# ---- nn1_feature_loader ----
nn1_feature_loader, I/O pins on the die edge:
Pins as bars across the die edge, other pins in gray.
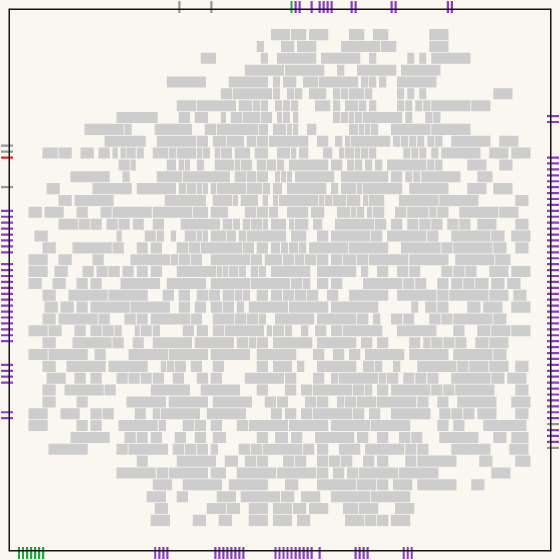

--- src/rtl/nn1_pkg.sv ---
// Shared constants and loader state type for the layer-1 neuron feature front end.
package nn1_pkg;

  localparam int unsigned NN1_IMAGE_SIZE = 121;
  localparam int unsigned NN1_PIXEL_BIT  = 8;
  localparam int unsigned NN1_THRESH     = 128;
  localparam int unsigned NN1_IDX_W      = $clog2(NN1_IMAGE_SIZE);

  typedef enum logic [1:0] {
    IDLE,
    LOAD,
    HOLD
  } loader_state_t;

endpackage

--- src/rtl/nn1_pix_binarize.sv ---
// Combinational pixel binarizer: pix_bit = (pix_data >= THRESH), unsigned compare.
module nn1_pix_binarize #(
  parameter int unsigned PIXEL_BIT = 8,
  parameter int unsigned THRESH    = 128
) (
  input  logic [PIXEL_BIT-1:0] pix_data,
  output logic                 pix_bit
);

  // One extra bit so a threshold of 2**PIXEL_BIT (never set) compares correctly.
  localparam logic [PIXEL_BIT:0] THRESH_EXT = (PIXEL_BIT + 1)'(THRESH);

  assign pix_bit = ({1'b0, pix_data} >= THRESH_EXT);

endmodule

--- src/rtl/nn1_feature_loader.sv ---
// Binarizes an 11x11 raster pixel stream into the packed layer-1 feature vector with valid/ready output.
// Optional shadow load buffer enabled by defining NN1_FEAT_DOUBLE_BUF_EN.
module nn1_feature_loader
  import nn1_pkg::*;
#(
  parameter int unsigned IMAGE_SIZE = NN1_IMAGE_SIZE,
  parameter int unsigned PIXEL_BIT  = NN1_PIXEL_BIT,
  parameter int unsigned THRESH     = NN1_THRESH
) (
  input  logic                  clk3,
  input  logic                  reset2,
  input  logic                  pix_valid,
  input  logic                  pix_sof,
  input  logic [PIXEL_BIT-1:0]  pix_data,
  output logic                  pix_ready,
  output logic                  feat_valid,
  input  logic                  feat_ready,
  output logic [IMAGE_SIZE-1:0] input_features,
  output logic                  frame_err
);

  localparam int unsigned      IDX_W    = $clog2(IMAGE_SIZE);
  localparam logic [IDX_W-1:0] LAST_IDX = IDX_W'(IMAGE_SIZE - 1);
  localparam logic [IDX_W-1:0] ONE_IDX  = IDX_W'(1);

  loader_state_t         state_q;
  logic [IDX_W-1:0]      idx_q;
  logic [IMAGE_SIZE-1:0] feat_q;
  logic                  feat_valid_q;
  logic                  pix_ready_q;
  logic                  frame_err_q;

  logic                  pix_bit;
  logic                  pix_xfer;
  logic                  feat_hs;

  logic [IMAGE_SIZE-1:0] ld_bits_nxt;
  logic [IDX_W-1:0]      ld_idx_nxt;
  logic                  ld_start;
  logic                  ld_err;
  logic                  ld_done;

  nn1_pix_binarize #(
    .PIXEL_BIT (PIXEL_BIT),
    .THRESH    (THRESH)
  ) u_binarize (
    .pix_data (pix_data),
    .pix_bit  (pix_bit)
  );

  assign pix_xfer = pix_valid & pix_ready_q;
  assign feat_hs  = feat_valid_q & feat_ready;

  assign pix_ready      = pix_ready_q;
  assign feat_valid     = feat_valid_q;
  assign input_features = feat_q;
  assign frame_err      = frame_err_q;

  // Next contents of the primary buffer for a pixel taken in IDLE or LOAD.
  always_comb begin
    ld_bits_nxt = feat_q;
    ld_idx_nxt  = idx_q;
    ld_start    = 1'b0;
    ld_err      = 1'b0;
    ld_done     = 1'b0;
    if (pix_xfer && (state_q != HOLD)) begin
      if (pix_sof) begin
        ld_start       = 1'b1;
        ld_err         = (state_q == LOAD);
        ld_bits_nxt    = '0;
        ld_bits_nxt[0] = pix_bit;
        ld_idx_nxt     = ONE_IDX;
      end else if (state_q == LOAD) begin
        ld_bits_nxt[idx_q] = pix_bit;
        if (idx_q == LAST_IDX) begin
          ld_done    = 1'b1;
          ld_idx_nxt = '0;
        end else begin
          ld_idx_nxt = idx_q + ONE_IDX;
        end
      end
    end
  end

`ifdef NN1_FEAT_DOUBLE_BUF_EN
  logic [IMAGE_SIZE-1:0] sh_bits_q;
  logic [IMAGE_SIZE-1:0] sh_bits_nxt;
  logic [IDX_W-1:0]      sh_idx_q;
  logic [IDX_W-1:0]      sh_idx_nxt;
  logic                  sh_busy_q;
  logic                  sh_busy_nxt;
  logic                  sh_full_q;
  logic                  sh_done;
  logic                  sh_err;

  // Shadow buffer fills while the primary frame is held for the consumer.
  always_comb begin
    sh_bits_nxt = sh_bits_q;
    sh_idx_nxt  = sh_idx_q;
    sh_busy_nxt = sh_busy_q;
    sh_done     = 1'b0;
    sh_err      = 1'b0;
    if (pix_xfer && (state_q == HOLD)) begin
      if (pix_sof) begin
        sh_err         = sh_busy_q;
        sh_bits_nxt    = '0;
        sh_bits_nxt[0] = pix_bit;
        sh_idx_nxt     = ONE_IDX;
        sh_busy_nxt    = 1'b1;
      end else if (sh_busy_q) begin
        sh_bits_nxt[sh_idx_q] = pix_bit;
        if (sh_idx_q == LAST_IDX) begin
          sh_done     = 1'b1;
          sh_busy_nxt = 1'b0;
          sh_idx_nxt  = '0;
        end else begin
          sh_idx_nxt = sh_idx_q + ONE_IDX;
        end
      end
    end
  end
`endif

  always_ff @(posedge clk3 or negedge reset2) begin
    if (!reset2) begin
      state_q      <= IDLE;
      idx_q        <= '0;
      feat_q       <= '0;
      feat_valid_q <= 1'b0;
      pix_ready_q  <= 1'b0;
      frame_err_q  <= 1'b0;
`ifdef NN1_FEAT_DOUBLE_BUF_EN
      sh_bits_q    <= '0;
      sh_idx_q     <= '0;
      sh_busy_q    <= 1'b0;
      sh_full_q    <= 1'b0;
`endif
    end else begin
      frame_err_q <= 1'b0;
      unique case (state_q)
        IDLE, LOAD: begin
          feat_q      <= ld_bits_nxt;
          idx_q       <= ld_idx_nxt;
          frame_err_q <= ld_err;
          pix_ready_q <= 1'b1;
          if (ld_done) begin
            state_q      <= HOLD;
            feat_valid_q <= 1'b1;
`ifndef NN1_FEAT_DOUBLE_BUF_EN
            pix_ready_q  <= 1'b0;
`endif
          end else if (ld_start) begin
            state_q <= LOAD;
          end
        end
        HOLD: begin
`ifdef NN1_FEAT_DOUBLE_BUF_EN
          sh_bits_q   <= sh_bits_nxt;
          sh_idx_q    <= sh_idx_nxt;
          sh_busy_q   <= sh_busy_nxt;
          frame_err_q <= sh_err;
          pix_ready_q <= 1'b1;
          if (feat_hs) begin
            if (sh_full_q || sh_done) begin
              feat_q    <= sh_bits_nxt;
              sh_full_q <= 1'b0;
            end else if (sh_busy_nxt) begin
              // Partial shadow frame becomes the primary frame and keeps loading in LOAD.
              feat_q       <= sh_bits_nxt;
              idx_q        <= sh_idx_nxt;
              sh_busy_q    <= 1'b0;
              feat_valid_q <= 1'b0;
              state_q      <= LOAD;
            end else begin
              feat_valid_q <= 1'b0;
              state_q      <= IDLE;
            end
          end else if (sh_done || sh_full_q) begin
            sh_full_q   <= 1'b1;
            pix_ready_q <= 1'b0;
          end
`else
          pix_ready_q <= feat_hs;
          if (feat_hs) begin
            feat_valid_q <= 1'b0;
            state_q      <= IDLE;
          end
`endif
        end
        default: begin
          state_q <= IDLE;
        end
      endcase
    end
  end

endmodule

--- config.mk ---
export PLATFORM = sky130hd
export DESIGN_NAME = nn1_feature_loader
export DESIGN_NICKNAME = d
export VERILOG_FILES = /design/src/rtl/nn1_pkg.sv /design/src/rtl/nn1_pix_binarize.sv /design/src/rtl/nn1_feature_loader.sv
export SDC_FILE = /design/constraint.sdc
export NUM_CORES = 1
export LEC_CHECK = 0
export CORE_MARGIN = 4
export CORE_UTILIZATION = 45
export DETAILED_ROUTE_END_ITERATION = 16
export GPL_TIMING_DRIVEN = 0
export HOLD_SLACK_MARGIN = 0.05
export PLACE_DENSITY = 0.79
export SYNTH_ARGS = -nofsm -noshare
export SYNTH_HDL_FRONTEND = slang
export SYNTH_SLANG_ARGS = --single-unit
--- constraint.sdc ---
create_clock -name clk3 -period 1.75 [get_ports clk3]
set_input_delay 0.35 -clock clk3 [delete_from_list [all_inputs] [get_ports clk3]]
set_output_delay 0.35 -clock clk3 [all_outputs]
set_load 0.02 [all_outputs]
# ---- seq_hit_monitor ----
===== config.mk =====
export PLATFORM = sky130hd
export DESIGN_NAME = seq_hit_monitor
export DESIGN_NICKNAME = d
export VERILOG_FILES = /design/src/rtl/seq_mon_pkg.sv /design/src/rtl/seq_sat_cnt.sv /design/src/rtl/seq_hit_monitor.sv
export SDC_FILE = /design/constraint.sdc
export NUM_CORES = 1
export LEC_CHECK = 0
export CORE_AREA = 2 2 84 86
export DETAILED_ROUTE_END_ITERATION = 10
export DIE_AREA = 0 0 86 88
export GPL_TIMING_DRIVEN = 1
export HOLD_SLACK_MARGIN = 0.02
export SYNTH_ARGS = -nofsm -noshare
export SYNTH_HDL_FRONTEND = slang
export SYNTH_SLANG_ARGS = --single-unit

===== constraint.sdc =====
create_clock -name clk -period 2.9 [get_ports clk]
set_input_delay 0.435 -clock clk [delete_from_list [all_inputs] [get_ports clk]]
set_output_delay 0.435 -clock clk [all_outputs]
set_load 0.01 [all_outputs]

===== src/rtl/seq_mon_pkg.sv =====
// Shared types and helpers for the sequence-hit window monitor.
package seq_mon_pkg;

   typedef enum logic {
      IDLE = 1'b0,
      RUN  = 1'b1
   } mon_state_e;

   // Width needed to hold values 0..value-1.
   function automatic int clog2(input int value);
      int res;
      res = 0;
      for (int i = 0; i < 31; i++) begin
         if ((1 << i) < value) res = i + 1;
      end
      return res;
   endfunction

   // All-ones value of a given width: the gap sentinel and the saturation ceiling.
   function automatic logic [31:0] all_ones(input int width);
      if (width >= 32) return '1;
      return (32'd1 << width) - 32'd1;
   endfunction

endpackage


===== src/rtl/seq_sat_cnt.sv =====
// Saturating up-counter with synchronous clear; clear applies before the increment,
// so clear and increment together load a count of one.
module seq_sat_cnt
   import seq_mon_pkg::*;
#(
   parameter int W = 8
) (
   input  logic         clk,
   input  logic         rst,
   input  logic         clr_i,
   input  logic         inc_i,
   output logic [W-1:0] cnt_o
);

   logic [W-1:0] cnt_q, cnt_d, base;

   always_comb begin
      base  = clr_i ? '0 : cnt_q;
      cnt_d = base;
      if (inc_i && !(&base)) cnt_d = base + W'(1);
   end

   always_ff @(posedge clk) begin
      if (!rst) cnt_q <= '0;
      else      cnt_q <= cnt_d;
   end

   assign cnt_o = cnt_q;

endmodule


===== src/rtl/seq_hit_monitor.sv =====
// Counts detector hits over fixed windows, tracks the minimum hit spacing and
// publishes a per-window report through a single valid/ready holding register.
module seq_hit_monitor
   import seq_mon_pkg::*;
#(
   parameter  int WIN_LEN = 64,
   parameter  int CNT_W   = 8,
   parameter  int THRESH  = 4,
   localparam int GAP_W   = clog2(WIN_LEN + 1)
) (
   input  logic             clk,
   input  logic             rst,
   input  logic             en,
   input  logic             hit,
   output logic             rpt_valid,
   input  logic             rpt_ready,
   output logic [CNT_W-1:0] rpt_count,
   output logic             rpt_alarm,
   output logic [GAP_W-1:0] rpt_min_gap,
   output logic             rpt_lost
);

   localparam logic [GAP_W-1:0] GAP_ONES = GAP_W'(all_ones(GAP_W));
   localparam logic [GAP_W-1:0] WIN_LAST = GAP_W'(WIN_LEN - 1);

   mon_state_e       state_q, state_d;
   logic [GAP_W-1:0] win_q, win_d;
   logic             have_hit_q, have_hit_d;
   logic [GAP_W-1:0] min_gap_q, min_gap_d;
   logic             rpt_valid_q, rpt_valid_d;
   logic [CNT_W-1:0] rpt_count_q, rpt_count_d;
   logic             rpt_alarm_q, rpt_alarm_d;
   logic [GAP_W-1:0] rpt_min_gap_q, rpt_min_gap_d;
   logic             rpt_lost_q, rpt_lost_d;

   logic             run_act, win_close, hit_v;
   logic [CNT_W-1:0] hit_cnt, close_cnt;
   logic [GAP_W-1:0] gap, min_cand;

   assign run_act   = (state_q == RUN) && en;
   assign win_close = run_act && (win_q == WIN_LAST);
   assign hit_v     = run_act && hit;

   seq_sat_cnt #(.W(CNT_W)) u_hit_cnt (
      .clk   (clk),
      .rst   (rst),
      .clr_i (!run_act || win_close),
      .inc_i (hit_v && !win_close),
      .cnt_o (hit_cnt)
   );

   // Restarts at one on every hit, so at the next hit it equals the hit distance.
   seq_sat_cnt #(.W(GAP_W)) u_gap (
      .clk   (clk),
      .rst   (rst),
      .clr_i (!run_act || win_close || hit_v),
      .inc_i (run_act && !win_close),
      .cnt_o (gap)
   );

   always_comb begin
      state_d = state_q;
      case (state_q)
         IDLE:    if (en)  state_d = RUN;
         RUN:     if (!en) state_d = IDLE;
         default: state_d = IDLE;
      endcase
   end

   always_comb begin
      win_d = '0;
      if (run_act && !win_close) win_d = win_q + GAP_W'(1);
      have_hit_d = run_act && !win_close && (have_hit_q || hit_v);

      min_cand = min_gap_q;
      if (hit_v && have_hit_q && (gap < min_gap_q)) min_cand = gap;
      min_gap_d = (run_act && !win_close) ? min_cand : GAP_ONES;

      close_cnt = hit_cnt;
      if (hit_v && !(&hit_cnt)) close_cnt = hit_cnt + CNT_W'(1);

      rpt_valid_d   = rpt_valid_q;
      rpt_count_d   = rpt_count_q;
      rpt_alarm_d   = rpt_alarm_q;
      rpt_min_gap_d = rpt_min_gap_q;
      rpt_lost_d    = rpt_lost_q;
      if (rpt_valid_q && rpt_ready) rpt_valid_d = 1'b0;
      // A report accepted in the closing cycle frees the slot, so no loss.
      if (win_close) begin
         rpt_valid_d   = 1'b1;
         rpt_count_d   = close_cnt;
         rpt_alarm_d   = int'(close_cnt) >= THRESH;
         rpt_min_gap_d = min_cand;
         rpt_lost_d    = rpt_valid_q && !rpt_ready;
      end
   end

   always_ff @(posedge clk) begin
      if (!rst) begin
         state_q       <= IDLE;
         win_q         <= '0;
         have_hit_q    <= 1'b0;
         min_gap_q     <= GAP_ONES;
         rpt_valid_q   <= 1'b0;
         rpt_count_q   <= '0;
         rpt_alarm_q   <= 1'b0;
         rpt_min_gap_q <= '0;
         rpt_lost_q    <= 1'b0;
      end else begin
         state_q       <= state_d;
         win_q         <= win_d;
         have_hit_q    <= have_hit_d;
         min_gap_q     <= min_gap_d;
         rpt_valid_q   <= rpt_valid_d;
         rpt_count_q   <= rpt_count_d;
         rpt_alarm_q   <= rpt_alarm_d;
         rpt_min_gap_q <= rpt_min_gap_d;
         rpt_lost_q    <= rpt_lost_d;
      end
   end

   assign rpt_valid   = rpt_valid_q;
   assign rpt_count   = rpt_count_q;
   assign rpt_alarm   = rpt_alarm_q;
   assign rpt_min_gap = rpt_min_gap_q;
   assign rpt_lost    = rpt_lost_q;

endmodule


# ---- modbus_frame_responder ----
--- config.mk ---
export PLATFORM = sky130hd
export DESIGN_NAME = modbus_frame_responder
export DESIGN_NICKNAME = d
export VERILOG_FILES = /design/src/rtl/modbus_frame_responder.sv
export SDC_FILE = /design/constraint.sdc
export NUM_CORES = 1
export LEC_CHECK = 0
export CAP_MARGIN = 25
export CORE_ASPECT_RATIO = 2
export CORE_UTILIZATION = 50
export CTS_CLUSTER_DIAMETER = 200
export CTS_CLUSTER_SIZE = 28
export DETAILED_ROUTE_END_ITERATION = 8
export GPL_TIMING_DRIVEN = 0
export HOLD_SLACK_MARGIN = 0.1
export PLACE_DENSITY = 0.77
export RECOVER_POWER = 100
export SYNTH_ARGS = -nofsm -noshare
export SYNTH_HDL_FRONTEND = slang
export SYNTH_SLANG_ARGS = --single-unit
export TNS_END_PERCENT = 1
--- constraint.sdc ---
create_clock -name clk -period 4 [get_ports clk]
set_input_delay 0.8 -clock clk [delete_from_list [all_inputs] [get_ports clk]]
set_output_delay 0.8 -clock clk [all_outputs]
set_load 0.005 [all_outputs]
--- src/rtl/modbus_frame_responder.sv ---
// modbus_frame_responder: slave end of the 48-bit frame link; executes reads/writes on a
// holding-register bank and returns echo, read-reply or exception frames over valid/ready.
module modbus_frame_responder #(
   parameter int SLAVE_ADDR = 2,
   parameter int BASE_ADDR  = 300,
   parameter int NUM_REGS   = 10
) (
   input  logic                   clk,
   input  logic                   rst_n,
   input  logic [47:0]            i_rx_data,
   input  logic                   i_rx_valid,
   output logic [47:0]            o_resp_data,
   output logic                   o_resp_valid,
   input  logic                   i_resp_ready,
   output logic [16*NUM_REGS-1:0] o_reg_out,
   output logic                   o_wr_strobe,
   output logic [3:0]             o_wr_index,
   output logic [15:0]            o_frame_cnt,
   output logic [15:0]            o_err_cnt,
   output logic [15:0]            o_ovr_cnt
);
   typedef enum logic [1:0] {IDLE, EXEC, RESP} state_t;

   state_t      r_state;
   logic [47:0] r_frame;
   logic [15:0] r_bank [NUM_REGS];
   logic [47:0] r_resp_data;
   logic        r_resp_valid;
   logic        r_wr_strobe;
   logic [3:0]  r_wr_index;
   logic [15:0] r_frame_cnt;
   logic [15:0] r_err_cnt;
   logic [15:0] r_ovr_cnt;

   logic [7:0]  w_a;
   logic [7:0]  w_f;
   logic [15:0] w_r;
   logic [15:0] w_v;
   logic [16:0] w_r17;
   logic        w_in_range;
   logic        w_for_us;
   logic [3:0]  w_idx;
   logic [7:0]  w_code;
   logic [15:0] w_rd_val;
   logic [47:0] w_resp;

   function automatic logic [15:0] sat_inc(input logic [15:0] c);
      return c + 16'(c != 16'hFFFF);
   endfunction

   assign w_a        = r_frame[7:0];
   assign w_f        = r_frame[15:8];
   assign w_r        = r_frame[31:16];
   assign w_v        = r_frame[47:32];
   // 17-bit range compare so addresses near 16'hFFFF cannot wrap into the window
   assign w_r17      = {1'b0, w_r};
   assign w_in_range = w_r17 >= 17'(BASE_ADDR) && w_r17 < 17'(BASE_ADDR + NUM_REGS);
   assign w_for_us   = w_a == 8'(SLAVE_ADDR) || w_a == 8'd0;
   assign w_idx      = 4'(w_r - 16'(BASE_ADDR));
   assign w_code     = (w_f != 8'd3 && w_f != 8'd6) ? 8'h01 :
                       !w_in_range                   ? 8'h02 :
                       (w_f == 8'd3 && w_v != 16'd1) ? 8'h03 : 8'h00;
   assign w_rd_val   = r_bank[w_idx];
   assign w_resp     = w_code != 8'h00 ? {24'h0, w_code, w_f | 8'h80, 8'(SLAVE_ADDR)} :
                       w_f == 8'd6     ? r_frame :
                                         {8'h00, w_rd_val, 8'd2, 8'd3, 8'(SLAVE_ADDR)};

   always_ff @(posedge clk or negedge rst_n) begin
      if (!rst_n) begin
         r_state      <= IDLE;
         r_frame      <= '0;
         for (int i = 0; i < NUM_REGS; i++) r_bank[i] <= '0;
         r_resp_data  <= '0;
         r_resp_valid <= 1'b0;
         r_wr_strobe  <= 1'b0;
         r_wr_index   <= '0;
         r_frame_cnt  <= '0;
         r_err_cnt    <= '0;
         r_ovr_cnt    <= '0;
      end else begin
         r_wr_strobe <= 1'b0;
         if (i_rx_valid && r_state != IDLE) r_ovr_cnt <= sat_inc(r_ovr_cnt);
         case (r_state)
            IDLE: if (i_rx_valid) begin
               r_frame <= i_rx_data;
               r_state <= EXEC;
            end
            EXEC: begin
               r_state <= IDLE;
               if (w_for_us) begin
                  r_frame_cnt <= sat_inc(r_frame_cnt);
                  if (w_code == 8'h00 && w_f == 8'd6) begin
                     r_bank[w_idx] <= w_v;
                     r_wr_strobe   <= 1'b1;
                     r_wr_index    <= w_idx;
                  end
                  // broadcasts never answer, not even with an exception
                  if (w_a != 8'd0) begin
                     r_resp_data  <= w_resp;
                     r_resp_valid <= 1'b1;
                     r_state      <= RESP;
                     if (w_code != 8'h00) r_err_cnt <= sat_inc(r_err_cnt);
                  end
               end
            end
            RESP: if (i_resp_ready) begin
               r_resp_valid <= 1'b0;
               r_state      <= IDLE;
            end
            default: r_state <= IDLE;
         endcase
      end
   end

   for (genvar k = 0; k < NUM_REGS; k++) begin : g_out
      assign o_reg_out[16*k +: 16] = r_bank[k];
   end

   assign o_resp_data  = r_resp_data;
   assign o_resp_valid = r_resp_valid;
   assign o_wr_strobe  = r_wr_strobe;
   assign o_wr_index   = r_wr_index;
   assign o_frame_cnt  = r_frame_cnt;
   assign o_err_cnt    = r_err_cnt;
   assign o_ovr_cnt    = r_ovr_cnt;
endmodule


## Gallery

Clock wires, drivers and flops.
Bar = 20 um.
(a)
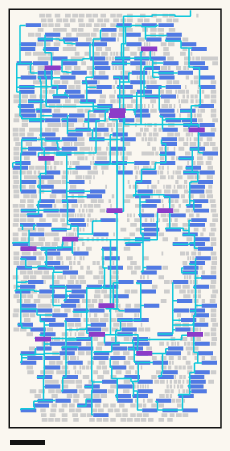
(b)
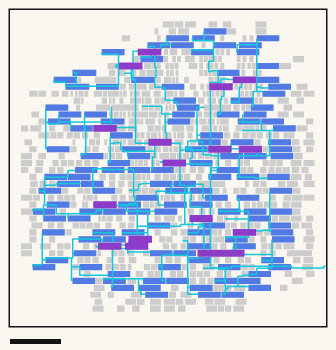
(c)
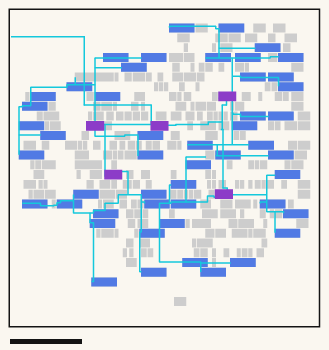
(b) is nn1_feature_loader.
(c) is seq_hit_monitor.
(a) is modbus_frame_responder.
- fewest sequential cells: (c)
- most sequential cells: (a)

Key to (b):
Key: clock wires = cyan [length 1600 um]; clock-net drivers = purple [count 17]; flip-flops = blue [count 133]
There are 18 routed clock nets. Position of the flops: all over the die.

seq_hit_monitor, signal wires on met3:
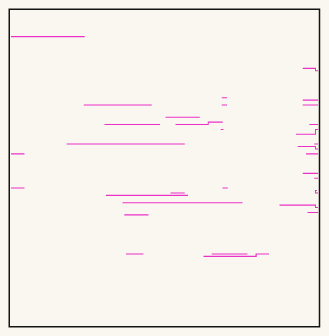
The longest straight run is 33.1 um. The layer holds 5.4% of the routed length. The layer carries 270 um of wire. The wires run mostly horizontal.
via count: 1938
met3 Use GR: 0.02922
final WL: 4984 um

seq_hit_monitor, placed standard cells:
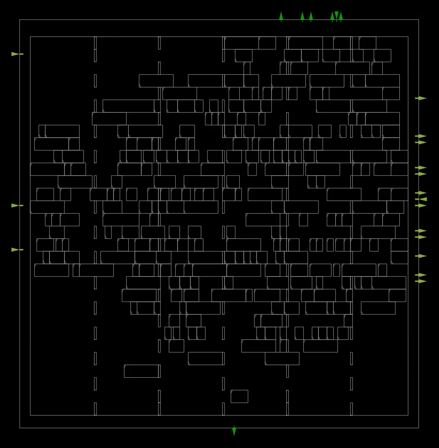
seq_cells: 49
post-route core utilization: 0.4096
Tapcells: 80
total core area: 6644 um2

==> results.yml, seq_hit_monitor <==
# implementation run metrics
synthesis:
  top_cells_by_count: "dfxtp_1, nand2_1, nor2_1, o21ai_0, nand3_1"
  syn_inst: 265
  syn-cell-area_um2: 2313
  synthFlopType: "dfxtp_1"
  top_area_frac: 0.4240
  syn_nets: 280
clocking:
  cts_sinks: 49
  clock_latency_ns: 0.31
  numCtsBuffers: 5
  cts.clk_slew.worst_paths_ns: 0.09
sta:
  hold_ws_ns: 0.4574
  final.setup.tns_ns: 0
  finalHoldViolCount: 0
  min_period_ns: 2.446
  tightest_slew_ns: 0.5741
cells_and_area:
  nClkBuffers: 5
  buffer_area_frac: 0.09195
  stdcell_count: 366
  sh_seq_area: 0.3605
  finalNetCount: 300
  fill_cells: 660
route:
  postRouteAntennaNets: 0
critical_path:
  reg2reg_to: "u_gap.cnt_o[1]"
  cp.buffers_inverters: 1
  path_delay_family: "simple AND/OR/NAND/NOR gates"
  slowest_delay_ns: 0.52
  startpoint: "en"
power_and_ir_drop:
  peakVddDrop_uv: 282.6
outcome:
  status: "complete, no violations"
global_route:
  grt_pass1_vias: 1736
  busiest_layer: "met1"
-- seq_hit_monitor: per-layer routing --
metal / wire, um / share of wire / up-vias
li1: - / - / 985
met1: 2602 / 0.52 / 902
met2: 2074 / 0.42 / 45
met3: 270 / 0.054 / 6
met4: 37 / 0.0074 / 0
met5: 0 / 0 / -
-- seq_hit_monitor: sequential cells by signal, indices dropped and copies added, names as in the netlist --
name / count
u_hit_cnt.cnt_o: 8
rpt_valid: 1
rpt_alarm: 1
rpt_count: 8
rpt_lost: 1
min_gap_q: 7
state_q: 1
have_hit_q: 1
u_gap.cnt_o: 7
win_q: 7
rpt_min_gap: 7
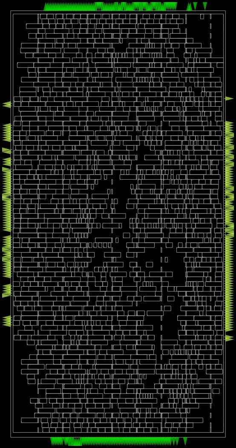
modbus_frame_responder: placed standard cells
num rows: 86
Tapcells: 352

==> results.yml, modbus_frame_responder <==
# implementation run metrics
clocking:
  cts_root_buffer: "clkbuf_16"
  cts_max_level: 1
route:
  top_layer: "met4"
  via_per_inst: 5.668
critical_path:
  cp_max_fo: 10
  crit_type: "reg -> reg"
  slowest_delay_ns: 0.86
  cp.buffers_inverters: 2
job:
  max-cap-violations: 1
sta:
  fin_skew_ns: 0.02841
  slew_violations: 101
die:
  dieArea_um2: 28680
  die_w_um: 120.3
outcome:
  violations: "capacitance limit, slew limit"
  status: "finished with violations"
placed_design:
  port_buffers: 313
cells_and_area:
  inverters: 7
power_and_ir_drop:
  peakVddDrop_uv: 379.7
  p_switching_mw: 1.580
global_route:
  use_met2: 0.5172
-- modbus_frame_responder: worst paths after layout --
check	start	end	slack, ns	depth (start not counted)
max reg2reg	r_frame[13]	o_reg_out[88]	0.27	7
min reg2reg	o_resp_data[1]	o_resp_data[1]	0.47	1
max in group asynchronous	rst_n	o_reg_out[7]	0.81	2
min in group asynchronous	rst_n	r_frame[23]	1.06	1
max	r_frame[13]	o_reg_out[88]	0.27	7
min	o_resp_data[1]	o_resp_data[1]	0.47	1
nn1_feature_loader, cell density map:
12 x 12 tiles, from white (low) to dark blue (high), 0 to 100% covered.
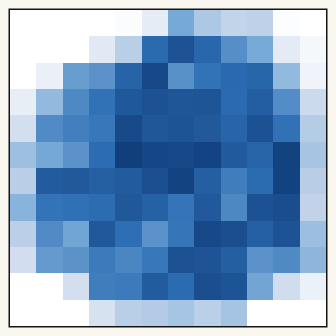
13% of the tiles are nearly empty. The mean over all tiles is 54%. The fullest tile reaches 94%.
post-route core utilization: 0.6448
total core area: 13190 um2
fp util: 0.4588

nn1_feature_loader, signal wires on met3:
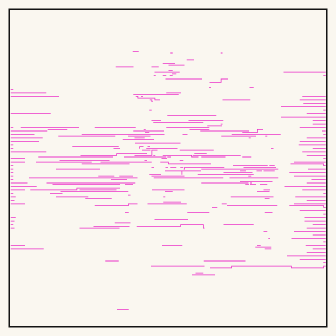
168 nets have wire on it. The layer holds 11% of the routed length.
via count: 5736
met3 Use GR: 0.06585
final WL: 19940 um

## Picture notes: 'I/O pins on the die edge' of nn1_feature_loader
Key: pix_ready = red [pins 1, direction output, edge left]; input_features = purple [pins 121, direction output, edge 50 right, 30 bottom, 28 left, 13 top]; pix_data = green [pins 8, direction input, edge 7 bottom, 1 top]
PortBufs: 128
DIE HEIGHT: 124.0 um

==> results.yml, nn1_feature_loader <==
# implementation run metrics
outcome:
  status: "finished with violations"
  violations: "setup timing"
synthesis:
  synthTopLogicFamily: "AND-OR/OR-AND gates"
sta:
  setup_slack_ns: -0.01199
  final-setup-viol-count: 2
critical_path:
  worst_ep_arrival_time_ns: 2.04
  cp_cell_sequence: "buf_2, nor2_2, nand2_1, clkbuf_2, o211ai_1, o31ai_1"
  startpoint: "idx_q[4]"
placed_design:
  post_dp_cell_area_um2: 7582
  dp_cells: 868
global_route:
  grt_max_degree: 82
  grt_pass1_wl_um: 30360
cells_and_area:
  drive_gt1_frac: 0.1890
  lay_top_count: "dfrtp_1"
  final_area_um2: 8506
  signal_buffers: 202
  fill_cells: 994
clocking:
  cts_max_level: 4
route:
  postRouteAntennaNets: 0
power_and_ir_drop:
  power_leakage_nw: 4.701
==> nn1_feature_loader: where the power goes <==
part           switching [mW]  internal, mW  total [mW]  leakage (nW)
clock                    1.34          2.35        3.69         0.294
sequential             0.0614          3.14        3.20          1.83
combinational           0.757         0.310        1.07          2.57
total                    2.16          5.80        7.95          4.70
==> nn1_feature_loader: worst max-delay path: cells and delay by family (launching register included) <==
| family | cells | cell delay, ns |
|---|---|---|
| AND-OR/OR-AND | 2 | 0.32 |
| buffers and inverters | 2 | 0.47 |
| flip-flops | 1 | 0.41 |
| AND/OR/NAND/NOR | 2 | 0.43 |

# ---- fnd_time_adjust_ctrl ----
fnd_time_adjust_ctrl, clock wires, drivers and flops:
Bar = 20 um.
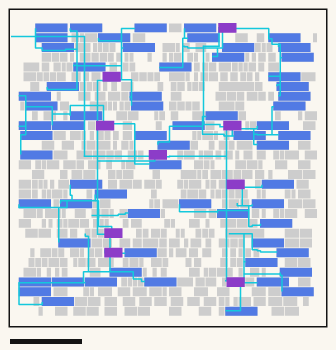

==> src/rtl/fnd_time_adjust_ctrl.sv <==
`default_nettype none
// ============================================================================
// Module   : fnd_time_adjust_ctrl
// Purpose  : Edit-mode sequencer for the FND clock display. Captures the
//            running time into shadow registers, lets the user step through
//            hour -> min -> sec and increment/decrement each field, blinks
//            the selected field and commits the result with a one-cycle
//            load strobe. Inactivity aborts the edit without loading.
// Revision : 1.0 - initial release
//
// Ports:
//   clk                 system clock
//   rst                 asynchronous reset, active-low
//   i_tick_1khz         1 kHz single-cycle enable
//   i_btn_mode          enter edit / commit pulse
//   i_btn_next          advance to next field pulse
//   i_btn_up            increment selected field pulse
//   i_btn_down          decrement selected field pulse
//   i_cur_hour/min/sec  running time
//   o_disp_hour/min/sec time to display (running time in IDLE, shadows else)
//   o_adjust_digit_sel  one-hot field select (bit1 hour, bit2 min, bit3 sec)
//   o_blink_on          blink phase, 1 = selected field visible
//   o_edit_active       high in any edit state
//   o_load_en           one-cycle commit strobe
//   o_load_hour/min/sec committed time, held between commits
// ============================================================================
module fnd_time_adjust_ctrl #(
  parameter int BLINK_HALF    = 250,
  parameter int TIMEOUT_TICKS = 10000
) (
  input  logic       clk,
  input  logic       rst,
  input  logic       i_tick_1khz,
  input  logic       i_btn_mode,
  input  logic       i_btn_next,
  input  logic       i_btn_up,
  input  logic       i_btn_down,
  input  logic [4:0] i_cur_hour,
  input  logic [5:0] i_cur_min,
  input  logic [5:0] i_cur_sec,
  output logic [4:0] o_disp_hour,
  output logic [5:0] o_disp_min,
  output logic [5:0] o_disp_sec,
  output logic [3:0] o_adjust_digit_sel,
  output logic       o_blink_on,
  output logic       o_edit_active,
  output logic       o_load_en,
  output logic [4:0] o_load_hour,
  output logic [5:0] o_load_min,
  output logic [5:0] o_load_sec
);

  localparam int c_BW = (BLINK_HALF    > 1) ? $clog2(BLINK_HALF)    : 1;
  localparam int c_TW = (TIMEOUT_TICKS > 1) ? $clog2(TIMEOUT_TICKS) : 1;
  localparam logic [c_BW-1:0] c_BLINK_LAST = c_BW'(BLINK_HALF - 1);
  localparam logic [c_TW-1:0] c_TO_LAST    = c_TW'(TIMEOUT_TICKS - 1);

  typedef enum logic [2:0] {
    ST_IDLE      = 3'd0,
    ST_EDIT_HOUR = 3'd1,
    ST_EDIT_MIN  = 3'd2,
    ST_EDIT_SEC  = 3'd3,
    ST_COMMIT    = 3'd4
  } state_t;

  state_t          r_state, w_state_nxt;
  logic [4:0]      r_hour, w_hour_nxt;
  logic [5:0]      r_min,  w_min_nxt;
  logic [5:0]      r_sec,  w_sec_nxt;
  logic [c_BW-1:0] r_bcnt, w_bcnt_nxt;
  logic [c_TW-1:0] r_tcnt, w_tcnt_nxt;
  logic            r_blink_on, w_blink_nxt;
  logic [3:0]      r_sel, w_sel_nxt;
  logic            r_edit, w_edit_nxt;
  logic            r_load_en;
  logic [4:0]      r_load_hour;
  logic [5:0]      r_load_min;
  logic [5:0]      r_load_sec;

  logic            w_any_btn;
  logic [4:0]      w_hour_inc, w_hour_dec;
  logic [5:0]      w_min_inc,  w_min_dec;
  logic [5:0]      w_sec_inc,  w_sec_dec;

  assign w_any_btn = i_btn_mode | i_btn_next | i_btn_up | i_btn_down;

  // Wrapping step functions. Out-of-range values snap to the wrap target
  // in the direction of travel (0 going up, MAX going down).
  assign w_hour_inc = (r_hour >= 5'd23) ? 5'd0  : r_hour + 5'd1;
  assign w_hour_dec = ((r_hour == 5'd0) || (r_hour > 5'd23)) ? 5'd23 : r_hour - 5'd1;
  assign w_min_inc  = (r_min  >= 6'd59) ? 6'd0  : r_min  + 6'd1;
  assign w_min_dec  = ((r_min  == 6'd0) || (r_min  > 6'd59)) ? 6'd59 : r_min  - 6'd1;
  assign w_sec_inc  = (r_sec  >= 6'd59) ? 6'd0  : r_sec  + 6'd1;
  assign w_sec_dec  = ((r_sec  == 6'd0) || (r_sec  > 6'd59)) ? 6'd59 : r_sec  - 6'd1;

  always_ff @(posedge clk or negedge rst) begin
    if (!rst) begin
      r_state     <= ST_IDLE;
      r_hour      <= '0;
      r_min       <= '0;
      r_sec       <= '0;
      r_bcnt      <= '0;
      r_tcnt      <= '0;
      r_blink_on  <= 1'b0;
      r_sel       <= '0;
      r_edit      <= 1'b0;
      r_load_en   <= 1'b0;
      r_load_hour <= '0;
      r_load_min  <= '0;
      r_load_sec  <= '0;
    end else begin
      r_state    <= w_state_nxt;
      r_hour     <= w_hour_nxt;
      r_min      <= w_min_nxt;
      r_sec      <= w_sec_nxt;
      r_bcnt     <= w_bcnt_nxt;
      r_tcnt     <= w_tcnt_nxt;
      r_blink_on <= w_blink_nxt;
      r_sel      <= w_sel_nxt;
      r_edit     <= w_edit_nxt;
      r_load_en  <= (w_state_nxt == ST_COMMIT);
      // Shadows do not change on the commit cycle, so the current shadows
      // are exactly what gets committed.
      if (w_state_nxt == ST_COMMIT) begin
        r_load_hour <= r_hour;
        r_load_min  <= r_min;
        r_load_sec  <= r_sec;
      end
    end
  end

  always_comb begin
    w_state_nxt = r_state;
    w_hour_nxt  = r_hour;
    w_min_nxt   = r_min;
    w_sec_nxt   = r_sec;
    w_bcnt_nxt  = r_bcnt;
    w_tcnt_nxt  = r_tcnt;
    w_blink_nxt = r_blink_on;
    w_sel_nxt   = 4'b0000;
    w_edit_nxt  = 1'b0;

    case (r_state)
      ST_IDLE: begin
        if (i_btn_mode) begin
          w_state_nxt = ST_EDIT_HOUR;
          w_hour_nxt  = i_cur_hour;
          w_min_nxt   = i_cur_min;
          w_sec_nxt   = i_cur_sec;
          w_bcnt_nxt  = '0;
          w_tcnt_nxt  = '0;
          w_blink_nxt = 1'b1;
        end
      end

      ST_EDIT_HOUR, ST_EDIT_MIN, ST_EDIT_SEC: begin
        if (w_any_btn) begin
          // Any activity restarts both counters, even if a tick coincides.
          w_bcnt_nxt  = '0;
          w_tcnt_nxt  = '0;
          w_blink_nxt = 1'b1;
          if (i_btn_mode) begin
            w_state_nxt = ST_COMMIT;
          end else if (i_btn_next) begin
            case (r_state)
              ST_EDIT_HOUR: w_state_nxt = ST_EDIT_MIN;
              ST_EDIT_MIN:  w_state_nxt = ST_EDIT_SEC;
              default:      w_state_nxt = ST_EDIT_HOUR;
            endcase
          end else if (i_btn_up) begin
            case (r_state)
              ST_EDIT_HOUR: w_hour_nxt = w_hour_inc;
              ST_EDIT_MIN:  w_min_nxt  = w_min_inc;
              default:      w_sec_nxt  = w_sec_inc;
            endcase
          end else begin
            case (r_state)
              ST_EDIT_HOUR: w_hour_nxt = w_hour_dec;
              ST_EDIT_MIN:  w_min_nxt  = w_min_dec;
              default:      w_sec_nxt  = w_sec_dec;
            endcase
          end
        end else if (i_tick_1khz) begin
          if (r_tcnt == c_TO_LAST) begin
            w_state_nxt = ST_IDLE;
            w_tcnt_nxt  = '0;
            w_bcnt_nxt  = '0;
          end else begin
            w_tcnt_nxt = r_tcnt + 1'b1;
            if (r_bcnt == c_BLINK_LAST) begin
              w_bcnt_nxt  = '0;
              w_blink_nxt = ~r_blink_on;
            end else begin
              w_bcnt_nxt = r_bcnt + 1'b1;
            end
          end
        end
      end

      ST_COMMIT: w_state_nxt = ST_IDLE;

      default:   w_state_nxt = ST_IDLE;
    endcase

    // Registered outputs are decoded from the next state so they line up
    // with the state they describe.
    case (w_state_nxt)
      ST_EDIT_HOUR: begin w_sel_nxt = 4'b0010; w_edit_nxt = 1'b1; end
      ST_EDIT_MIN:  begin w_sel_nxt = 4'b0100; w_edit_nxt = 1'b1; end
      ST_EDIT_SEC:  begin w_sel_nxt = 4'b1000; w_edit_nxt = 1'b1; end
      default:      begin w_sel_nxt = 4'b0000; w_edit_nxt = 1'b0; end
    endcase
    if (!w_edit_nxt) begin
      w_blink_nxt = 1'b0;
    end
  end

  assign o_disp_hour        = (r_state == ST_IDLE) ? i_cur_hour : r_hour;
  assign o_disp_min         = (r_state == ST_IDLE) ? i_cur_min  : r_min;
  assign o_disp_sec         = (r_state == ST_IDLE) ? i_cur_sec  : r_sec;
  assign o_adjust_digit_sel = r_sel;
  assign o_blink_on         = r_blink_on;
  assign o_edit_active      = r_edit;
  assign o_load_en          = r_load_en;
  assign o_load_hour        = r_load_hour;
  assign o_load_min         = r_load_min;
  assign o_load_sec         = r_load_sec;

endmodule
`default_nettype wire

==> config.mk <==
export PLATFORM = sky130hd
export DESIGN_NAME = fnd_time_adjust_ctrl
export DESIGN_NICKNAME = d
export VERILOG_FILES = /design/src/rtl/fnd_time_adjust_ctrl.sv
export SDC_FILE = /design/constraint.sdc
export NUM_CORES = 1
export LEC_CHECK = 0
export CORE_MARGIN = 2
export CORE_UTILIZATION = 59
export DETAILED_ROUTE_END_ITERATION = 8
export PLACE_DENSITY_LB_ADDON = 0.05
export SYNTH_ARGS = -nofsm -noshare
export SYNTH_HDL_FRONTEND = slang
export SYNTH_SLANG_ARGS = --single-unit
==> constraint.sdc <==
create_clock -name clk -period 4.4 [get_ports clk]
set_clock_uncertainty 0.05 [all_clocks]
set_input_delay 0.88 -clock clk [delete_from_list [all_inputs] [get_ports clk]]
set_output_delay 0.88 -clock clk [all_outputs]
set_load 0.005 [all_outputs]
# ---- regfile_core ----
$ cat src/rtl/regfile_core.sv
// regfile_core: general registers R1..R7 with R0 as a DIN pass-through, two combinational read ports and one synchronous write port.
// Define REGFILE_BYPASS_EN to forward RIN to a read port that selects the register being written in the same cycle.
module regfile_core #(
    parameter int WIDTH = 16,
    parameter int SEL_W = 3
) (
    input  logic             CLK,
    input  logic             RST,
    input  logic [SEL_W-1:0] DSEL,
    input  logic [SEL_W-1:0] ASEL,
    input  logic [SEL_W-1:0] BSEL,
    input  logic [WIDTH-1:0] DIN,
    input  logic [WIDTH-1:0] RIN,
    output logic [WIDTH-1:0] ABUS,
    output logic [WIDTH-1:0] BBUS
);

    localparam int NREG = 2 ** SEL_W;

    // Index 0 has no storage; selecting it reads DIN instead.
    logic [WIDTH-1:0] regs [1:NREG-1];
    logic             write_en;

    assign write_en = RST && (DSEL != '0);

    always_ff @(posedge CLK) begin
        if (!RST) begin
            for (int i = 1; i < NREG; i++) begin
                regs[i] <= '0;
            end
        end else if (write_en) begin
            regs[DSEL] <= RIN;
        end
    end

    always_comb begin
        ABUS = DIN;
        BBUS = DIN;
        for (int i = 1; i < NREG; i++) begin
            if (ASEL == SEL_W'(i)) ABUS = regs[i];
            if (BSEL == SEL_W'(i)) BBUS = regs[i];
        end
`ifdef REGFILE_BYPASS_EN
        // Forwarding is gated by the same condition that commits the write.
        if (write_en && (ASEL == DSEL)) ABUS = RIN;
        if (write_en && (BSEL == DSEL)) BBUS = RIN;
`endif
    end

endmodule

$ cat config.mk
export PLATFORM = sky130hd
export DESIGN_NAME = regfile_core
export DESIGN_NICKNAME = d
export VERILOG_FILES = /design/src/rtl/regfile_core.sv
export SDC_FILE = /design/constraint.sdc
export NUM_CORES = 1
export LEC_CHECK = 0
export ABC_AREA = 1
export CAP_MARGIN = 40
export CORE_ASPECT_RATIO = 1.25
export CORE_MARGIN = 8
export CORE_UTILIZATION = 55
export DETAILED_ROUTE_END_ITERATION = 7
export GPL_TIMING_DRIVEN = 0
export PLACE_DENSITY_LB_ADDON = 0.15
export SETUP_SLACK_MARGIN = 0.05
export SLEW_MARGIN = 25
export SYNTH_ARGS = -nofsm -noshare
export SYNTH_HDL_FRONTEND = slang
export SYNTH_SLANG_ARGS = --single-unit
$ cat constraint.sdc
create_clock -name CLK -period 5.4 [get_ports CLK]
set_input_delay 1.08 -clock CLK [delete_from_list [all_inputs] [get_ports CLK]]
set_output_delay 1.08 -clock CLK [all_outputs]
set_load 0.01 [all_outputs]
# ---- ifq_fetch_queue ----
<file path="config.mk">
export PLATFORM = sky130hd
export DESIGN_NAME = ifq_fetch_queue
export DESIGN_NICKNAME = d
export VERILOG_FILES = /design/src/rtl/rv32_pkg.sv /design/src/rtl/ifq_ptr.sv /design/src/rtl/ifq_fetch_queue.sv
export SDC_FILE = /design/constraint.sdc
export NUM_CORES = 1
export LEC_CHECK = 0
export CORE_AREA = 10 10 171 173
export DETAILED_ROUTE_END_ITERATION = 10
export DIE_AREA = 0 0 181 183
export SETUP_SLACK_MARGIN = 0.4
export SYNTH_ARGS = -nofsm -noshare
export SYNTH_HDL_FRONTEND = slang
export SYNTH_HIERARCHICAL = 1
export SYNTH_SLANG_ARGS = --single-unit
export TNS_END_PERCENT = 50
</file>
<file path="constraint.sdc">
create_clock -name clk -period 19.3 [get_ports clk]
set_input_delay 3.86 -clock clk [delete_from_list [all_inputs] [get_ports clk]]
set_output_delay 3.86 -clock clk [all_outputs]
set_load 0.1 [all_outputs]
</file>
<file path="src/rtl/rv32_pkg.sv">
// Shared RV32 fetch/decode definitions: NOP bubble encoding and the fetch queue entry.
// Used by ifq_fetch_queue and by the decoder for bubble insertion.
package rv32_pkg;

    localparam int XLEN = 32;

    // addi x0, x0, 0
    localparam logic [31:0] NOP_INSTR = 32'h0000_0013;

    typedef struct packed {
        logic [XLEN-1:0] pc;
        logic [XLEN-1:0] instr;
    } ifq_entry_t;

endpackage

</file>
<file path="src/rtl/ifq_ptr.sv">
// Wrap-around pointer register with synchronous clear and advance enable.
// Width equals log2 of a power-of-two depth, so natural overflow gives the modulo wrap.
module ifq_ptr #(
    parameter int W = 2
) (
    input  logic         clk,
    input  logic         clr,
    input  logic         en,
    output logic [W-1:0] ptr
);

    always_ff @(posedge clk) begin
        if (clr)
            ptr <= '0;
        else if (en)
            ptr <= ptr + 1'b1;
    end

endmodule

</file>
<file path="src/rtl/ifq_fetch_queue.sv">
// In-order {pc, instr} queue between fetch and the IF->ID register; NOP on empty cycles.
// Optional empty-queue bypass from in_* to out_* is enabled by defining IFQ_BYPASS_EN.
module ifq_fetch_queue
    import rv32_pkg::*;
#(
    parameter int DEPTH = 4,
    parameter int PW    = 32,
    parameter int IW    = 32
) (
    input  logic                     clk,
    input  logic                     rst,
    input  logic                     flush,
    input  logic                     in_valid,
    output logic                     in_ready,
    input  logic [PW-1:0]            in_pc,
    input  logic [IW-1:0]            in_instr,
    output logic                     out_valid,
    input  logic                     out_ready,
    output logic [PW-1:0]            out_pc,
    output logic [IW-1:0]            out_instr,
    output logic [$clog2(DEPTH):0]   count
);

    localparam int AW = $clog2(DEPTH);
    localparam int CW = AW + 1;

    logic [PW-1:0] pc_mem    [DEPTH];
    logic [IW-1:0] instr_mem [DEPTH];
    logic [AW-1:0] wr_ptr, rd_ptr;
    logic          empty, full, push, pop, wr_en, rd_en, byp;

    assign empty    = (count == '0);
    assign full     = (count == CW'(DEPTH));
    assign in_ready = !full;

`ifdef IFQ_BYPASS_EN
    // Empty queue forwards the fetch pair directly; flush kills it this cycle.
    assign byp       = empty & in_valid & !flush;
    assign out_valid = !empty | byp;
    assign out_pc    = byp ? in_pc    : (empty ? '0           : pc_mem[rd_ptr]);
    assign out_instr = byp ? in_instr : (empty ? IW'(NOP_INSTR) : instr_mem[rd_ptr]);
`else
    assign byp       = 1'b0;
    assign out_valid = !empty;
    assign out_pc    = empty ? '0             : pc_mem[rd_ptr];
    assign out_instr = empty ? IW'(NOP_INSTR) : instr_mem[rd_ptr];
`endif

    assign push  = in_valid & in_ready;
    assign pop   = out_valid & out_ready;
    // A bypassed pair consumed by decode is never written into storage.
    assign wr_en = push & !flush & !(byp & out_ready);
    assign rd_en = pop & !empty & !flush;

    // Clearing both pointers on flush leaves rd_ptr == wr_ptr with nothing queued.
    ifq_ptr #(.W(AW)) u_wr_ptr (
        .clk (clk),
        .clr (rst | flush),
        .en  (wr_en),
        .ptr (wr_ptr)
    );

    ifq_ptr #(.W(AW)) u_rd_ptr (
        .clk (clk),
        .clr (rst | flush),
        .en  (rd_en),
        .ptr (rd_ptr)
    );

    always_ff @(posedge clk) begin
        if (rst || flush)
            count <= '0;
        else
            count <= count + CW'(wr_en) - CW'(rd_en);
    end

    always_ff @(posedge clk) begin
        if (wr_en) begin
            pc_mem[wr_ptr]    <= in_pc;
            instr_mem[wr_ptr] <= in_instr;
        end
    end

endmodule

</file>
# ---- control_unit ----
--- src/rtl/control_unit.sv ---
// Multi-cycle MIPS-style control FSM with precise interrupt entry and ERET return.
// Control outputs are registered decodes of the state being entered, so they always match current_state.
module control_unit (
  input  logic        clk,
  input  logic        rst_n,
  input  logic [5:0]  opcode,
  input  logic [31:0] executedInstr,
  input  logic [1:0]  int_state,
  input  logic        int_respond,
  output logic        MemtoReg,
  output logic        RegDst,
  output logic        IorD,
  output logic        ALUSrcA,
  output logic        IRWrite,
  output logic        MemWrite,
  output logic        PCWrite,
  output logic        Branch,
  output logic        RegWrite,
  output logic [1:0]  ALUOp,
  output logic [1:0]  ALUSrcB,
  output logic [1:0]  PCSrc,
  output logic [1:0]  store_PC_REGFILE,
  output logic [3:0]  current_state
);

  localparam int unsigned STATE_W = 4;
  localparam int unsigned OP_W    = 6;

  localparam logic [OP_W-1:0] OP_RTYPE = OP_W'(0);
  localparam logic [OP_W-1:0] OP_J     = OP_W'(2);
  localparam logic [OP_W-1:0] OP_BEQ   = OP_W'(4);
  localparam logic [OP_W-1:0] OP_ADDI  = OP_W'(8);
  localparam logic [OP_W-1:0] OP_COP0  = OP_W'(16);
  localparam logic [OP_W-1:0] OP_LW    = OP_W'(35);
  localparam logic [OP_W-1:0] OP_SW    = OP_W'(43);
  localparam logic [31:0]     ERET_INSTR = 32'h4200_0018;

  localparam logic [1:0] INT_PENDING = 2'b01;

  typedef enum logic [STATE_W-1:0] {
    S_FETCH   = 4'd0,
    S_DECODE  = 4'd1,
    S_MEMADR  = 4'd2,
    S_MEMRD   = 4'd3,
    S_MEMWB   = 4'd4,
    S_MEMWR   = 4'd5,
    S_EXECUTE = 4'd6,
    S_ALUWB   = 4'd7,
    S_BEQEX   = 4'd8,
    S_ADDIEX  = 4'd9,
    S_ADDIWB  = 4'd10,
    S_JEX     = 4'd11,
    S_INTSAVE = 4'd12,
    S_ERET    = 4'd13,
    S_ILL14   = 4'd14,
    S_ILL15   = 4'd15
  } state_t;

  typedef struct packed {
    logic       mem_to_reg;
    logic       reg_dst;
    logic       ior_d;
    logic       alu_src_a;
    logic       ir_write;
    logic       mem_write;
    logic       pc_write;
    logic       branch;
    logic       reg_write;
    logic [1:0] alu_op;
    logic [1:0] alu_src_b;
    logic [1:0] pc_src;
    logic [1:0] store_ctx;
  } ctrl_t;

  state_t state_q;
  state_t state_n;
  state_t done_n;
  ctrl_t  ctrl_q;
  logic   int_take;

  // Moore output decode; anything not named for a state stays 0.
  function automatic ctrl_t decode(input state_t s);
    ctrl_t c;
    c = '0;
    case (s)
      S_FETCH: begin
        c.alu_src_b = 2'b01;
        c.ir_write  = 1'b1;
        c.pc_write  = 1'b1;
      end
      S_DECODE: c.alu_src_b = 2'b11;
      S_MEMADR: begin
        c.alu_src_a = 1'b1;
        c.alu_src_b = 2'b10;
      end
      S_MEMRD: c.ior_d = 1'b1;
      S_MEMWB: begin
        c.mem_to_reg = 1'b1;
        c.reg_write  = 1'b1;
      end
      S_MEMWR: begin
        c.ior_d     = 1'b1;
        c.mem_write = 1'b1;
      end
      S_EXECUTE: begin
        c.alu_src_a = 1'b1;
        c.alu_op    = 2'b10;
      end
      S_ALUWB: begin
        c.reg_dst   = 1'b1;
        c.reg_write = 1'b1;
      end
      S_BEQEX: begin
        c.alu_src_a = 1'b1;
        c.alu_op    = 2'b01;
        c.pc_src    = 2'b01;
        c.branch    = 1'b1;
      end
      S_ADDIEX: begin
        c.alu_src_a = 1'b1;
        c.alu_src_b = 2'b10;
      end
      S_ADDIWB: c.reg_write = 1'b1;
      S_JEX: begin
        c.pc_src   = 2'b10;
        c.pc_write = 1'b1;
      end
      S_INTSAVE: begin
        c.store_ctx = 2'b01;
        c.pc_src    = 2'b11;
        c.pc_write  = 1'b1;
      end
      S_ERET: begin
        c.store_ctx = 2'b10;
        c.pc_src    = 2'b11;
        c.pc_write  = 1'b1;
      end
      default: c = '0;
    endcase
    return c;
  endfunction

  // Interrupts are only taken at an instruction boundary, and never while one is in service.
  assign int_take = int_respond && (int_state == INT_PENDING);

  always_comb begin
    done_n  = int_take ? S_INTSAVE : S_FETCH;
    state_n = S_FETCH;
    case (state_q)
      S_FETCH:  state_n = S_DECODE;
      S_DECODE: begin
        case (opcode)
          OP_LW, OP_SW: state_n = S_MEMADR;
          OP_RTYPE:     state_n = S_EXECUTE;
          OP_BEQ:       state_n = S_BEQEX;
          OP_ADDI:      state_n = S_ADDIEX;
          OP_J:         state_n = S_JEX;
          OP_COP0:      state_n = (executedInstr == ERET_INSTR) ? S_ERET : done_n;
          default:      state_n = done_n;
        endcase
      end
      S_MEMADR:  state_n = (opcode == OP_LW) ? S_MEMRD : S_MEMWR;
      S_MEMRD:   state_n = S_MEMWB;
      S_EXECUTE: state_n = S_ALUWB;
      S_ADDIEX:  state_n = S_ADDIWB;
      S_MEMWB, S_MEMWR, S_ALUWB, S_BEQEX, S_ADDIWB, S_JEX:
                 state_n = done_n;
      S_INTSAVE, S_ERET:
                 state_n = S_FETCH;
      default:   state_n = S_FETCH;
    endcase
  end

  always_ff @(posedge clk) begin
    if (!rst_n) begin
      state_q <= S_FETCH;
      ctrl_q  <= decode(S_FETCH);
    end else begin
      state_q <= state_n;
      ctrl_q  <= decode(state_n);
    end
  end

  assign current_state    = STATE_W'(state_q);
  assign MemtoReg         = ctrl_q.mem_to_reg;
  assign RegDst           = ctrl_q.reg_dst;
  assign IorD             = ctrl_q.ior_d;
  assign ALUSrcA          = ctrl_q.alu_src_a;
  assign IRWrite          = ctrl_q.ir_write;
  assign MemWrite         = ctrl_q.mem_write;
  assign PCWrite          = ctrl_q.pc_write;
  assign Branch           = ctrl_q.branch;
  assign RegWrite         = ctrl_q.reg_write;
  assign ALUOp            = ctrl_q.alu_op;
  assign ALUSrcB          = ctrl_q.alu_src_b;
  assign PCSrc            = ctrl_q.pc_src;
  assign store_PC_REGFILE = ctrl_q.store_ctx;

endmodule

--- config.mk ---
export PLATFORM = sky130hd
export DESIGN_NAME = control_unit
export DESIGN_NICKNAME = d
export VERILOG_FILES = /design/src/rtl/control_unit.sv
export SDC_FILE = /design/constraint.sdc
export NUM_CORES = 1
export LEC_CHECK = 0
export CAP_MARGIN = 20
export CORE_ASPECT_RATIO = 2
export CORE_MARGIN = 1.5
export CORE_UTILIZATION = 41
export CTS_CLUSTER_DIAMETER = 120
export DETAILED_ROUTE_END_ITERATION = 12
export GPL_ROUTABILITY_DRIVEN = 0
export PLACE_DENSITY = 0.84
export SETUP_SLACK_MARGIN = 0.1
export SLEW_MARGIN = 20
export SYNTH_ARGS = -nofsm -noshare
export SYNTH_HDL_FRONTEND = slang
export SYNTH_SLANG_ARGS = --single-unit
export TNS_END_PERCENT = 100
--- constraint.sdc ---
create_clock -name clk -period 5.1 [get_ports clk]
set_input_delay 1.275 -clock clk [delete_from_list [all_inputs] [get_ports clk]]
set_output_delay 1.275 -clock clk [all_outputs]
set_load 0.03 [all_outputs]
fnd_time_adjust_ctrl, cell density map:
9 x 9 tiles, from white (low) to dark blue (high), 0 to 100% covered.
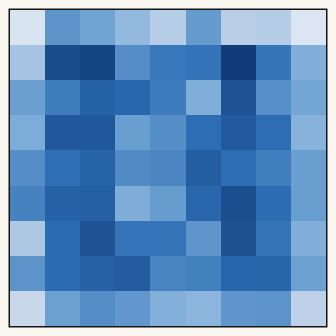
33% of the tiles are over 75% full. The mean over all tiles is 63%. The fullest tile reaches 95%.
fp util: 0.6118
total core area: 6794 um2

About 'clock wires, drivers and flops' of fnd_time_adjust_ctrl:
Key: flip-flops = blue [count 65]; clock-net drivers = purple [count 9]; clock wires = cyan [length 838 um]
There are 10 routed clock nets. Position of the flops: all over the die.
clk pwr: 0.508 mW
clock latency on the worst-skew pair: 0.35 ns

==> results.yml, fnd_time_adjust_ctrl <==
# implementation run metrics
synthesis:
  synth-edff-count: 0
  syn-cell-area_um2: 4156
  syn_inst: 487
  synthFlopType: "dfrtp_1"
  ys_ff: 65
  synth_chip_area_um2: 4156
  ys_sh_aoi: 0.2511
  topCellsByArea: "dfrtp_1, o21ai_0, nand2_1, mux2_2, ha_1"
  top_area_frac: 0.3913
  async_flop_share: 1.000
  ys_cells: 487
die:
  rows: 30
critical_path:
  slowest_delay_ns: 0.52
  endpoint_kind: "output pin"
  cpMaxStageDelayCell: "dfrtp_1"
  cp.depth: 4
  startpoint: "r_state[0]"
  path_delay_family: "buffers and inverters"
cells_and_area:
  seq_cell_count: 65
  finalNetCount: 567
  syn_to_final_growth_pct: 20.32
  antennaDiodeCount: 0
  lay_top_count: "dfrtp_1"
outcome:
  status: "complete, no violations"
clocking:
  cts_root_buffer: "clkbuf_8"
  cts_max_level: 3
global_route:
  grt_pass1_vias: 3531
sta:
  finalCritPeriodShare: 0.7141
  min_period_ns: 3.142
  setup_slack_ns: 1.258
power_and_ir_drop:
  finalPower_mw: 3.294
placed_design:
  dp_cells: 617
route:
  drc: 0
fnd_time_adjust_ctrl: metal layers:
layer  track usage  vias to the layer above
met1        0.4102                     1960
met2        0.4118                      173
met3       0.04807                       18
met5             0                        -
li1              -                     1900
met4        0.1161                        0
fnd_time_adjust_ctrl: report_power, final:
part / leakage, nW / switching, mW / internal, mW
combinational: 1.11 / 0.837 / 0.867
sequential: 0.838 / 0.302 / 0.781
clock: 0.0981 / 0.236 / 0.273
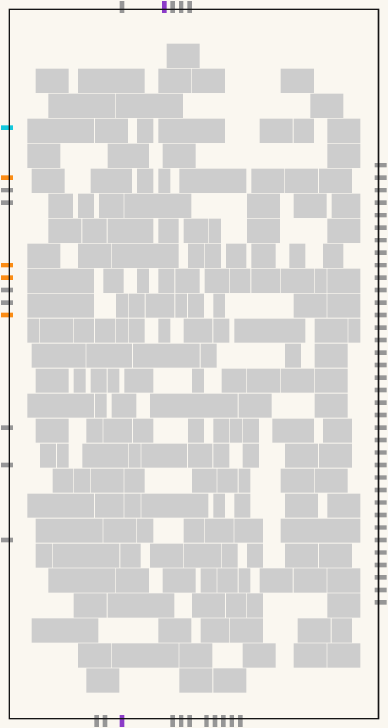
control_unit: I/O pins on the die edge
Pins as bars across the die edge, other pins in gray.
Key: current_state = orange [pins 4, direction output, edge left]; ALUOp = purple [pins 2, direction output, edge 1 bottom, 1 top]; clk = cyan [pins 1, direction input, edge left]
All pins by edge: 36 right, 12 left, 11 bottom, 5 top.
DIE HEIGHT: 77.08 um
Die W: 40.04 um
PortBufs: 63

==> results.yml, control_unit <==
# implementation run metrics
outcome:
  status: "complete, no violations"
synthesis:
  top_cells_by_count: "dfxtp_1, nor2_1, nor3_1, nand2_1, o21ai_0"
  synthTopLogicFamily: "simple AND/OR/NAND/NOR gates"
  synth_warnings: 0
  ys_cells: 128
  syn_nets: 171
  syn-cell-area_um2: 1125
  top_area_frac: 0.3560
  yosysMostFrequentCell: "dfxtp_1"
power_and_ir_drop:
  internal_power_mw: 0.2922
  powerDensity_nw_per_um2: 225.4
  comb_power_share: 0.295
  power_leakage_nw: 0.6494
  seq-power_mw: 0.170
critical_path:
  required_ns: 5.26
  cpMaxStageDelayCell: "o21ai_1"
  cp_cell_sequence: "clkdlybuf4s50_1, nor4b_4, nand4_2, nor4_4, a211oi_1, o21ai_1, nand2_1, nor4_1"
  r2r_slack_ns: 2.58
  endpoint_kind: "register"
global_route:
  grt_pass1_vias: 1316
cells_and_area:
  nMultiInputCombCells: 97
  largest_reg_flops: 4
  lay_top_count: "clkdlybuf4s50_1"
  biggestCellCategory: "logic gates"
  finalNetCount: 233
  nClkBuffers: 4
  comb_area_um2: 671.9
  seq_cell_count: 20
sta:
  hold_ws_ns: 0.7989
  slew_headroom: 0.4435
  rsz0062_at_grt: "false"
  max_clock_freq_mhz: 267.3
placed_design:
  place_hpwl_um: 2710
job:
  openroad.warnings: 26
worst_hold_path:
  min_from: "current_state[3]"
  hold_path.class: "reg -> reg"
route:
  drt_wl_total_um: 3411
clocking:
  cts_sinks: 20
  cts_tree: "built"
control_unit: per-layer routing:
layer / track usage / share of wire / wire length [um] / up-vias
li1: - / - / - / 600
met1: 0.1967 / 0.33 / 1127 / 577
met2: 0.4548 / 0.55 / 1863 / 67
met3: 0.03179 / 0.087 / 298 / 13
met4: 0.1172 / 0.035 / 121 / 0
met5: 0 / 0 / 0 / -
control_unit: worst register-to-register path, delay by kind of cell, from the launching register on:
kind,cells,cell delay (ns)
AND-OR/OR-AND,2,0.95
flip-flops,1,0.49
AND/OR/NAND/NOR,3,0.99
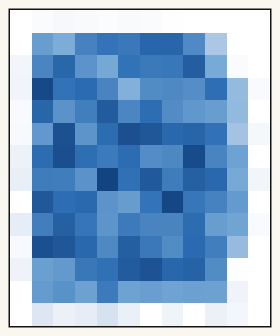
regfile_core: cell density map
12 x 14 tiles, from white (low) to dark blue (high), 0 to 100% covered.
The densest ninth of the die: middle. The fullest tile reaches 92%. The emptiest ninth of the die: top right.
fp util: 0.5593
post-route core utilization: 0.6570
total core area: 12110 um2

regfile_core, I/O pins on the die edge:
Pins as bars across the die edge, other pins in gray.
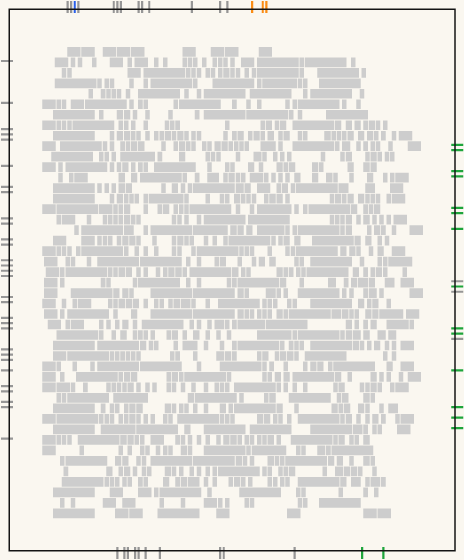
Key: ASEL = orange [pins 3, direction input, edge top]; DIN = green [pins 16, direction input, edge 14 right, 2 bottom]; RST = blue [pins 1, direction input, edge top]
All pins by edge: 30 left, 17 right, 16 top, 12 bottom.
DIE HEIGHT: 140.0 um
Die W: 115.2 um

==> results.yml, regfile_core <==
# implementation run metrics
die:
  ios: 75
  rows: 45
cells_and_area:
  inverters: 118
  layout_top_cells: "nand2_1, nor2_1, edfxtp_1, inv_1, clkdlybuf4s50_1"
  stdcell_count: 1164
  antennaDiodeCount: 0
global_route:
  grt_pass1_vias: 5703
  grt_antenna_before_repair: 0
clocking:
  cts_sinks: 112
  cts_tree: "built"
  cts_max_level: 3
synthesis:
  ys_sh_simple: 0.3269
  ys_sh_xor: 0
  synth_chip_area_um2: 6770
  synth-seq-area-share: 0.4968
placed_design:
  dp_cells: 1148
  post_dp_cell_area_um2: 7696
  gp_congestion: 0.9088
power_and_ir_drop:
  power_leakage_nw: 3.679
  peakVddDrop_uv: 223.4
  comb_power_share: 0.207
outcome:
  status: "complete, no violations"
critical_path:
  cp-start-kind: "primary input"
  path_delay_family: "buffers and inverters"
sta:
  setup_slack_ns: 0.7451
  min_period_ns: 4.655
-- regfile_core: worst max path at each step --
stage,startpoint,end,slack (ns),cells past startpoint
finish,BSEL[1],BBUS[10],0.75,13
global route,BSEL[1],BBUS[14],0.58,12
CTS,BSEL[1],BBUS[14],0.76,12
detailed placement,BSEL[1],BBUS[14],0.78,12
global placement,BSEL[1],BBUS[14],0.77,12
floorplan,ASEL[0],ABUS[13],2.12,11
-- regfile_core: metal layers --
layer,GRT usage,up-vias,part of all wire
li1,-,3066,-
met1,0.2910,2671,0.41
met2,0.4102,223,0.50
met3,0.03785,25,0.076
met4,0.06449,0,0.016
met5,0,-,0
ifq_fetch_queue, cell density map:
18 x 18 tiles, from white (low) to dark blue (high), 0 to 100% covered.
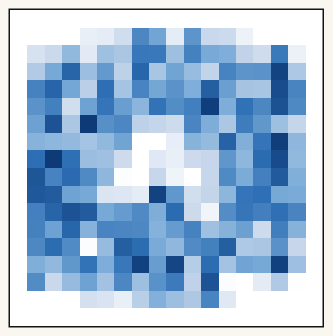
28% of the tiles are nearly empty. 11% of the tiles are over 75% full. The emptiest ninth of the die: bottom right.
post-route core utilization: 0.4923
fp util: 0.3935

ifq_fetch_queue, signal wires on met3:
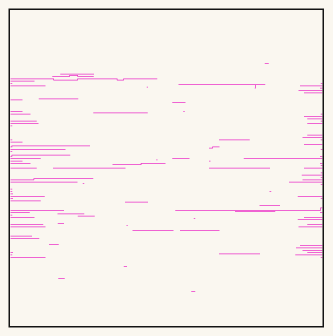
The longest straight run is 84.0 um. 91 nets have wire on it.
met3 Use GR: 0.03858
final WL: 20380 um
via count: 4800

==> results.yml, ifq_fetch_queue <==
# implementation run metrics
global_route:
  busiest_layer: "met2"
cells_and_area:
  finalNetCount: 675
  biggestCellCategory: "flip-flops and latches"
  drive_gt1_frac: 0.1890
critical_path:
  crit_path_end: "out_instr[31]"
  cp.depth: 4
  worst_ep_arrival_time_ns: 3.82
synthesis:
  synth_cell_type_count: 27
  syn_inst: 446
  synth_chip_area_um2: 10140
  synth_warnings: 6
clocking:
  cts_max_level: 1
  clock_latency_ns: 0.53
outcome:
  status: "complete, no violations"
power_and_ir_drop:
  peakVddDrop_uv: 56.33
  seq-power_mw: 0.639
route:
  top_layer: "met4"
sta:
  final-setup-viol-count: 0
die:
  die_w_um: 181
==> ifq_fetch_queue: placed cells by master, fill, tap and decap left out, types with 3 or more instances in the layout <==
cell,netlist,routed
clkbuf_16,0,29
mux4_1,4,4
or2_1,3,3
clkinv_1,0,5
mux4_2,60,60
edfxtp_1,256,256
clkinv_2,0,5
and2_1,61,61
nor2_1,6,6
clkbuf_1,6,6
clkdlybuf4s50_1,0,137
dfxtp_1,7,5
inv_1,7,6
buf_4,0,9

==> gallery <==
Clock wires, drivers and flops.
picture 1
Bar = 20 um.
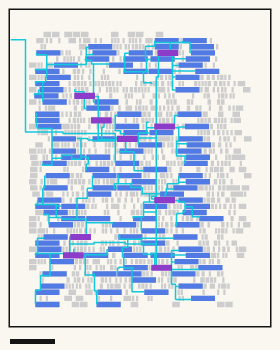
picture 2
Bar = 50 um.
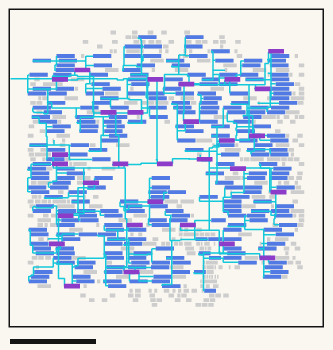
picture 3
Bar = 10 um.
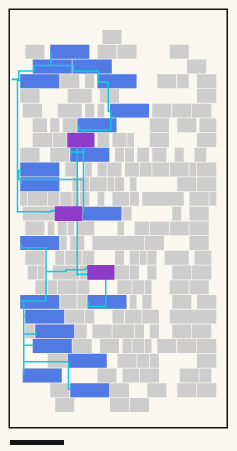
The one with the fewest sequential cells is picture 3.
The one with the most sequential cells is picture 2.
| from | picture |
|---|---|
| control_unit | picture 3 |
| ifq_fetch_queue | picture 2 |
| regfile_core | picture 1 |

Key to picture 3:
Key: clock wires = cyan [length 216 um]; flip-flops = blue [count 20]; clock-net drivers = purple [count 3]
There are 4 routed clock nets.


# ---- tx_scheduler ----
tx_scheduler, signal wires on met3:
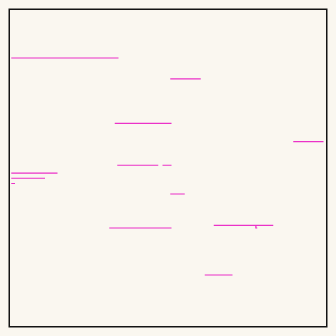

$ cat config.mk
export PLATFORM = sky130hd
export DESIGN_NAME = tx_scheduler
export DESIGN_NICKNAME = d
export VERILOG_FILES = /design/src/rtl/tx_scheduler.sv
export SDC_FILE = /design/constraint.sdc
export NUM_CORES = 1
export LEC_CHECK = 0
export ABC_AREA = 1
export CELL_PAD_IN_SITES_DETAIL_PLACEMENT = 1
export CELL_PAD_IN_SITES_GLOBAL_PLACEMENT = 1
export CORE_MARGIN = 8
export CORE_UTILIZATION = 46
export DETAILED_ROUTE_END_ITERATION = 7
export GPL_TIMING_DRIVEN = 0
export PLACE_DENSITY_LB_ADDON = 0.1
export SYNTH_ARGS = -nofsm -noshare
export SYNTH_HDL_FRONTEND = slang
export SYNTH_SLANG_ARGS = --single-unit
$ cat constraint.sdc
create_clock -name clock -period 3.6 [get_ports clock]
set_input_delay 1.08 -clock clock [delete_from_list [all_inputs] [get_ports clock]]
set_output_delay 1.08 -clock clock [all_outputs]
set_load 0.05 [all_outputs]
$ cat src/rtl/tx_scheduler.sv
// tx_scheduler
//   Arbitrates the half-duplex optical TX path between the (N)ACK responder
//   (priority) and the normal message sender. A grant is issued only after the
//   line has been quiet for IDLE_GAP cycles. It is held until tx_done, until the
//   owner withdraws its request, or until the watchdog expires. Consecutive
//   contested priority wins are capped by STARVE_LIMIT. One HOLDOFF cycle
//   separates successive grants.
//
// Ports
//   clock          in   system clock
//   reset          in   synchronous, active-high reset
//   req_priority   in   level request from the (N)ACK path
//   req_normal     in   level request from the normal message path
//   tx_done        in   one-cycle frame completion pulse from the transceiver
//   line_busy      in   synchronised receive activity
//   grant_priority out  priority requester owns the TX path
//   grant_normal   out  normal requester owns the TX path
//   busy           out  high in every state except IDLE
//   grant_timeout  out  one-cycle pulse in the release cycle after watchdog expiry
module tx_scheduler #(
    parameter int IDLE_GAP     = 16,
    parameter int STARVE_LIMIT = 4,
    parameter int MAX_GRANT    = 4096
) (
    input  logic clock,
    input  logic reset,
    input  logic req_priority,
    input  logic req_normal,
    input  logic tx_done,
    input  logic line_busy,
    output logic grant_priority,
    output logic grant_normal,
    output logic busy,
    output logic grant_timeout
);

    localparam logic [7:0]  GAP   = 8'(IDLE_GAP);
    localparam logic [3:0]  LIMIT = 4'(STARVE_LIMIT);
    localparam logic [15:0] WD_LD = 16'(MAX_GRANT - 1);

    typedef enum logic [1:0] {
        IDLE    = 2'd0,
        GRANT_P = 2'd1,
        GRANT_N = 2'd2,
        HOLDOFF = 2'd3
    } state_t;

    state_t      state;
    state_t      state_next;
    logic [7:0]  idle_cnt;
    logic [3:0]  streak;
    logic [15:0] watchdog;

    logic in_grant;
    logic owner_req;
    logic granting;
    logic pick_normal;
    logic release_grant;
    logic expire;

    assign in_grant  = (state == GRANT_P) || (state == GRANT_N);
    assign owner_req = (state == GRANT_P) ? req_priority : req_normal;

    // Normal wins when it is alone, or when priority has already won
    // STARVE_LIMIT contested rounds in a row.
    assign granting    = (state == IDLE) && (idle_cnt == GAP) && (req_priority || req_normal);
    assign pick_normal = req_normal && (!req_priority || (streak >= LIMIT));

    // tx_done takes precedence: a timeout is only flagged when no completion
    // arrives in the expiry cycle.
    assign release_grant = in_grant && (tx_done || !owner_req || (watchdog == 16'd0));
    assign expire        = in_grant && (watchdog == 16'd0) && !tx_done;

    // State register
    always_ff @(posedge clock) begin
        if (reset) state <= IDLE;
        else       state <= state_next;
    end

    // Next-state logic
    always_comb begin
        state_next = state;
        case (state)
            IDLE:    if (granting) state_next = pick_normal ? GRANT_N : GRANT_P;
            GRANT_P,
            GRANT_N: if (release_grant) state_next = HOLDOFF;
            HOLDOFF: state_next = IDLE;
            default: state_next = IDLE;
        endcase
    end

    // Output decode
    always_comb begin
        grant_priority = (state == GRANT_P);
        grant_normal   = (state == GRANT_N);
        busy           = (state != IDLE);
    end

    // Quiet-line counter. Frozen while granted so our own TX echo on the
    // receiver is not mistaken for foreign traffic; restarted on release so the
    // full gap is enforced between frames.
    always_ff @(posedge clock) begin
        if (reset)                  idle_cnt <= 8'd0;
        else if (release_grant)     idle_cnt <= 8'd0;
        else if (in_grant)          idle_cnt <= idle_cnt;
        else if (line_busy)         idle_cnt <= 8'd0;
        else if (idle_cnt != GAP)   idle_cnt <= idle_cnt + 8'd1;
    end

    // Starvation streak: counts only contested priority wins.
    always_ff @(posedge clock) begin
        if (reset)                    streak <= 4'd0;
        else if (!req_normal)         streak <= 4'd0;
        else if (granting) begin
            if (pick_normal)          streak <= 4'd0;
            else                      streak <= streak + 4'd1;
        end
    end

    // Watchdog: loaded on grant, counts down while granted.
    always_ff @(posedge clock) begin
        if (reset)                              watchdog <= 16'd0;
        else if (granting)                      watchdog <= WD_LD;
        else if (in_grant && watchdog != 16'd0) watchdog <= watchdog - 16'd1;
    end

    always_ff @(posedge clock) begin
        if (reset) grant_timeout <= 1'b0;
        else       grant_timeout <= expire;
    end

endmodule

# ---- key_repeat ----
[config.mk]
export PLATFORM = sky130hd
export DESIGN_NAME = key_repeat
export DESIGN_NICKNAME = d
export VERILOG_FILES = /design/src/rtl/db_pkg.sv /design/src/rtl/tick_gen.sv /design/src/rtl/key_repeat.sv
export SDC_FILE = /design/constraint.sdc
export NUM_CORES = 1
export LEC_CHECK = 0
export CORE_AREA = 2 2 64 78
export CTS_BUF_LIST = sky130_fd_sc_hd__clkbuf_8 sky130_fd_sc_hd__clkbuf_16
export DETAILED_ROUTE_END_ITERATION = 6
export DIE_AREA = 0 0 66 80
export SYNTH_ARGS = -nofsm -noshare
export SYNTH_HDL_FRONTEND = slang
export SYNTH_SLANG_ARGS = --single-unit
[constraint.sdc]
create_clock -name clk_i -period 2.9 [get_ports clk_i]
set_input_delay 0.58 -clock clk_i [delete_from_list [all_inputs] [get_ports clk_i]]
set_output_delay 0.58 -clock clk_i [all_outputs]
set_load 0.01 [all_outputs]
[src/rtl/db_pkg.sv]
// Shared definitions for the debouncer / key-repeat pair: FSM encodings and
// default timing constants for a 50 MHz system clock.
package db_pkg;

    typedef enum logic [1:0] {
        ST_IDLE   = 2'd0,
        ST_DELAY  = 2'd1,
        ST_REPEAT = 2'd2
    } state_e;

    localparam int TICK_DIV_50MHZ_10MS = 500000;
    localparam int DELAY_TICKS_500MS   = 50;
    localparam int RATE_TICKS_100MS    = 10;

    function automatic int max2(input int a, input int b);
        return (a > b) ? a : b;
    endfunction

endpackage

[src/rtl/tick_gen.sv]
// Prescaler: counts 0..DIV-1 while enabled and emits a one-cycle tick on the
// terminal count. A synchronous clear parks it at zero.
module tick_gen #(
    parameter int DIV = 4
) (
    input  logic clk_i,
    input  logic reset_i,
    input  logic clr_i,
    input  logic en_i,
    output logic tick_o
);

    localparam int            PW   = (DIV > 1) ? $clog2(DIV) : 1;
    localparam logic [PW-1:0] LAST = PW'(DIV - 1);

    logic [PW-1:0] presc_q;
    logic [PW-1:0] presc_d;

    assign tick_o = en_i && !clr_i && (presc_q == LAST);

    always_comb begin
        presc_d = presc_q;
        if (clr_i) begin
            presc_d = '0;
        end else if (en_i) begin
            presc_d = tick_o ? '0 : presc_q + PW'(1);
        end
    end

    always_ff @(posedge clk_i or posedge reset_i) begin
        if (reset_i) begin
            presc_q <= '0;
        end else begin
            presc_q <= presc_d;
        end
    end

endmodule

[src/rtl/key_repeat.sv]
// Turns a debounced key level into press / release pulses plus typematic
// repeat pulses while the key is held (initial delay, then a fixed rate).
module key_repeat
    import db_pkg::*;
#(
    parameter int TICK_DIV    = TICK_DIV_50MHZ_10MS,
    parameter int DELAY_TICKS = DELAY_TICKS_500MS,
    parameter int RATE_TICKS  = RATE_TICKS_100MS
) (
    input  logic clk_i,
    input  logic reset_i,
    input  logic db_i,
    output logic press_o,
    output logic release_o,
    output logic rpt_o,
    output logic key_evt_o,
    output logic held_o
);

    localparam int            CW      = $clog2(max2(DELAY_TICKS, RATE_TICKS) + 1);
    localparam logic [CW-1:0] DELAY_C = CW'(DELAY_TICKS);
    localparam logic [CW-1:0] RATE_C  = CW'(RATE_TICKS);

    state_e        state_q;
    logic          db_q;
    logic          rise;
    logic          fall;
    logic          tick;
    logic [CW-1:0] cnt_q;
    logic [CW-1:0] cnt_inc;
    logic          press_q;
    logic          release_q;
    logic          rpt_q;
    logic          held_q;

    assign rise    = db_i & ~db_q;
    assign fall    = ~db_i & db_q;
    assign cnt_inc = cnt_q + CW'(1);

    // Prescaler is parked at zero in IDLE so timing restarts from each press.
    tick_gen #(
        .DIV(TICK_DIV)
    ) u_tick_gen (
        .clk_i  (clk_i),
        .reset_i(reset_i),
        .clr_i  (state_q == ST_IDLE),
        .en_i   (state_q != ST_IDLE),
        .tick_o (tick)
    );

    always_ff @(posedge clk_i or posedge reset_i) begin
        if (reset_i) begin
            state_q   <= ST_IDLE;
            db_q      <= 1'b0;
            cnt_q     <= '0;
            press_q   <= 1'b0;
            release_q <= 1'b0;
            rpt_q     <= 1'b0;
            held_q    <= 1'b0;
        end else begin
            db_q      <= db_i;
            press_q   <= 1'b0;
            release_q <= 1'b0;
            rpt_q     <= 1'b0;
            case (state_q)
                ST_IDLE: begin
                    if (rise) begin
                        state_q <= ST_DELAY;
                        press_q <= 1'b1;
                        held_q  <= 1'b1;
                        cnt_q   <= '0;
                    end
                end
                ST_DELAY, ST_REPEAT: begin
                    // A fall wins over a repeat falling due in the same cycle.
                    if (fall) begin
                        state_q   <= ST_IDLE;
                        release_q <= 1'b1;
                        held_q    <= 1'b0;
                        cnt_q     <= '0;
                    end else if (tick) begin
                        if (cnt_inc == ((state_q == ST_DELAY) ? DELAY_C : RATE_C)) begin
                            state_q <= ST_REPEAT;
                            rpt_q   <= 1'b1;
                            cnt_q   <= '0;
                        end else begin
                            cnt_q <= cnt_inc;
                        end
                    end
                end
                default: begin
                    state_q <= ST_IDLE;
                    held_q  <= 1'b0;
                    cnt_q   <= '0;
                end
            endcase
        end
    end

    assign press_o   = press_q;
    assign release_o = release_q;
    assign rpt_o     = rpt_q;
    assign key_evt_o = press_q | rpt_q;
    assign held_o    = held_q;

endmodule

# ---- mulu_arb ----
## config.mk

```make
export PLATFORM = sky130hd
export DESIGN_NAME = mulu_arb
export DESIGN_NICKNAME = d
export VERILOG_FILES = /design/src/rtl/mulu_arb.sv
export SDC_FILE = /design/constraint.sdc
export NUM_CORES = 1
export LEC_CHECK = 0
export ABC_AREA = 1
export ABC_CLOCK_PERIOD_IN_PS = 3100
export CELL_PAD_IN_SITES_DETAIL_PLACEMENT = 1
export CELL_PAD_IN_SITES_GLOBAL_PLACEMENT = 1
export CORE_ASPECT_RATIO = 1.25
export CORE_MARGIN = 2
export CORE_UTILIZATION = 31
export CTS_BUF_LIST = sky130_fd_sc_hd__clkbuf_2
export CTS_CLUSTER_DIAMETER = 50
export DETAILED_ROUTE_END_ITERATION = 12
export GPL_ROUTABILITY_DRIVEN = 0
export PLACE_DENSITY = 0.81
export SLEW_MARGIN = 20
export SYNTH_ARGS = -nofsm -noshare
export SYNTH_HDL_FRONTEND = slang
export SYNTH_SLANG_ARGS = --single-unit
```

## constraint.sdc

```tcl
create_clock -name clk -period 3.1 [get_ports clk]
set_clock_uncertainty 0.15 [all_clocks]
set_input_delay 0.465 -clock clk [delete_from_list [all_inputs] [get_ports clk]]
set_output_delay 0.465 -clock clk [all_outputs]
set_load 0.01 [all_outputs]
```

## src/rtl/mulu_arb.sv

```systemverilog
// Two-requester arbiter in front of a shared combinational unsigned multiplier.
// Optional MULU_ARB_ROUND_ROBIN_EN selects round-robin tie-breaking (default: requester 0 wins ties).
module mulu_arb #(
  parameter  int X_WIDTH = 3,
  parameter  int Y_WIDTH = 3,
  localparam int P_WIDTH = X_WIDTH + Y_WIDTH
) (
  input  logic               clk,
  input  logic               reset,
  input  logic               req0,
  input  logic               req1,
  input  logic [X_WIDTH-1:0] x0,
  input  logic [X_WIDTH-1:0] x1,
  input  logic [Y_WIDTH-1:0] y0,
  input  logic [Y_WIDTH-1:0] y1,
  output logic               gnt0,
  output logic               gnt1,
  output logic               done0,
  output logic               done1,
  output logic [P_WIDTH-1:0] p_out,
  output logic               busy,
  output logic [X_WIDTH-1:0] mul_x,
  output logic [Y_WIDTH-1:0] mul_y,
  input  logic [P_WIDTH-1:0] mul_p
);

  typedef enum logic [1:0] {
    IDLE = 2'd0,
    CALC = 2'd1,
    DONE = 2'd2
  } state_t;

  state_t               r_state;
  state_t               w_state_nxt;
  logic                 w_grant;
  logic                 w_win1;
  logic [X_WIDTH-1:0]   r_x;
  logic [Y_WIDTH-1:0]   r_y;
  logic                 r_owner;
  logic                 r_gnt0;
  logic                 r_gnt1;
  logic                 r_done0;
  logic                 r_done1;
  logic [P_WIDTH-1:0]   r_p;

`ifdef MULU_ARB_ROUND_ROBIN_EN
  // High when requester 1 was served last; reset so requester 0 wins the first tie.
  logic r_last1;

  always_ff @(posedge clk or posedge reset) begin
    if (reset) begin
      r_last1 <= 1'b1;
    end else if (w_grant) begin
      r_last1 <= w_win1;
    end
  end

  always_comb begin
    w_win1 = req1 & (~req0 | ~r_last1);
  end
`else
  always_comb begin
    w_win1 = req1 & ~req0;
  end
`endif

  always_ff @(posedge clk or posedge reset) begin
    if (reset) begin
      r_state <= IDLE;
    end else begin
      r_state <= w_state_nxt;
    end
  end

  always_comb begin
    w_state_nxt = r_state;
    w_grant     = 1'b0;
    case (r_state)
      IDLE: begin
        if (req0 | req1) begin
          w_grant     = 1'b1;
          w_state_nxt = CALC;
        end
      end
      CALC:    w_state_nxt = DONE;
      DONE:    w_state_nxt = IDLE;
      default: w_state_nxt = IDLE;
    endcase
  end

  always_ff @(posedge clk or posedge reset) begin
    if (reset) begin
      r_x     <= '0;
      r_y     <= '0;
      r_owner <= 1'b0;
      r_gnt0  <= 1'b0;
      r_gnt1  <= 1'b0;
      r_done0 <= 1'b0;
      r_done1 <= 1'b0;
      r_p     <= '0;
    end else begin
      r_done0 <= 1'b0;
      r_done1 <= 1'b0;
      if (w_grant) begin
        r_x     <= w_win1 ? x1 : x0;
        r_y     <= w_win1 ? y1 : y0;
        r_owner <= w_win1;
        r_gnt0  <= ~w_win1;
        r_gnt1  <= w_win1;
      end else if (r_state == CALC) begin
        r_gnt0  <= 1'b0;
        r_gnt1  <= 1'b0;
        r_p     <= mul_p;
        r_done0 <= ~r_owner;
        r_done1 <= r_owner;
      end
    end
  end

  // The shared multiplier only sees our operands while we own it.
  always_comb begin
    mul_x = '0;
    mul_y = '0;
    if (r_state == CALC) begin
      mul_x = r_x;
      mul_y = r_y;
    end
  end

  assign gnt0  = r_gnt0;
  assign gnt1  = r_gnt1;
  assign done0 = r_done0;
  assign done1 = r_done1;
  assign p_out = r_p;
  assign busy  = (r_state != IDLE);

endmodule

```

# ---- pal_cfg_loader ----
===== config.mk =====
export PLATFORM = sky130hd
export DESIGN_NAME = pal_cfg_loader
export DESIGN_NICKNAME = d
export VERILOG_FILES = /design/src/rtl/pal_cfg_loader.sv
export SDC_FILE = /design/constraint.sdc
export NUM_CORES = 1
export LEC_CHECK = 0
export CORE_ASPECT_RATIO = 0.6
export CORE_MARGIN = 1
export CORE_UTILIZATION = 35
export CTS_CLUSTER_SIZE = 10
export DETAILED_ROUTE_END_ITERATION = 7
export PLACE_DENSITY = 0.52
export SETUP_SLACK_MARGIN = 0.2
export SLEW_MARGIN = 10
export SYNTH_ARGS = -nofsm -noshare
export SYNTH_HDL_FRONTEND = slang
export SYNTH_SLANG_ARGS = --single-unit

===== constraint.sdc =====
create_clock -name clk -period 2.1 [get_ports clk]
set_input_delay 0.42 -clock clk [delete_from_list [all_inputs] [get_ports clk]]
set_output_delay 0.42 -clock clk [all_outputs]
set_load 0.1 [all_outputs]

===== src/rtl/pal_cfg_loader.sv =====
// rtl/pal_cfg_loader.sv - word-to-serial configuration loader for one PAL shift register
//
// Accepts SR_LEN bits as ceil(SR_LEN/WORD_W) words over a valid/ready handshake,
// most-significant word first. Each word goes out MSB first on cfg_data,
// qualified by cfg_en. Only the low FIRST_BITS bits of the first word are used,
// so the stream is exactly SR_LEN bits long.
//
// Ports:
//   clk         sole clock, rising edge
//   rst_n       asynchronous active-low reset
//   start       request a load (looked at only while idle)
//   abort       cancel a load in progress (waiting for a word or shifting)
//   word_in     configuration word
//   word_valid  word_in is valid
//   word_ready  loader accepts word_in this cycle
//   cfg_data    serial bit to the PAL CFG input (0 when cfg_en is low)
//   cfg_en      PAL shift enable
//   busy        load in progress
//   done        one-cycle pulse after the final bit
module pal_cfg_loader #(
    parameter int SR_LEN = 27,
    parameter int WORD_W = 8
) (
    input  logic              clk,
    input  logic              rst_n,
    input  logic              start,
    input  logic              abort,
    input  logic [WORD_W-1:0] word_in,
    input  logic              word_valid,
    output logic              word_ready,
    output logic              cfg_data,
    output logic              cfg_en,
    output logic              busy,
    output logic              done
);

    localparam int NWORDS     = (SR_LEN + WORD_W - 1) / WORD_W;
    localparam int FIRST_BITS = SR_LEN - (NWORDS - 1) * WORD_W;
    localparam int IDX_W      = $clog2(NWORDS + 1);
    localparam int BIT_W      = $clog2(WORD_W + 1);
    localparam int TOT_W      = $clog2(SR_LEN + 1);

    localparam logic [1:0] S_IDLE   = 2'd0;
    localparam logic [1:0] S_WAIT   = 2'd1;
    localparam logic [1:0] S_SHIFT  = 2'd2;
    localparam logic [1:0] S_FINISH = 2'd3;

    logic [1:0]        state;
    logic [WORD_W-1:0] shreg;
    logic [BIT_W-1:0]  bit_cnt;
    logic [TOT_W-1:0]  tot_cnt;
    logic [IDX_W-1:0]  word_idx;

    always_ff @(posedge clk or negedge rst_n) begin
        if (!rst_n) begin
            state    <= S_IDLE;
            shreg    <= '0;
            bit_cnt  <= '0;
            tot_cnt  <= '0;
            word_idx <= '0;
        end else begin
            case (state)
                S_IDLE: begin
                    word_idx <= '0;
                    tot_cnt  <= TOT_W'(SR_LEN);
                    if (start) begin
                        state <= S_WAIT;
                    end
                end
                S_WAIT: begin
                    // word_ready is high throughout this state, so the
                    // handshake reduces to word_valid; abort takes priority.
                    if (abort) begin
                        state <= S_IDLE;
                    end else if (word_valid) begin
                        state <= S_SHIFT;
                        if (word_idx == '0) begin
                            // Left-justify the short first word so its top
                            // used bit sits at the serial output position.
                            shreg   <= word_in << (WORD_W - FIRST_BITS);
                            bit_cnt <= BIT_W'(FIRST_BITS);
                        end else begin
                            shreg   <= word_in;
                            bit_cnt <= BIT_W'(WORD_W);
                        end
                    end
                end
                S_SHIFT: begin
                    if (abort) begin
                        state <= S_IDLE;
                    end else begin
                        shreg   <= shreg << 1;
                        bit_cnt <= bit_cnt - BIT_W'(1);
                        tot_cnt <= tot_cnt - TOT_W'(1);
                        if (bit_cnt == BIT_W'(1)) begin
                            if (tot_cnt == TOT_W'(1)) begin
                                state <= S_FINISH;
                            end else begin
                                state    <= S_WAIT;
                                word_idx <= word_idx + IDX_W'(1);
                            end
                        end
                    end
                end
                S_FINISH: begin
                    state <= S_IDLE;
                end
                default: begin
                    state <= S_IDLE;
                end
            endcase
        end
    end

    // Outputs decode registered state only; nothing combinational from inputs.
    assign word_ready = (state == S_WAIT);
    assign cfg_en     = (state == S_SHIFT);
    assign cfg_data   = cfg_en & shreg[WORD_W-1];
    assign busy       = (state == S_WAIT) || (state == S_SHIFT);
    assign done       = (state == S_FINISH);

endmodule


# ---- serial_arith_seq ----
<file path="config.mk">
export PLATFORM = sky130hd
export DESIGN_NAME = serial_arith_seq
export DESIGN_NICKNAME = d
export VERILOG_FILES = /design/src/rtl/serial_arith_seq_pkg.sv /design/src/rtl/ctrl_bit_cell.sv /design/src/rtl/serial_arith_seq.sv
export SDC_FILE = /design/constraint.sdc
export NUM_CORES = 1
export LEC_CHECK = 0
export CORE_AREA = 2 2 65 67
export DETAILED_ROUTE_END_ITERATION = 10
export DIE_AREA = 0 0 67 69
export GPL_ROUTABILITY_DRIVEN = 0
export PLACE_DENSITY = 0.82
export SETUP_SLACK_MARGIN = 0.02
export SYNTH_ARGS = -nofsm -noshare
export SYNTH_HDL_FRONTEND = slang
export SYNTH_SLANG_ARGS = --single-unit
</file>
<file path="constraint.sdc">
create_clock -name clk -period 1.75 [get_ports clk]
set_input_delay 0.2625 -clock clk [delete_from_list [all_inputs] [get_ports clk]]
set_output_delay 0.2625 -clock clk [all_outputs]
set_load 0.05 [all_outputs]
</file>
<file path="src/rtl/serial_arith_seq_pkg.sv">
// Shared definitions for the bit-serial arithmetic sequencer: op codes,
// FSM state encoding and the initial-carry rule.
package serial_arith_seq_pkg;

    localparam logic [1:0] OP_INC = 2'b00;
    localparam logic [1:0] OP_ADD = 2'b01;
    localparam logic [1:0] OP_SUB = 2'b10;
    localparam logic [1:0] OP_DEC = 2'b11;

    typedef enum logic [1:0] {
        ST_IDLE = 2'b00,
        ST_RUN  = 2'b01,
        ST_DONE = 2'b10
    } state_t;

    // INC and SUB both need the +1 injected through the carry of bit 0.
    function automatic logic init_carry(input logic [1:0] op_code);
        return (op_code == OP_INC) || (op_code == OP_SUB);
    endfunction

endpackage

</file>
<file path="src/rtl/ctrl_bit_cell.sv">
// Controlled full-adder bit cell: {s1,s0} selects the B operand as 0, b, ~b or 1
// before a plain full add with the incoming carry.
module ctrl_bit_cell (
    input  logic a_i,
    input  logic b_i,
    input  logic c,
    input  logic s1,
    input  logic s0,
    output logic sum,
    output logic c_next
);

    logic b_eff;

    assign b_eff  = (~s1 & s0 & b_i) | (s1 & ~s0 & ~b_i) | (s1 & s0);
    assign sum    = a_i ^ b_eff ^ c;
    assign c_next = (a_i & b_eff) | (a_i & c) | (b_eff & c);

endmodule

</file>
<file path="src/rtl/serial_arith_seq.sv">
// Bit-serial INC/ADD/SUB/DEC sequencer: one bit pair per clock, LSB first, through
// a single ctrl_bit_cell. Define OVF_DETECT_EN to register signed overflow on ovf.
module serial_arith_seq #(
    parameter int WIDTH = 8
) (
    input  logic             clk,
    input  logic             rst,
    input  logic             start,
    input  logic [1:0]       op,
    input  logic [WIDTH-1:0] a,
    input  logic [WIDTH-1:0] b,
    output logic             busy,
    output logic             done,
    output logic [WIDTH-1:0] result,
    output logic             cout,
    output logic             ovf
);

    import serial_arith_seq_pkg::*;

    localparam int               CNT_W    = (WIDTH > 1) ? $clog2(WIDTH) : 1;
    localparam logic [CNT_W-1:0] LAST_BIT = CNT_W'(WIDTH - 1);

    state_t             state_q, state_d;
    logic [WIDTH-1:0]   a_sh_q, a_sh_d;
    logic [WIDTH-1:0]   b_sh_q, b_sh_d;
    logic [1:0]         op_q, op_d;
    logic               carry_q, carry_d;
    logic [CNT_W-1:0]   cnt_q, cnt_d;
    logic [WIDTH-1:0]   stage_q, stage_d;
    logic [WIDTH-1:0]   result_q, result_d;
    logic               cout_q, cout_d;
`ifdef OVF_DETECT_EN
    logic               ovf_q, ovf_d;
`endif

    logic cell_sum;
    logic cell_c_next;

    ctrl_bit_cell u_cell (
        .a_i    (a_sh_q[0]),
        .b_i    (b_sh_q[0]),
        .c      (carry_q),
        .s1     (op_q[1]),
        .s0     (op_q[0]),
        .sum    (cell_sum),
        .c_next (cell_c_next)
    );

    always_comb begin
        // NOTE: every output of this block is defaulted first so no path can infer a latch.
        state_d  = state_q;
        a_sh_d   = a_sh_q;
        b_sh_d   = b_sh_q;
        op_d     = op_q;
        carry_d  = carry_q;
        cnt_d    = cnt_q;
        stage_d  = stage_q;
        result_d = result_q;
        cout_d   = cout_q;
`ifdef OVF_DETECT_EN
        ovf_d    = ovf_q;
`endif
        busy     = 1'b0;
        done     = 1'b0;

        unique case (state_q)
            ST_IDLE: begin
                if (start) begin
                    a_sh_d  = a;
                    b_sh_d  = b;
                    op_d    = op;
                    carry_d = init_carry(op);
                    cnt_d   = '0;
                    state_d = ST_RUN;
                end
            end
            ST_RUN: begin
                busy    = 1'b1;
                a_sh_d  = a_sh_q >> 1;
                b_sh_d  = b_sh_q >> 1;
                carry_d = cell_c_next;
                stage_d = {cell_sum, stage_q[WIDTH-1:1]};
                cnt_d   = cnt_q + 1'b1;
                // The last sum bit bypasses staging so result updates on the same edge.
                if (cnt_q == LAST_BIT) begin
                    result_d = {cell_sum, stage_q[WIDTH-1:1]};
                    cout_d   = cell_c_next;
`ifdef OVF_DETECT_EN
                    ovf_d    = carry_q ^ cell_c_next;
`endif
                    state_d  = ST_DONE;
                end
            end
            ST_DONE: begin
                busy    = 1'b1;
                done    = 1'b1;
                state_d = ST_IDLE;
            end
            default: state_d = ST_IDLE;
        endcase
    end

    // NOTE: state registers use non-blocking assignments so every flop samples pre-edge values.
    always_ff @(posedge clk or posedge rst) begin
        if (rst) begin
            state_q  <= ST_IDLE;
            a_sh_q   <= '0;
            b_sh_q   <= '0;
            op_q     <= '0;
            carry_q  <= 1'b0;
            cnt_q    <= '0;
            stage_q  <= '0;
            result_q <= '0;
            cout_q   <= 1'b0;
`ifdef OVF_DETECT_EN
            ovf_q    <= 1'b0;
`endif
        end else begin
            state_q  <= state_d;
            a_sh_q   <= a_sh_d;
            b_sh_q   <= b_sh_d;
            op_q     <= op_d;
            carry_q  <= carry_d;
            cnt_q    <= cnt_d;
            stage_q  <= stage_d;
            result_q <= result_d;
            cout_q   <= cout_d;
`ifdef OVF_DETECT_EN
            ovf_q    <= ovf_d;
`endif
        end
    end

    assign result = result_q;
    assign cout   = cout_q;
`ifdef OVF_DETECT_EN
    assign ovf    = ovf_q;
`else
    assign ovf    = 1'b0;
`endif

endmodule
</file>
serial_arith_seq, cell density map:
7 x 7 tiles, from white (low) to dark blue (high), 0 to 100% covered.
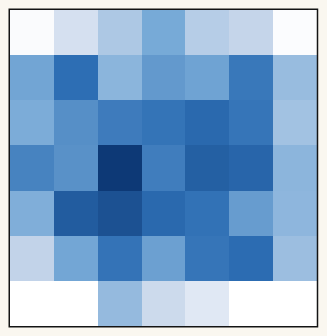
18% of the tiles are over 75% full. The mean over all tiles is 50%. The fullest tile reaches 96%. The densest ninth of the die: middle. 10% of the tiles are nearly empty.
post-route core utilization: 0.6004
fp util: 0.4850
total core area: 3914 um2

==> results.yml, serial_arith_seq <==
# implementation run metrics
outcome:
  status: "complete, no violations"
synthesis:
  syn_inst: 152
  syn-cell-area_um2: 1898
  ys_sh_aoi: 0.1641
  synthFlopType: "dfrtp_1"
  ys_ff: 40
  synth-seq-area-share: 0.5274
route:
  wl_met1_um: 1676
  top_layer: "met4"
  postRouteAntennaNets: 0
  vias: 1283
die:
  ios: 33
  die_w_um: 67
clocking:
  cts_root_buffer: "clkbuf_8"
  cts_sinks: 40
  cts_max_level: 2
  cts.clk_slew.worst_paths_ns: 0.08
critical_path:
  crit_type: "reg -> reg"
  worst_ep_arrival_time_ns: 1.80
  r2r_start: "cnt_q[0]"
  crit_path_end: "result[4]"
global_route:
  busiest_layer: "met2"
  grt_max_degree: 41
power_and_ir_drop:
  power_leakage_nw: 1.084
  clk-power_mw: 0.645
  power_leader: "combinational logic"
  powerDensity_nw_per_um2: 1784
placed_design:
  place_hpwl_um: 2654
  dp_cells: 230
cells_and_area:
  syn_to_final_growth_pct: 23.80
## serial_arith_seq: area by class of cell
type / count / area [um2] / share of cell area
flip-flops and latches: 40 / 1001 / 0.4260
inverters: 4 / 15.01 / 0.006390
multi-input cells: 96 / 799.5 / 0.3403
well taps: 50 / 62.56 / 0.02662
repair buffers: 40 / 375.4 / 0.1597
clock buffers: 7 / 96.34 / 0.04100
## serial_arith_seq: through the flow
step	power [mW]	util
after floorplan	3.045	-
after global placement	3.471	0.5758
after detailed placement	3.586	0.5758
after CTS	4.238	0.6004
after global routing	4.461	0.6004
final	4.192	0.6004
mulu_arb, clock wires, drivers and flops:
Bar = 20 um.
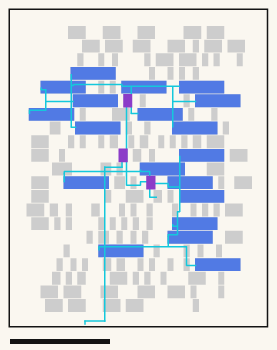
Key: clock-net drivers = purple [count 3]; flip-flops = blue [count 19]; clock wires = cyan [length 209 um]
There are 4 routed clock nets.
clk pwr: 0.102 mW
clock latency on the worst-skew pair: 0.28 ns
clock network power share: 0.096

==> results.yml, mulu_arb <==
# implementation run metrics
power_and_ir_drop:
  comb_power_share: 0.503
  p_comb_mw: 0.535
  finalPower_mw: 1.064
  power_leader: "combinational logic"
cells_and_area:
  lay_top_count: "nand2_1"
  nMultiInputCombCells: 77
  final_util: 0.4847
  ff_latch_area_um2: 475.5
  seq_cell_count: 19
sta:
  hold_ws_ns: 0.2786
  tightest_slew_ns: 0.7200
  setup_slack_ns: 0.7840
  slew_violations: 0
route:
  via_per_inst: 4.400
  firstDrtPassIters: 4
die:
  die_h_um: 62.96
synthesis:
  ys_ff: 19
  synth_chip_area_um2: 862.1
  top_cells_by_count: "nand2_1, dfrtp_1, inv_1, nand3_1, nor2_1"
  synthTopLogicFamily: "simple AND/OR/NAND/NOR gates"
critical_path:
  endpoint_kind: "output pin"
placed_design:
  pre_cts_ws_ns: 1.086
outcome:
  status: "complete, no violations"
mulu_arb: routing by layer:
layer	share of wire	vias up	GRT usage
met5	0	-	0
met4	0.013	0	0.06081
met3	0.022	2	0.01435
met2	0.54	14	0.2581
li1	-	410	-
met1	0.42	388	0.1954
mulu_arb: sequential cells by signal (all words and copies together), names as in the netlist:
| name | count |
|---|---|
| gnt0 | 1 |
| r_owner | 1 |
| gnt1 | 1 |
| done0 | 1 |
| p_out | 6 |
| r_x | 3 |
| r_y | 3 |
| r_state | 2 |
| done1 | 1 |
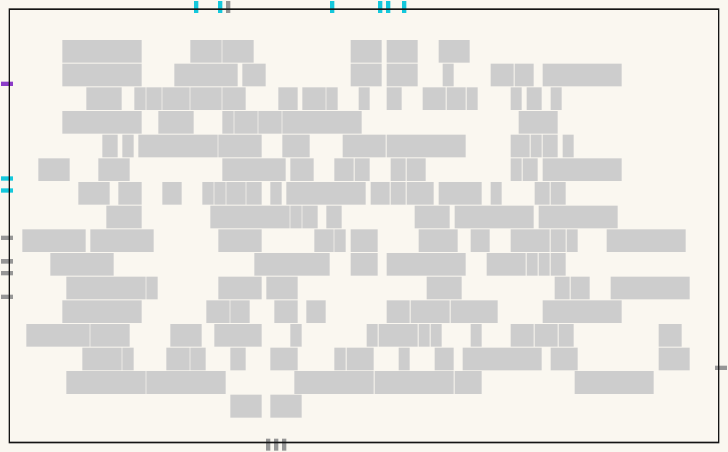
pal_cfg_loader: I/O pins on the die edge
Pins as bars across the die edge, other pins in gray.
Key: clk = purple [pins 1, direction input, edge left]; word_in = cyan [pins 8, direction input, edge 6 top, 2 left]
All pins by edge: 7 left, 7 top, 3 bottom, 1 right.
Die W: 81.40 um
PortBufs: 17
DIE HEIGHT: 49.64 um

pal_cfg_loader, signal wires on met3:
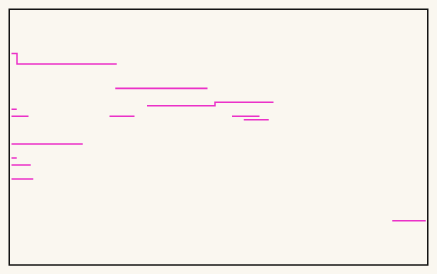
The wires run mostly horizontal. The layer holds 4.0% of the routed length.
met3 Use GR: 0.05370
final WL: 2742 um
via count: 997

==> results.yml, pal_cfg_loader <==
# implementation run metrics
outcome:
  status: "complete, no violations"
cells_and_area:
  antennaDiodeCount: 0
  fill_cells: 325
  lay_top_count: "dfrtp_1"
  clock_area_frac: 0.03198
  sh_seq_area: 0.3198
  drive_gt1_frac: 0.1975
power_and_ir_drop:
  p_comb_mw: 1.42
  sw_frac_of_total: 0.4507
  power_leader: "combinational logic"
  peakVddDrop_uv: 1656
  powerDensity_nw_per_um2: 1415
synthesis:
  ys_cells: 135
  top_area_frac: 0.4159
  synth-seq-area-share: 0.4159
  yosysMostFrequentCell: "dfrtp_1"
sta:
  min_period_ns: 1.792
  tightest_slew_ns: 0.5169
  hold_ws_ns: 0.5024
clocking:
  hold_buffers: 0
  clockBufferDepth: 2
global_route:
  grt_antenna_before_repair: 0
  use_met2: 0.2194
  busiest_layer: "met1"
  grt.overflow.total: 0
route:
  postRouteAntennaNets: 0
critical_path:
  reg2reg_to: "state[1]"
  r2r_start: "bit_cnt[1]"
die:
  dieArea_um2: 4040
## pal_cfg_loader: logic make-up after synthesis
group | after synthesis | synth area share
XOR/XNOR | 4 | 0.02647
AND/OR/NAND/NOR | 49 | 0.2259
AND-OR/OR-AND | 27 | 0.1304
flip-flops | 22 | 0.4159
multiplexers | 7 | 0.05576
adder cells (fa/ha/maj) | 10 | 0.09452
buffers and inverters | 16 | 0.05104
## pal_cfg_loader: registers in the layout, summed over array words and instances, names as in the netlist
signal    count
bit_cnt       4
shreg         8
state         2
tot_cnt       5
word_idx      3
tx_scheduler, signal wires by layer:
Bar = 20 um.
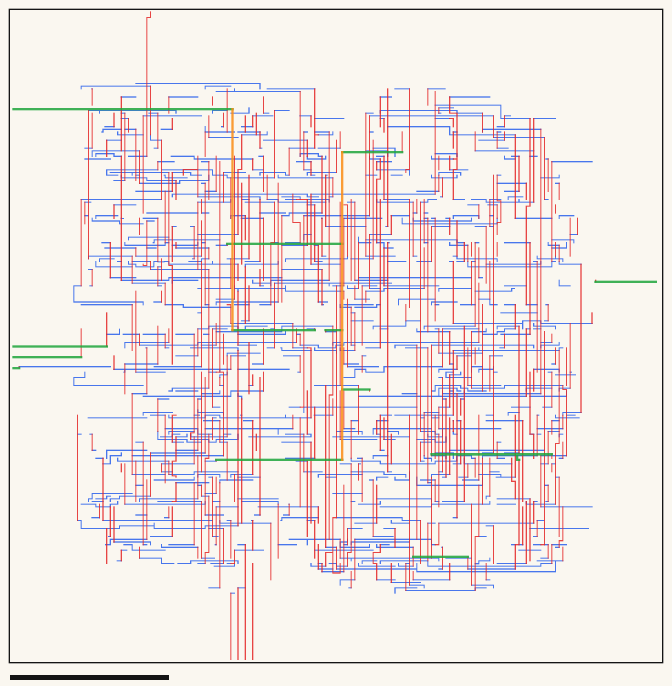
Key: M3 = green [wire length 133 um]; M2 = red [wire length 2670 um]; M4 = orange [wire length 66.6 um]; M1 = blue [wire length 2420 um]
via count: 2058
wire per inst: 13.78 um
final WL: 5291 um
Total GRT Usage: 0.1813

Notes on 'signal wires on met3' of tx_scheduler above:
The layer holds 2.5% of the routed length. The longest straight run is 27.6 um. The wires run mostly horizontal. 7 nets have wire on it. The layer carries 133 um of wire.
met3 Use GR: 0.04437

==> results.yml, tx_scheduler <==
# implementation run metrics
synthesis:
  yosysMostFrequentCell: "nand2_1"
  synth-seq-area-share: 0.3079
  synth_warnings: 0
  syn_nets: 330
  syn-cell-area_um2: 2016
  synth-edff-count: 0
cells_and_area:
  regMostFlops: "watchdog"
  inverters: 41
  signal_buffers: 15
  finalNetCount: 346
  layout_top_cells: "nand2_1, inv_1, nor2_1, nand3_1, dfxtp_1"
  sh_seq_area: 0.2766
  nClkBuffers: 6
  seq_cell_count: 31
  comb_share: 0.5304
sta:
  fin_skew_ns: 0.004528
  rsz0062_at_grt: "false"
  hold_ws_ns: 0.4781
  slew_headroom: 0.6448
  setup_slack_ns: 0.5596
  finalCritPeriodShare: 0.8446
global_route:
  grt_max_degree: 11
  grt_util_met1: 0.2060
critical_path:
  startpoint: "state[0]"
  required_ns: 2.52
  cp_max_fo: 5
clocking:
  cts_tree: "built"
  hold_buffers: 0
die:
  core_um2: 4294
  die_w_um: 82.20
  rows: 24
  tap_cells: 52
  fp-utilization: 0.4694
route:
  top_layer: "met4"
  firstDrtPassIters: 4
  via_per_inst: 5.359
outcome:
  status: "complete, no violations"
power_and_ir_drop:
  sw_frac_of_total: 0.5158
  powerDensity_nw_per_um2: 1022
worst_hold_path:
  whs_endpoint: "streak[3]"
placed_design:
  gp_congestion: 0.8137
  post_dp_cell_area_um2: 2171
-- tx_scheduler: kinds of logic (layout without fill, tap and decap cells) --
kind of cell | after synthesis | in the layout | share of synthesized area
AOI/OAI and AO/OA | 36 | 36 | 0.09870
xor gates and xnor gates | 3 | 3 | 0.01304
adders and majority gates | 7 | 7 | 0.04345
buffers and inverters | 47 | 62 | 0.1018
DFF | 31 | 31 | 0.3079
and+or+nand+nor | 193 | 193 | 0.4351
-- tx_scheduler: critical path, cell delays in order, from the launching register on --
cell and delay, ns:
dfxtp_1 0.36, inv_1 0.07, ha_1 0.27, inv_1 0.16, clkdlybuf4s50_1 0.82
key_repeat, signal wires on met3:
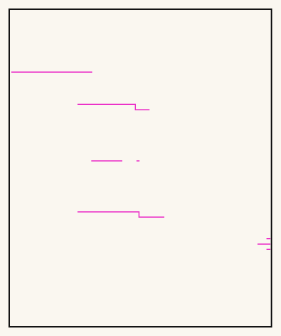
5 nets have wire on it. The layer carries 74.7 um of wire. The longest straight run is 20.2 um. The layer holds 2.4% of the routed length.
met3 Use GR: 0.04231
final WL: 3179 um
via count: 1274

key_repeat, cell density map:
7 x 8 tiles, from white (low) to dark blue (high), 0 to 100% covered.
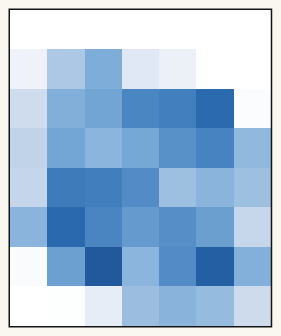
7.1% of the tiles are over 75% full. The fullest tile reaches 83%. The emptiest ninth of the die: top right. The mean over all tiles is 37%.
total core area: 4527 um2
post-route core utilization: 0.4439
fp util: 0.3894

==> results.yml, key_repeat <==
# implementation run metrics
route:
  postRouteAntennaNets: 0
  route.met3.wl_um: 74
synthesis:
  synth_warnings: 0
  topCellsByArea: "dfrtp_1, xnor2_1, nor2_1, ha_1, nand3_1"
  synth_chip_area_um2: 1763
  yosysMostFrequentCell: "dfrtp_1"
  ys_ff: 32
  async_flop_share: 1.000
sta:
  hold_ws_ns: 0.4792
  slew_violations: 0
  min_period_ns: 2.272
critical_path:
  endpoint_kind: "register"
  crit_type: "reg -> reg"
  cp-start-kind: "register"
  worst_ep_arrival_time_ns: 2.45
outcome:
  status: "complete, no violations"
worst_hold_path:
  hold_path.class: "reg -> reg"
placed_design:
  port_buffers: 7
power_and_ir_drop:
  power_leader: "sequential cells"
  seqPwrFrac: 0.411
  clk-power_mw: 0.468
  internal_power_mw: 0.8789
cells_and_area:
  layout_top_cells: "dfrtp_1, nor2_1, inv_1, nand3_1, nand2_1"
clocking:
  cts_max_level: 2
==> key_repeat: metrics by stage <==
stage / std cells / area [um2] / worst slack [ns]
global placement: 246 / 1883 / 0.5983
global route: 254 / 2009 / 0.5075
detailed placement: 246 / 1883 / 0.6161
CTS: 254 / 2009 / 0.5957
finish: 254 / 2009 / 0.6275
floorplan: 185 / 1763 / 0.8188
==> key_repeat: registers in the layout, summed over array words and instances (netlist names) <==
name	count
rpt_o	1
db_q	1
u_tick_gen.presc_q	19
cnt_q	6
state_q	2
held_o	1
press_o	1
release_o	1

# ---- ivl_uvm_ovl_window_stim ----
## config.mk

```make
export PLATFORM = sky130hd
export DESIGN_NAME = ivl_uvm_ovl_window_stim
export DESIGN_NICKNAME = d
export VERILOG_FILES = /design/src/rtl/ivl_uvm_ovl_window_stim.sv
export SDC_FILE = /design/constraint.sdc
export NUM_CORES = 1
export LEC_CHECK = 0
export ABC_AREA = 1
export CAP_MARGIN = 20
export CORE_MARGIN = 10
export CORE_UTILIZATION = 55
export DETAILED_ROUTE_END_ITERATION = 10
export DONT_BUFFER_PORTS = 1
export GPL_ROUTABILITY_DRIVEN = 0
export HOLD_SLACK_MARGIN = 0.15
export PLACE_DENSITY = 0.76
export REMOVE_ABC_BUFFERS = 1
export SETUP_SLACK_MARGIN = 0.3
export SKIP_CTS_REPAIR_TIMING = 1
export SLEW_MARGIN = 40
export SYNTH_ARGS = -nofsm -noshare
export SYNTH_HDL_FRONTEND = slang
export SYNTH_SLANG_ARGS = --single-unit
```

## constraint.sdc

```tcl
create_clock -name i_clk -period 1.4 [get_ports i_clk]
set_input_delay 0.21 -clock i_clk [delete_from_list [all_inputs] [get_ports i_clk]]
set_output_delay 0.21 -clock i_clk [all_outputs]
set_load 0.05 [all_outputs]
```

## src/rtl/ivl_uvm_ovl_window_stim.sv

```systemverilog
// ivl_uvm_ovl_window_stim: programmable start/test/end window generator
// that drives an ovl_window checker, with optional single-cycle fault.
//
// Ports:
//   i_clk, i_rst          clock, synchronous active-high reset
//   i_go                  request one window (sampled only in IDLE)
//   i_win_len             number of OPEN cycles
//   i_drop_en, i_drop_at  fault enable and OPEN-cycle index of the fault
//   i_x_mode              fault drives X instead of 0 (macro builds only)
//   o_start_event, o_test_expr, o_end_event   to the checker
//   o_busy                START through GAP
//   o_done                one-cycle pulse in GAP
//   o_win_count           completed windows, saturating
//
// Build option: define OVL_WINDOW_STIM_XINJECT_EN to add i_x_mode.
module ivl_uvm_ovl_window_stim #(
    parameter int LEN_W = 8
) (
    input  logic             i_clk,
    input  logic             i_rst,
    input  logic             i_go,
    input  logic [LEN_W-1:0] i_win_len,
    input  logic             i_drop_en,
    input  logic [LEN_W-1:0] i_drop_at,
`ifdef OVL_WINDOW_STIM_XINJECT_EN
    input  logic             i_x_mode,
`endif
    output logic             o_start_event,
    output logic             o_test_expr,
    output logic             o_end_event,
    output logic             o_busy,
    output logic             o_done,
    output logic [LEN_W-1:0] o_win_count
);

    typedef enum logic [2:0] {
        S_IDLE,
        S_START,
        S_OPEN,
        S_END,
        S_GAP
    } state_t;

    state_t           r_state;
    state_t           w_state_nxt;
    logic [LEN_W-1:0] r_cnt;
    logic [LEN_W-1:0] w_cnt_nxt;
    logic [LEN_W-1:0] r_len;
    logic             r_drop_en;
    logic [LEN_W-1:0] r_drop_at;
    logic             w_drop_val;

    logic             w_start;
    logic             w_test;
    logic             w_end;
    logic             w_busy;
    logic             w_done;

`ifdef OVL_WINDOW_STIM_XINJECT_EN
    logic             r_x_mode;
    assign w_drop_val = r_x_mode ? 1'bx : 1'b0;
`else
    assign w_drop_val = 1'b0;
`endif

    // Next state and the OPEN-cycle index that goes with it.
    always_comb begin
        w_state_nxt = r_state;
        w_cnt_nxt   = r_cnt;
        unique case (r_state)
            S_IDLE: begin
                if (i_go) w_state_nxt = S_START;
            end
            S_START: begin
                w_cnt_nxt   = '0;
                w_state_nxt = (r_len != '0) ? S_OPEN : S_END;
            end
            S_OPEN: begin
                w_cnt_nxt = r_cnt + LEN_W'(1);
                if (r_cnt == r_len - LEN_W'(1)) w_state_nxt = S_END;
            end
            S_END:   w_state_nxt = S_GAP;
            S_GAP:   w_state_nxt = S_IDLE;
            default: w_state_nxt = S_IDLE;
        endcase
    end

    // Outputs are decoded from the upcoming state so they can be
    // registered and still line up with the state they belong to.
    always_comb begin
        w_start = (w_state_nxt == S_START);
        w_end   = (w_state_nxt == S_END);
        w_done  = (w_state_nxt == S_GAP);
        w_busy  = (w_state_nxt != S_IDLE);
        w_test  = 1'b0;
        unique case (w_state_nxt)
            S_START, S_END: w_test = 1'b1;
            S_OPEN: begin
                if (r_drop_en && (w_cnt_nxt == r_drop_at))
                    w_test = w_drop_val;
                else
                    w_test = 1'b1;
            end
            default: w_test = 1'b0;
        endcase
    end

    always_ff @(posedge i_clk) begin
        if (i_rst) begin
            r_state       <= S_IDLE;
            r_cnt         <= '0;
            r_len         <= '0;
            r_drop_en     <= 1'b0;
            r_drop_at     <= '0;
`ifdef OVL_WINDOW_STIM_XINJECT_EN
            r_x_mode      <= 1'b0;
`endif
            o_start_event <= 1'b0;
            o_test_expr   <= 1'b0;
            o_end_event   <= 1'b0;
            o_busy        <= 1'b0;
            o_done        <= 1'b0;
            o_win_count   <= '0;
        end else begin
            r_state       <= w_state_nxt;
            r_cnt         <= w_cnt_nxt;
            o_start_event <= w_start;
            o_test_expr   <= w_test;
            o_end_event   <= w_end;
            o_busy        <= w_busy;
            o_done        <= w_done;
            if (r_state == S_IDLE && i_go) begin
                r_len     <= i_win_len;
                r_drop_en <= i_drop_en;
                r_drop_at <= i_drop_at;
`ifdef OVL_WINDOW_STIM_XINJECT_EN
                r_x_mode  <= i_x_mode;
`endif
            end
            // Count lands as the window leaves GAP.
            if (r_state == S_GAP && o_win_count != '1)
                o_win_count <= o_win_count + LEN_W'(1);
        end
    end

endmodule

```

# ---- output_pack_reg ----
===== src/rtl/output_pack_reg.sv =====
// Packs 8/16/32-bit result elements LSB-first into 32-bit buffer words; a word appears one clock after its completing beat.
// A single output register holds the word; in_ready drops while it is full and out_ready is low.
module output_pack_reg #(
  parameter int CNT_W = 16
) (
  input  logic             clk,
  input  logic             reset_n,
  input  logic [1:0]       bitwidth,
  input  logic             in_valid,
  output logic             in_ready,
  input  logic [31:0]      in_data,
  input  logic             flush,
  output logic             out_valid,
  input  logic             out_ready,
  output logic [31:0]      out_data,
  output logic [1:0]       phase,
  output logic [CNT_W-1:0] word_count
);

  localparam logic [1:0] MODE_32 = 2'b00;
  localparam logic [1:0] MODE_16 = 2'b01;
  localparam logic [1:0] MODE_8  = 2'b10;

  logic [1:0]  mode_q;
  logic [1:0]  lane_mode;
  logic [31:0] asm_q;
  logic [31:0] lane_bits;
  logic [31:0] merged;
  logic        accept;
  logic        last_lane;
  logic        emit;

  assign in_ready = !out_valid || out_ready;
  assign accept   = in_valid && in_ready;

  // The mode of a word is taken from bitwidth on its first lane only.
  always_comb begin
    lane_mode = mode_q;
    if (phase == 2'd0) begin
      lane_mode = bitwidth[1] ? MODE_8 : bitwidth;
    end
  end

  always_comb begin
    lane_bits = in_data;
    last_lane = 1'b1;
    case (lane_mode)
      MODE_16: begin
        lane_bits = {16'h0000, in_data[15:0]} << {phase[0], 4'b0000};
        last_lane = (phase == 2'd1);
      end
      MODE_8: begin
        lane_bits = {24'h000000, in_data[7:0]} << {phase, 3'b000};
        last_lane = (phase == 2'd3);
      end
      default: begin
        lane_bits = in_data;
        last_lane = 1'b1;
      end
    endcase
  end

  assign merged = accept ? (asm_q | lane_bits) : asm_q;
  assign emit   = (accept && last_lane) ||
                  (flush && in_ready && ((phase != 2'd0) || accept));

  always_ff @(posedge clk or negedge reset_n) begin
    if (!reset_n) begin
      mode_q     <= MODE_32;
      asm_q      <= '0;
      phase      <= 2'd0;
      out_valid  <= 1'b0;
      out_data   <= '0;
      word_count <= '0;
    end else begin
      if (accept && (phase == 2'd0)) begin
        mode_q <= lane_mode;
      end
      if (emit) begin
        out_data   <= merged;
        out_valid  <= 1'b1;
        asm_q      <= '0;
        phase      <= 2'd0;
        word_count <= word_count + {{(CNT_W-1){1'b0}}, 1'b1};
      end else begin
        if (out_ready) begin
          out_valid <= 1'b0;
        end
        if (accept) begin
          asm_q <= merged;
          phase <= phase + 2'd1;
        end
      end
    end
  end

endmodule


===== config.mk =====
export PLATFORM = sky130hd
export DESIGN_NAME = output_pack_reg
export DESIGN_NICKNAME = d
export VERILOG_FILES = /design/src/rtl/output_pack_reg.sv
export SDC_FILE = /design/constraint.sdc
export NUM_CORES = 1
export LEC_CHECK = 0
export CAP_MARGIN = 10
export CORE_AREA = 2 2 83 93
export CTS_BUF_LIST = sky130_fd_sc_hd__clkbuf_2
export DETAILED_ROUTE_END_ITERATION = 7
export DIE_AREA = 0 0 85 95
export HOLD_SLACK_MARGIN = 0.1
export PLACE_DENSITY = 0.86
export SYNTH_ARGS = -nofsm -noshare
export SYNTH_HDL_FRONTEND = slang
export SYNTH_SLANG_ARGS = --single-unit

===== constraint.sdc =====
create_clock -name clk -period 5.85 [get_ports clk]
set_clock_uncertainty 0.1 [all_clocks]
set_input_delay 1.755 -clock clk [delete_from_list [all_inputs] [get_ports clk]]
set_output_delay 1.755 -clock clk [all_outputs]
set_load 0.01 [all_outputs]


==> screenshots <==
I/O pins on the die edge.
Pins as bars across the die edge, other pins in gray.
shot_01.png
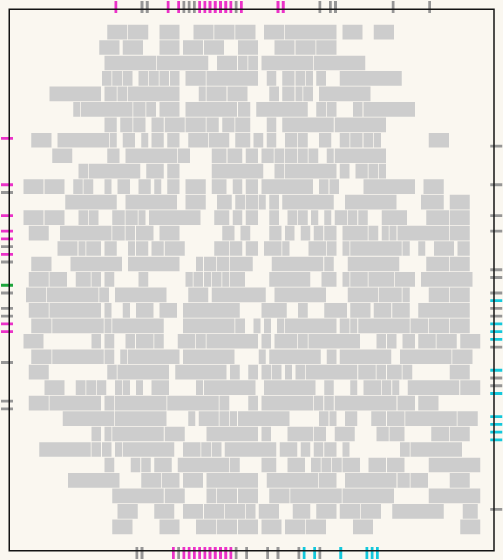
shot_02.png
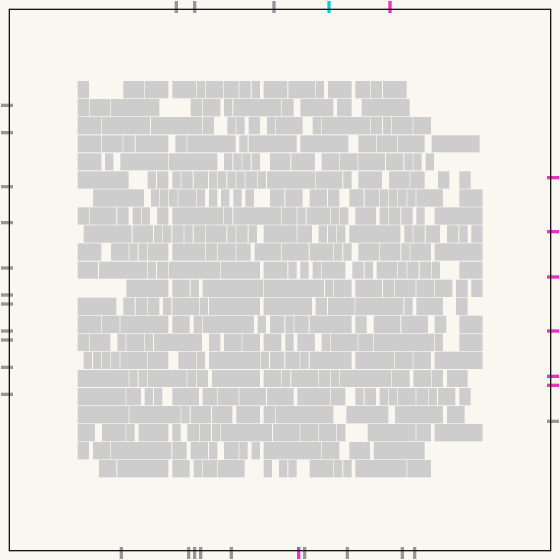
shot_01.png: output_pack_reg
shot_02.png: ivl_uvm_ovl_window_stim
The one with the most pins is shot_01.png.

Key to shot_01.png:
Key: out_valid = green [pins 1, direction output, edge left]; in_data = magenta [pins 32, direction input, edge 13 top, 11 bottom, 8 left]; word_count = cyan [pins 16, direction output, edge 10 right, 6 bottom]
All pins by edge: 26 bottom, 24 top, 23 right, 18 left.

ivl_uvm_ovl_window_stim, clock wires, drivers and flops:
Bar = 20 um.
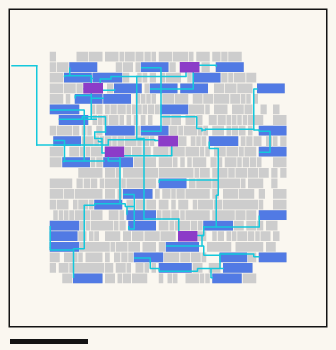
Key: clock wires = cyan [length 585 um]; flip-flops = blue [count 41]; clock-net drivers = purple [count 5]
There are 6 routed clock nets.
clock latency on the worst-skew pair: 0.31 ns
skew final: 0.01196 ns
clock network power share: 0.276
clk pwr: 0.795 mW

==> results.yml, ivl_uvm_ovl_window_stim <==
# implementation run metrics
global_route:
  track_usage: 0.1623
  use_met2: 0.2717
critical_path:
  slowest_delay_ns: 0.35
  reg2reg_to: "o_end_event"
  required_ns: 1.65
  cp.buffers_inverters: 1
synthesis:
  synth_warnings: 0
  ys_sh_simple: 0.3112
  async_flop_share: 0
  mux_share: 0
  largest_area_cell: "dfxtp_1"
placed_design:
  port_buffers: 0
  pre_cts_ws_ns: -0.2446
cells_and_area:
  buffer_area_frac: 0.1948
  syn_to_final_growth_pct: 53.84
  comb_area_um2: 1413
  lay_top_count: "nand2_1"
  clock_area_frac: 0.02514
  drive_gt1_frac: 0.3924
route:
  drtIter0Drc: 368
  drc: 0
  drt_wl_total_um: 8102
sta:
  setup_slack_ns: -0.3453
  rsz0062_at_grt: "true"
  slew_violations: 0
  finalHoldViolCount: 0
  final-setup-viol-count: 9
clocking:
  cts_sinks: 41
  numCtsBuffers: 5
die:
  rows: 22
  core_um2: 3661
outcome:
  violations: "setup timing"
  status: "finished with violations"
-- ivl_uvm_ovl_window_stim: worst max-delay path by stage --
| stage | from | endpoint | slack, ns | depth (start not counted) |
|---|---|---|---|---|
| final | r_len[0] | o_end_event | -0.35 | 11 |
| after global routing | r_len[0] | o_end_event | -0.52 | 11 |
| after CTS | r_len[0] | o_end_event | -0.27 | 14 |
| after detailed placement | r_len[0] | o_end_event | -0.24 | 14 |
| after global placement | r_len[0] | o_end_event | -0.21 | 14 |
| after floorplan | o_win_count[0] | o_win_count[3] | -0.53 | 8 |
output_pack_reg, cell density map:
8 x 10 tiles, from white (low) to dark blue (high), 0 to 100% covered.
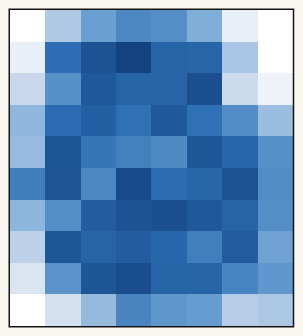
The mean over all tiles is 61%. 5.0% of the tiles are nearly empty. The fullest tile reaches 93%. 41% of the tiles are over 75% full. The emptiest ninth of the die: top right.
total core area: 7226 um2
fp util: 0.5399

output_pack_reg, placed standard cells:
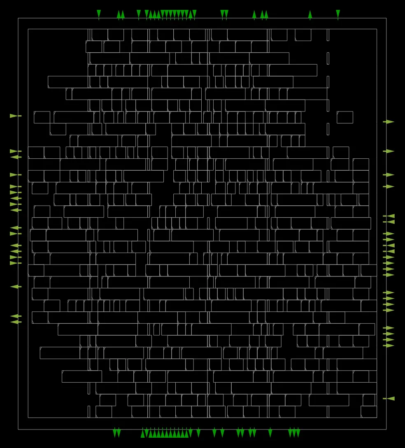
post-route core utilization: 0.6923
seq_cells: 85
Tapcells: 87

==> results.yml, output_pack_reg <==
# implementation run metrics
sta:
  finalCritPeriodShare: 0.8172
  slew_headroom: 0.3120
  max_clock_freq_mhz: 209.2
  setup_slack_ns: 1.069
critical_path:
  cp-start-kind: "primary input"
  cp_max_fo: 2
worst_hold_path:
  hold_path.class: "reg -> reg"
synthesis:
  synth_cell_type_count: 40
  synth-seq-area-share: 0.5452
  ys_ff: 85
  syn_nets: 421
cells_and_area:
  stdcell_count: 553
  drive_gt1_frac: 0.07940
route:
  postRouteAntennaNets: 0
  firstDrtPassIters: 5
outcome:
  status: "complete, no violations"
global_route:
  met3_usage: 0.03584
  grt_pass1_wl_um: 15880
  grt_util_met1: 0.3450
clocking:
  cts_root_buffer: "clkbuf_2"
placed_design:
  place_hpwl_um: 6879
[output_pack_reg: report_power, final]
part / internal (mW) / leakage, nW / switching, mW / total [mW]
registers: 0.810 / 1.08 / 0.140 / 0.950
clock network: 0.144 / 0.0867 / 0.208 / 0.352
logic: 0.601 / 0.935 / 0.710 / 1.31
total: 1.56 / 2.10 / 1.06 / 2.61
[output_pack_reg: area by class of cell]
type | count | area share
multi-input cells | 254 | 0.3232
well taps | 87 | 0.02176
repair buffers | 95 | 0.1896
inverters | 16 | 0.01201
flip-flops and latches | 85 | 0.4252
clock inverters | 7 | 0.01926
clock buffers | 9 | 0.009004


## Gallery

Signal wires on met3.
image #1
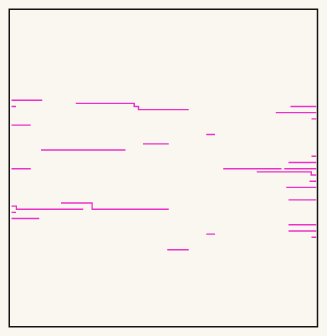
image #2
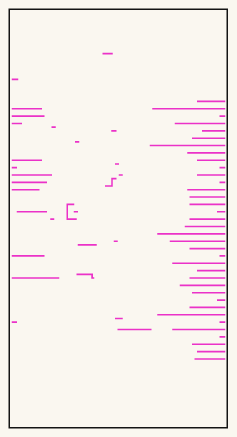
image #3
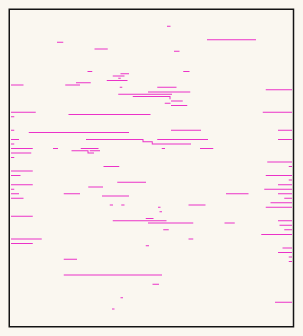
image #4
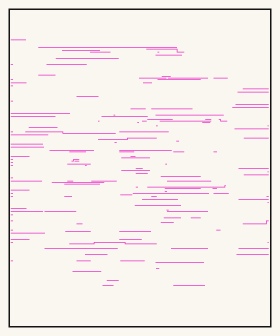
image #5
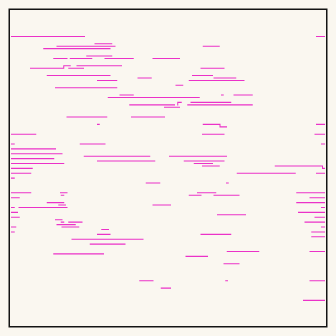
image #6
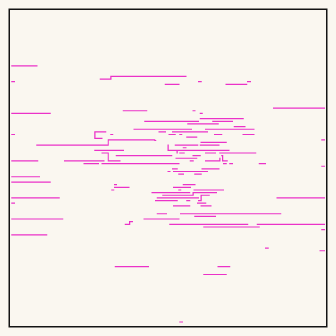
| from | picture |
|---|---|
| output_pack_reg | image #3 |
| regfile_core | image #4 |
| fnd_time_adjust_ctrl | image #5 |
| ivl_uvm_ovl_window_stim | image #6 |
| control_unit | image #2 |
| serial_arith_seq | image #1 |


==> screenshots <==
Cell density map.
panel A
12 x 24 tiles, from white (low) to dark blue (high), 0 to 100% covered.
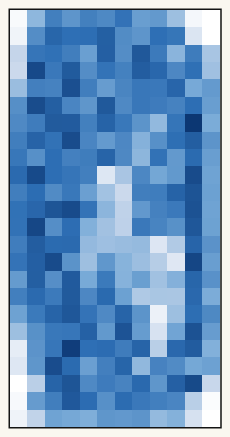
panel B
8 x 8 tiles, from white (low) to dark blue (high), 0 to 100% covered.
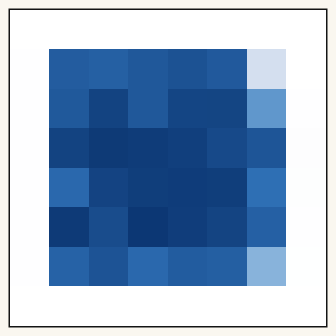
panel C
8 x 8 tiles, from white (low) to dark blue (high), 0 to 100% covered.
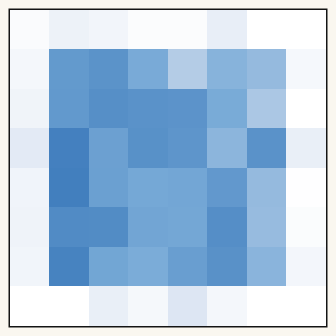
panel D
5 x 6 tiles, from white (low) to dark blue (high), 0 to 100% covered.
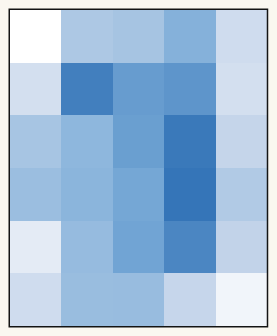
panel E
8 x 5 tiles, from white (low) to dark blue (high), 0 to 100% covered.
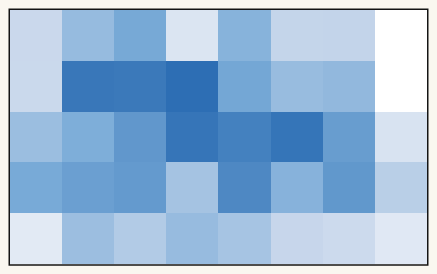
panel F
9 x 9 tiles, from white (low) to dark blue (high), 0 to 100% covered.
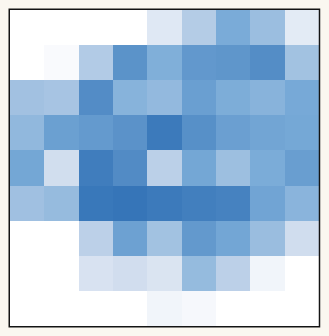
panel C -> tx_scheduler
panel A -> modbus_frame_responder
panel B -> ivl_uvm_ovl_window_stim
panel E -> pal_cfg_loader
panel D -> mulu_arb
panel F -> seq_hit_monitor

Key to panel B:
The emptiest ninth of the die: top right. 50% of the tiles are over 75% full. The mean over all tiles is 47%.

Power and IR drop assume default switching activity.
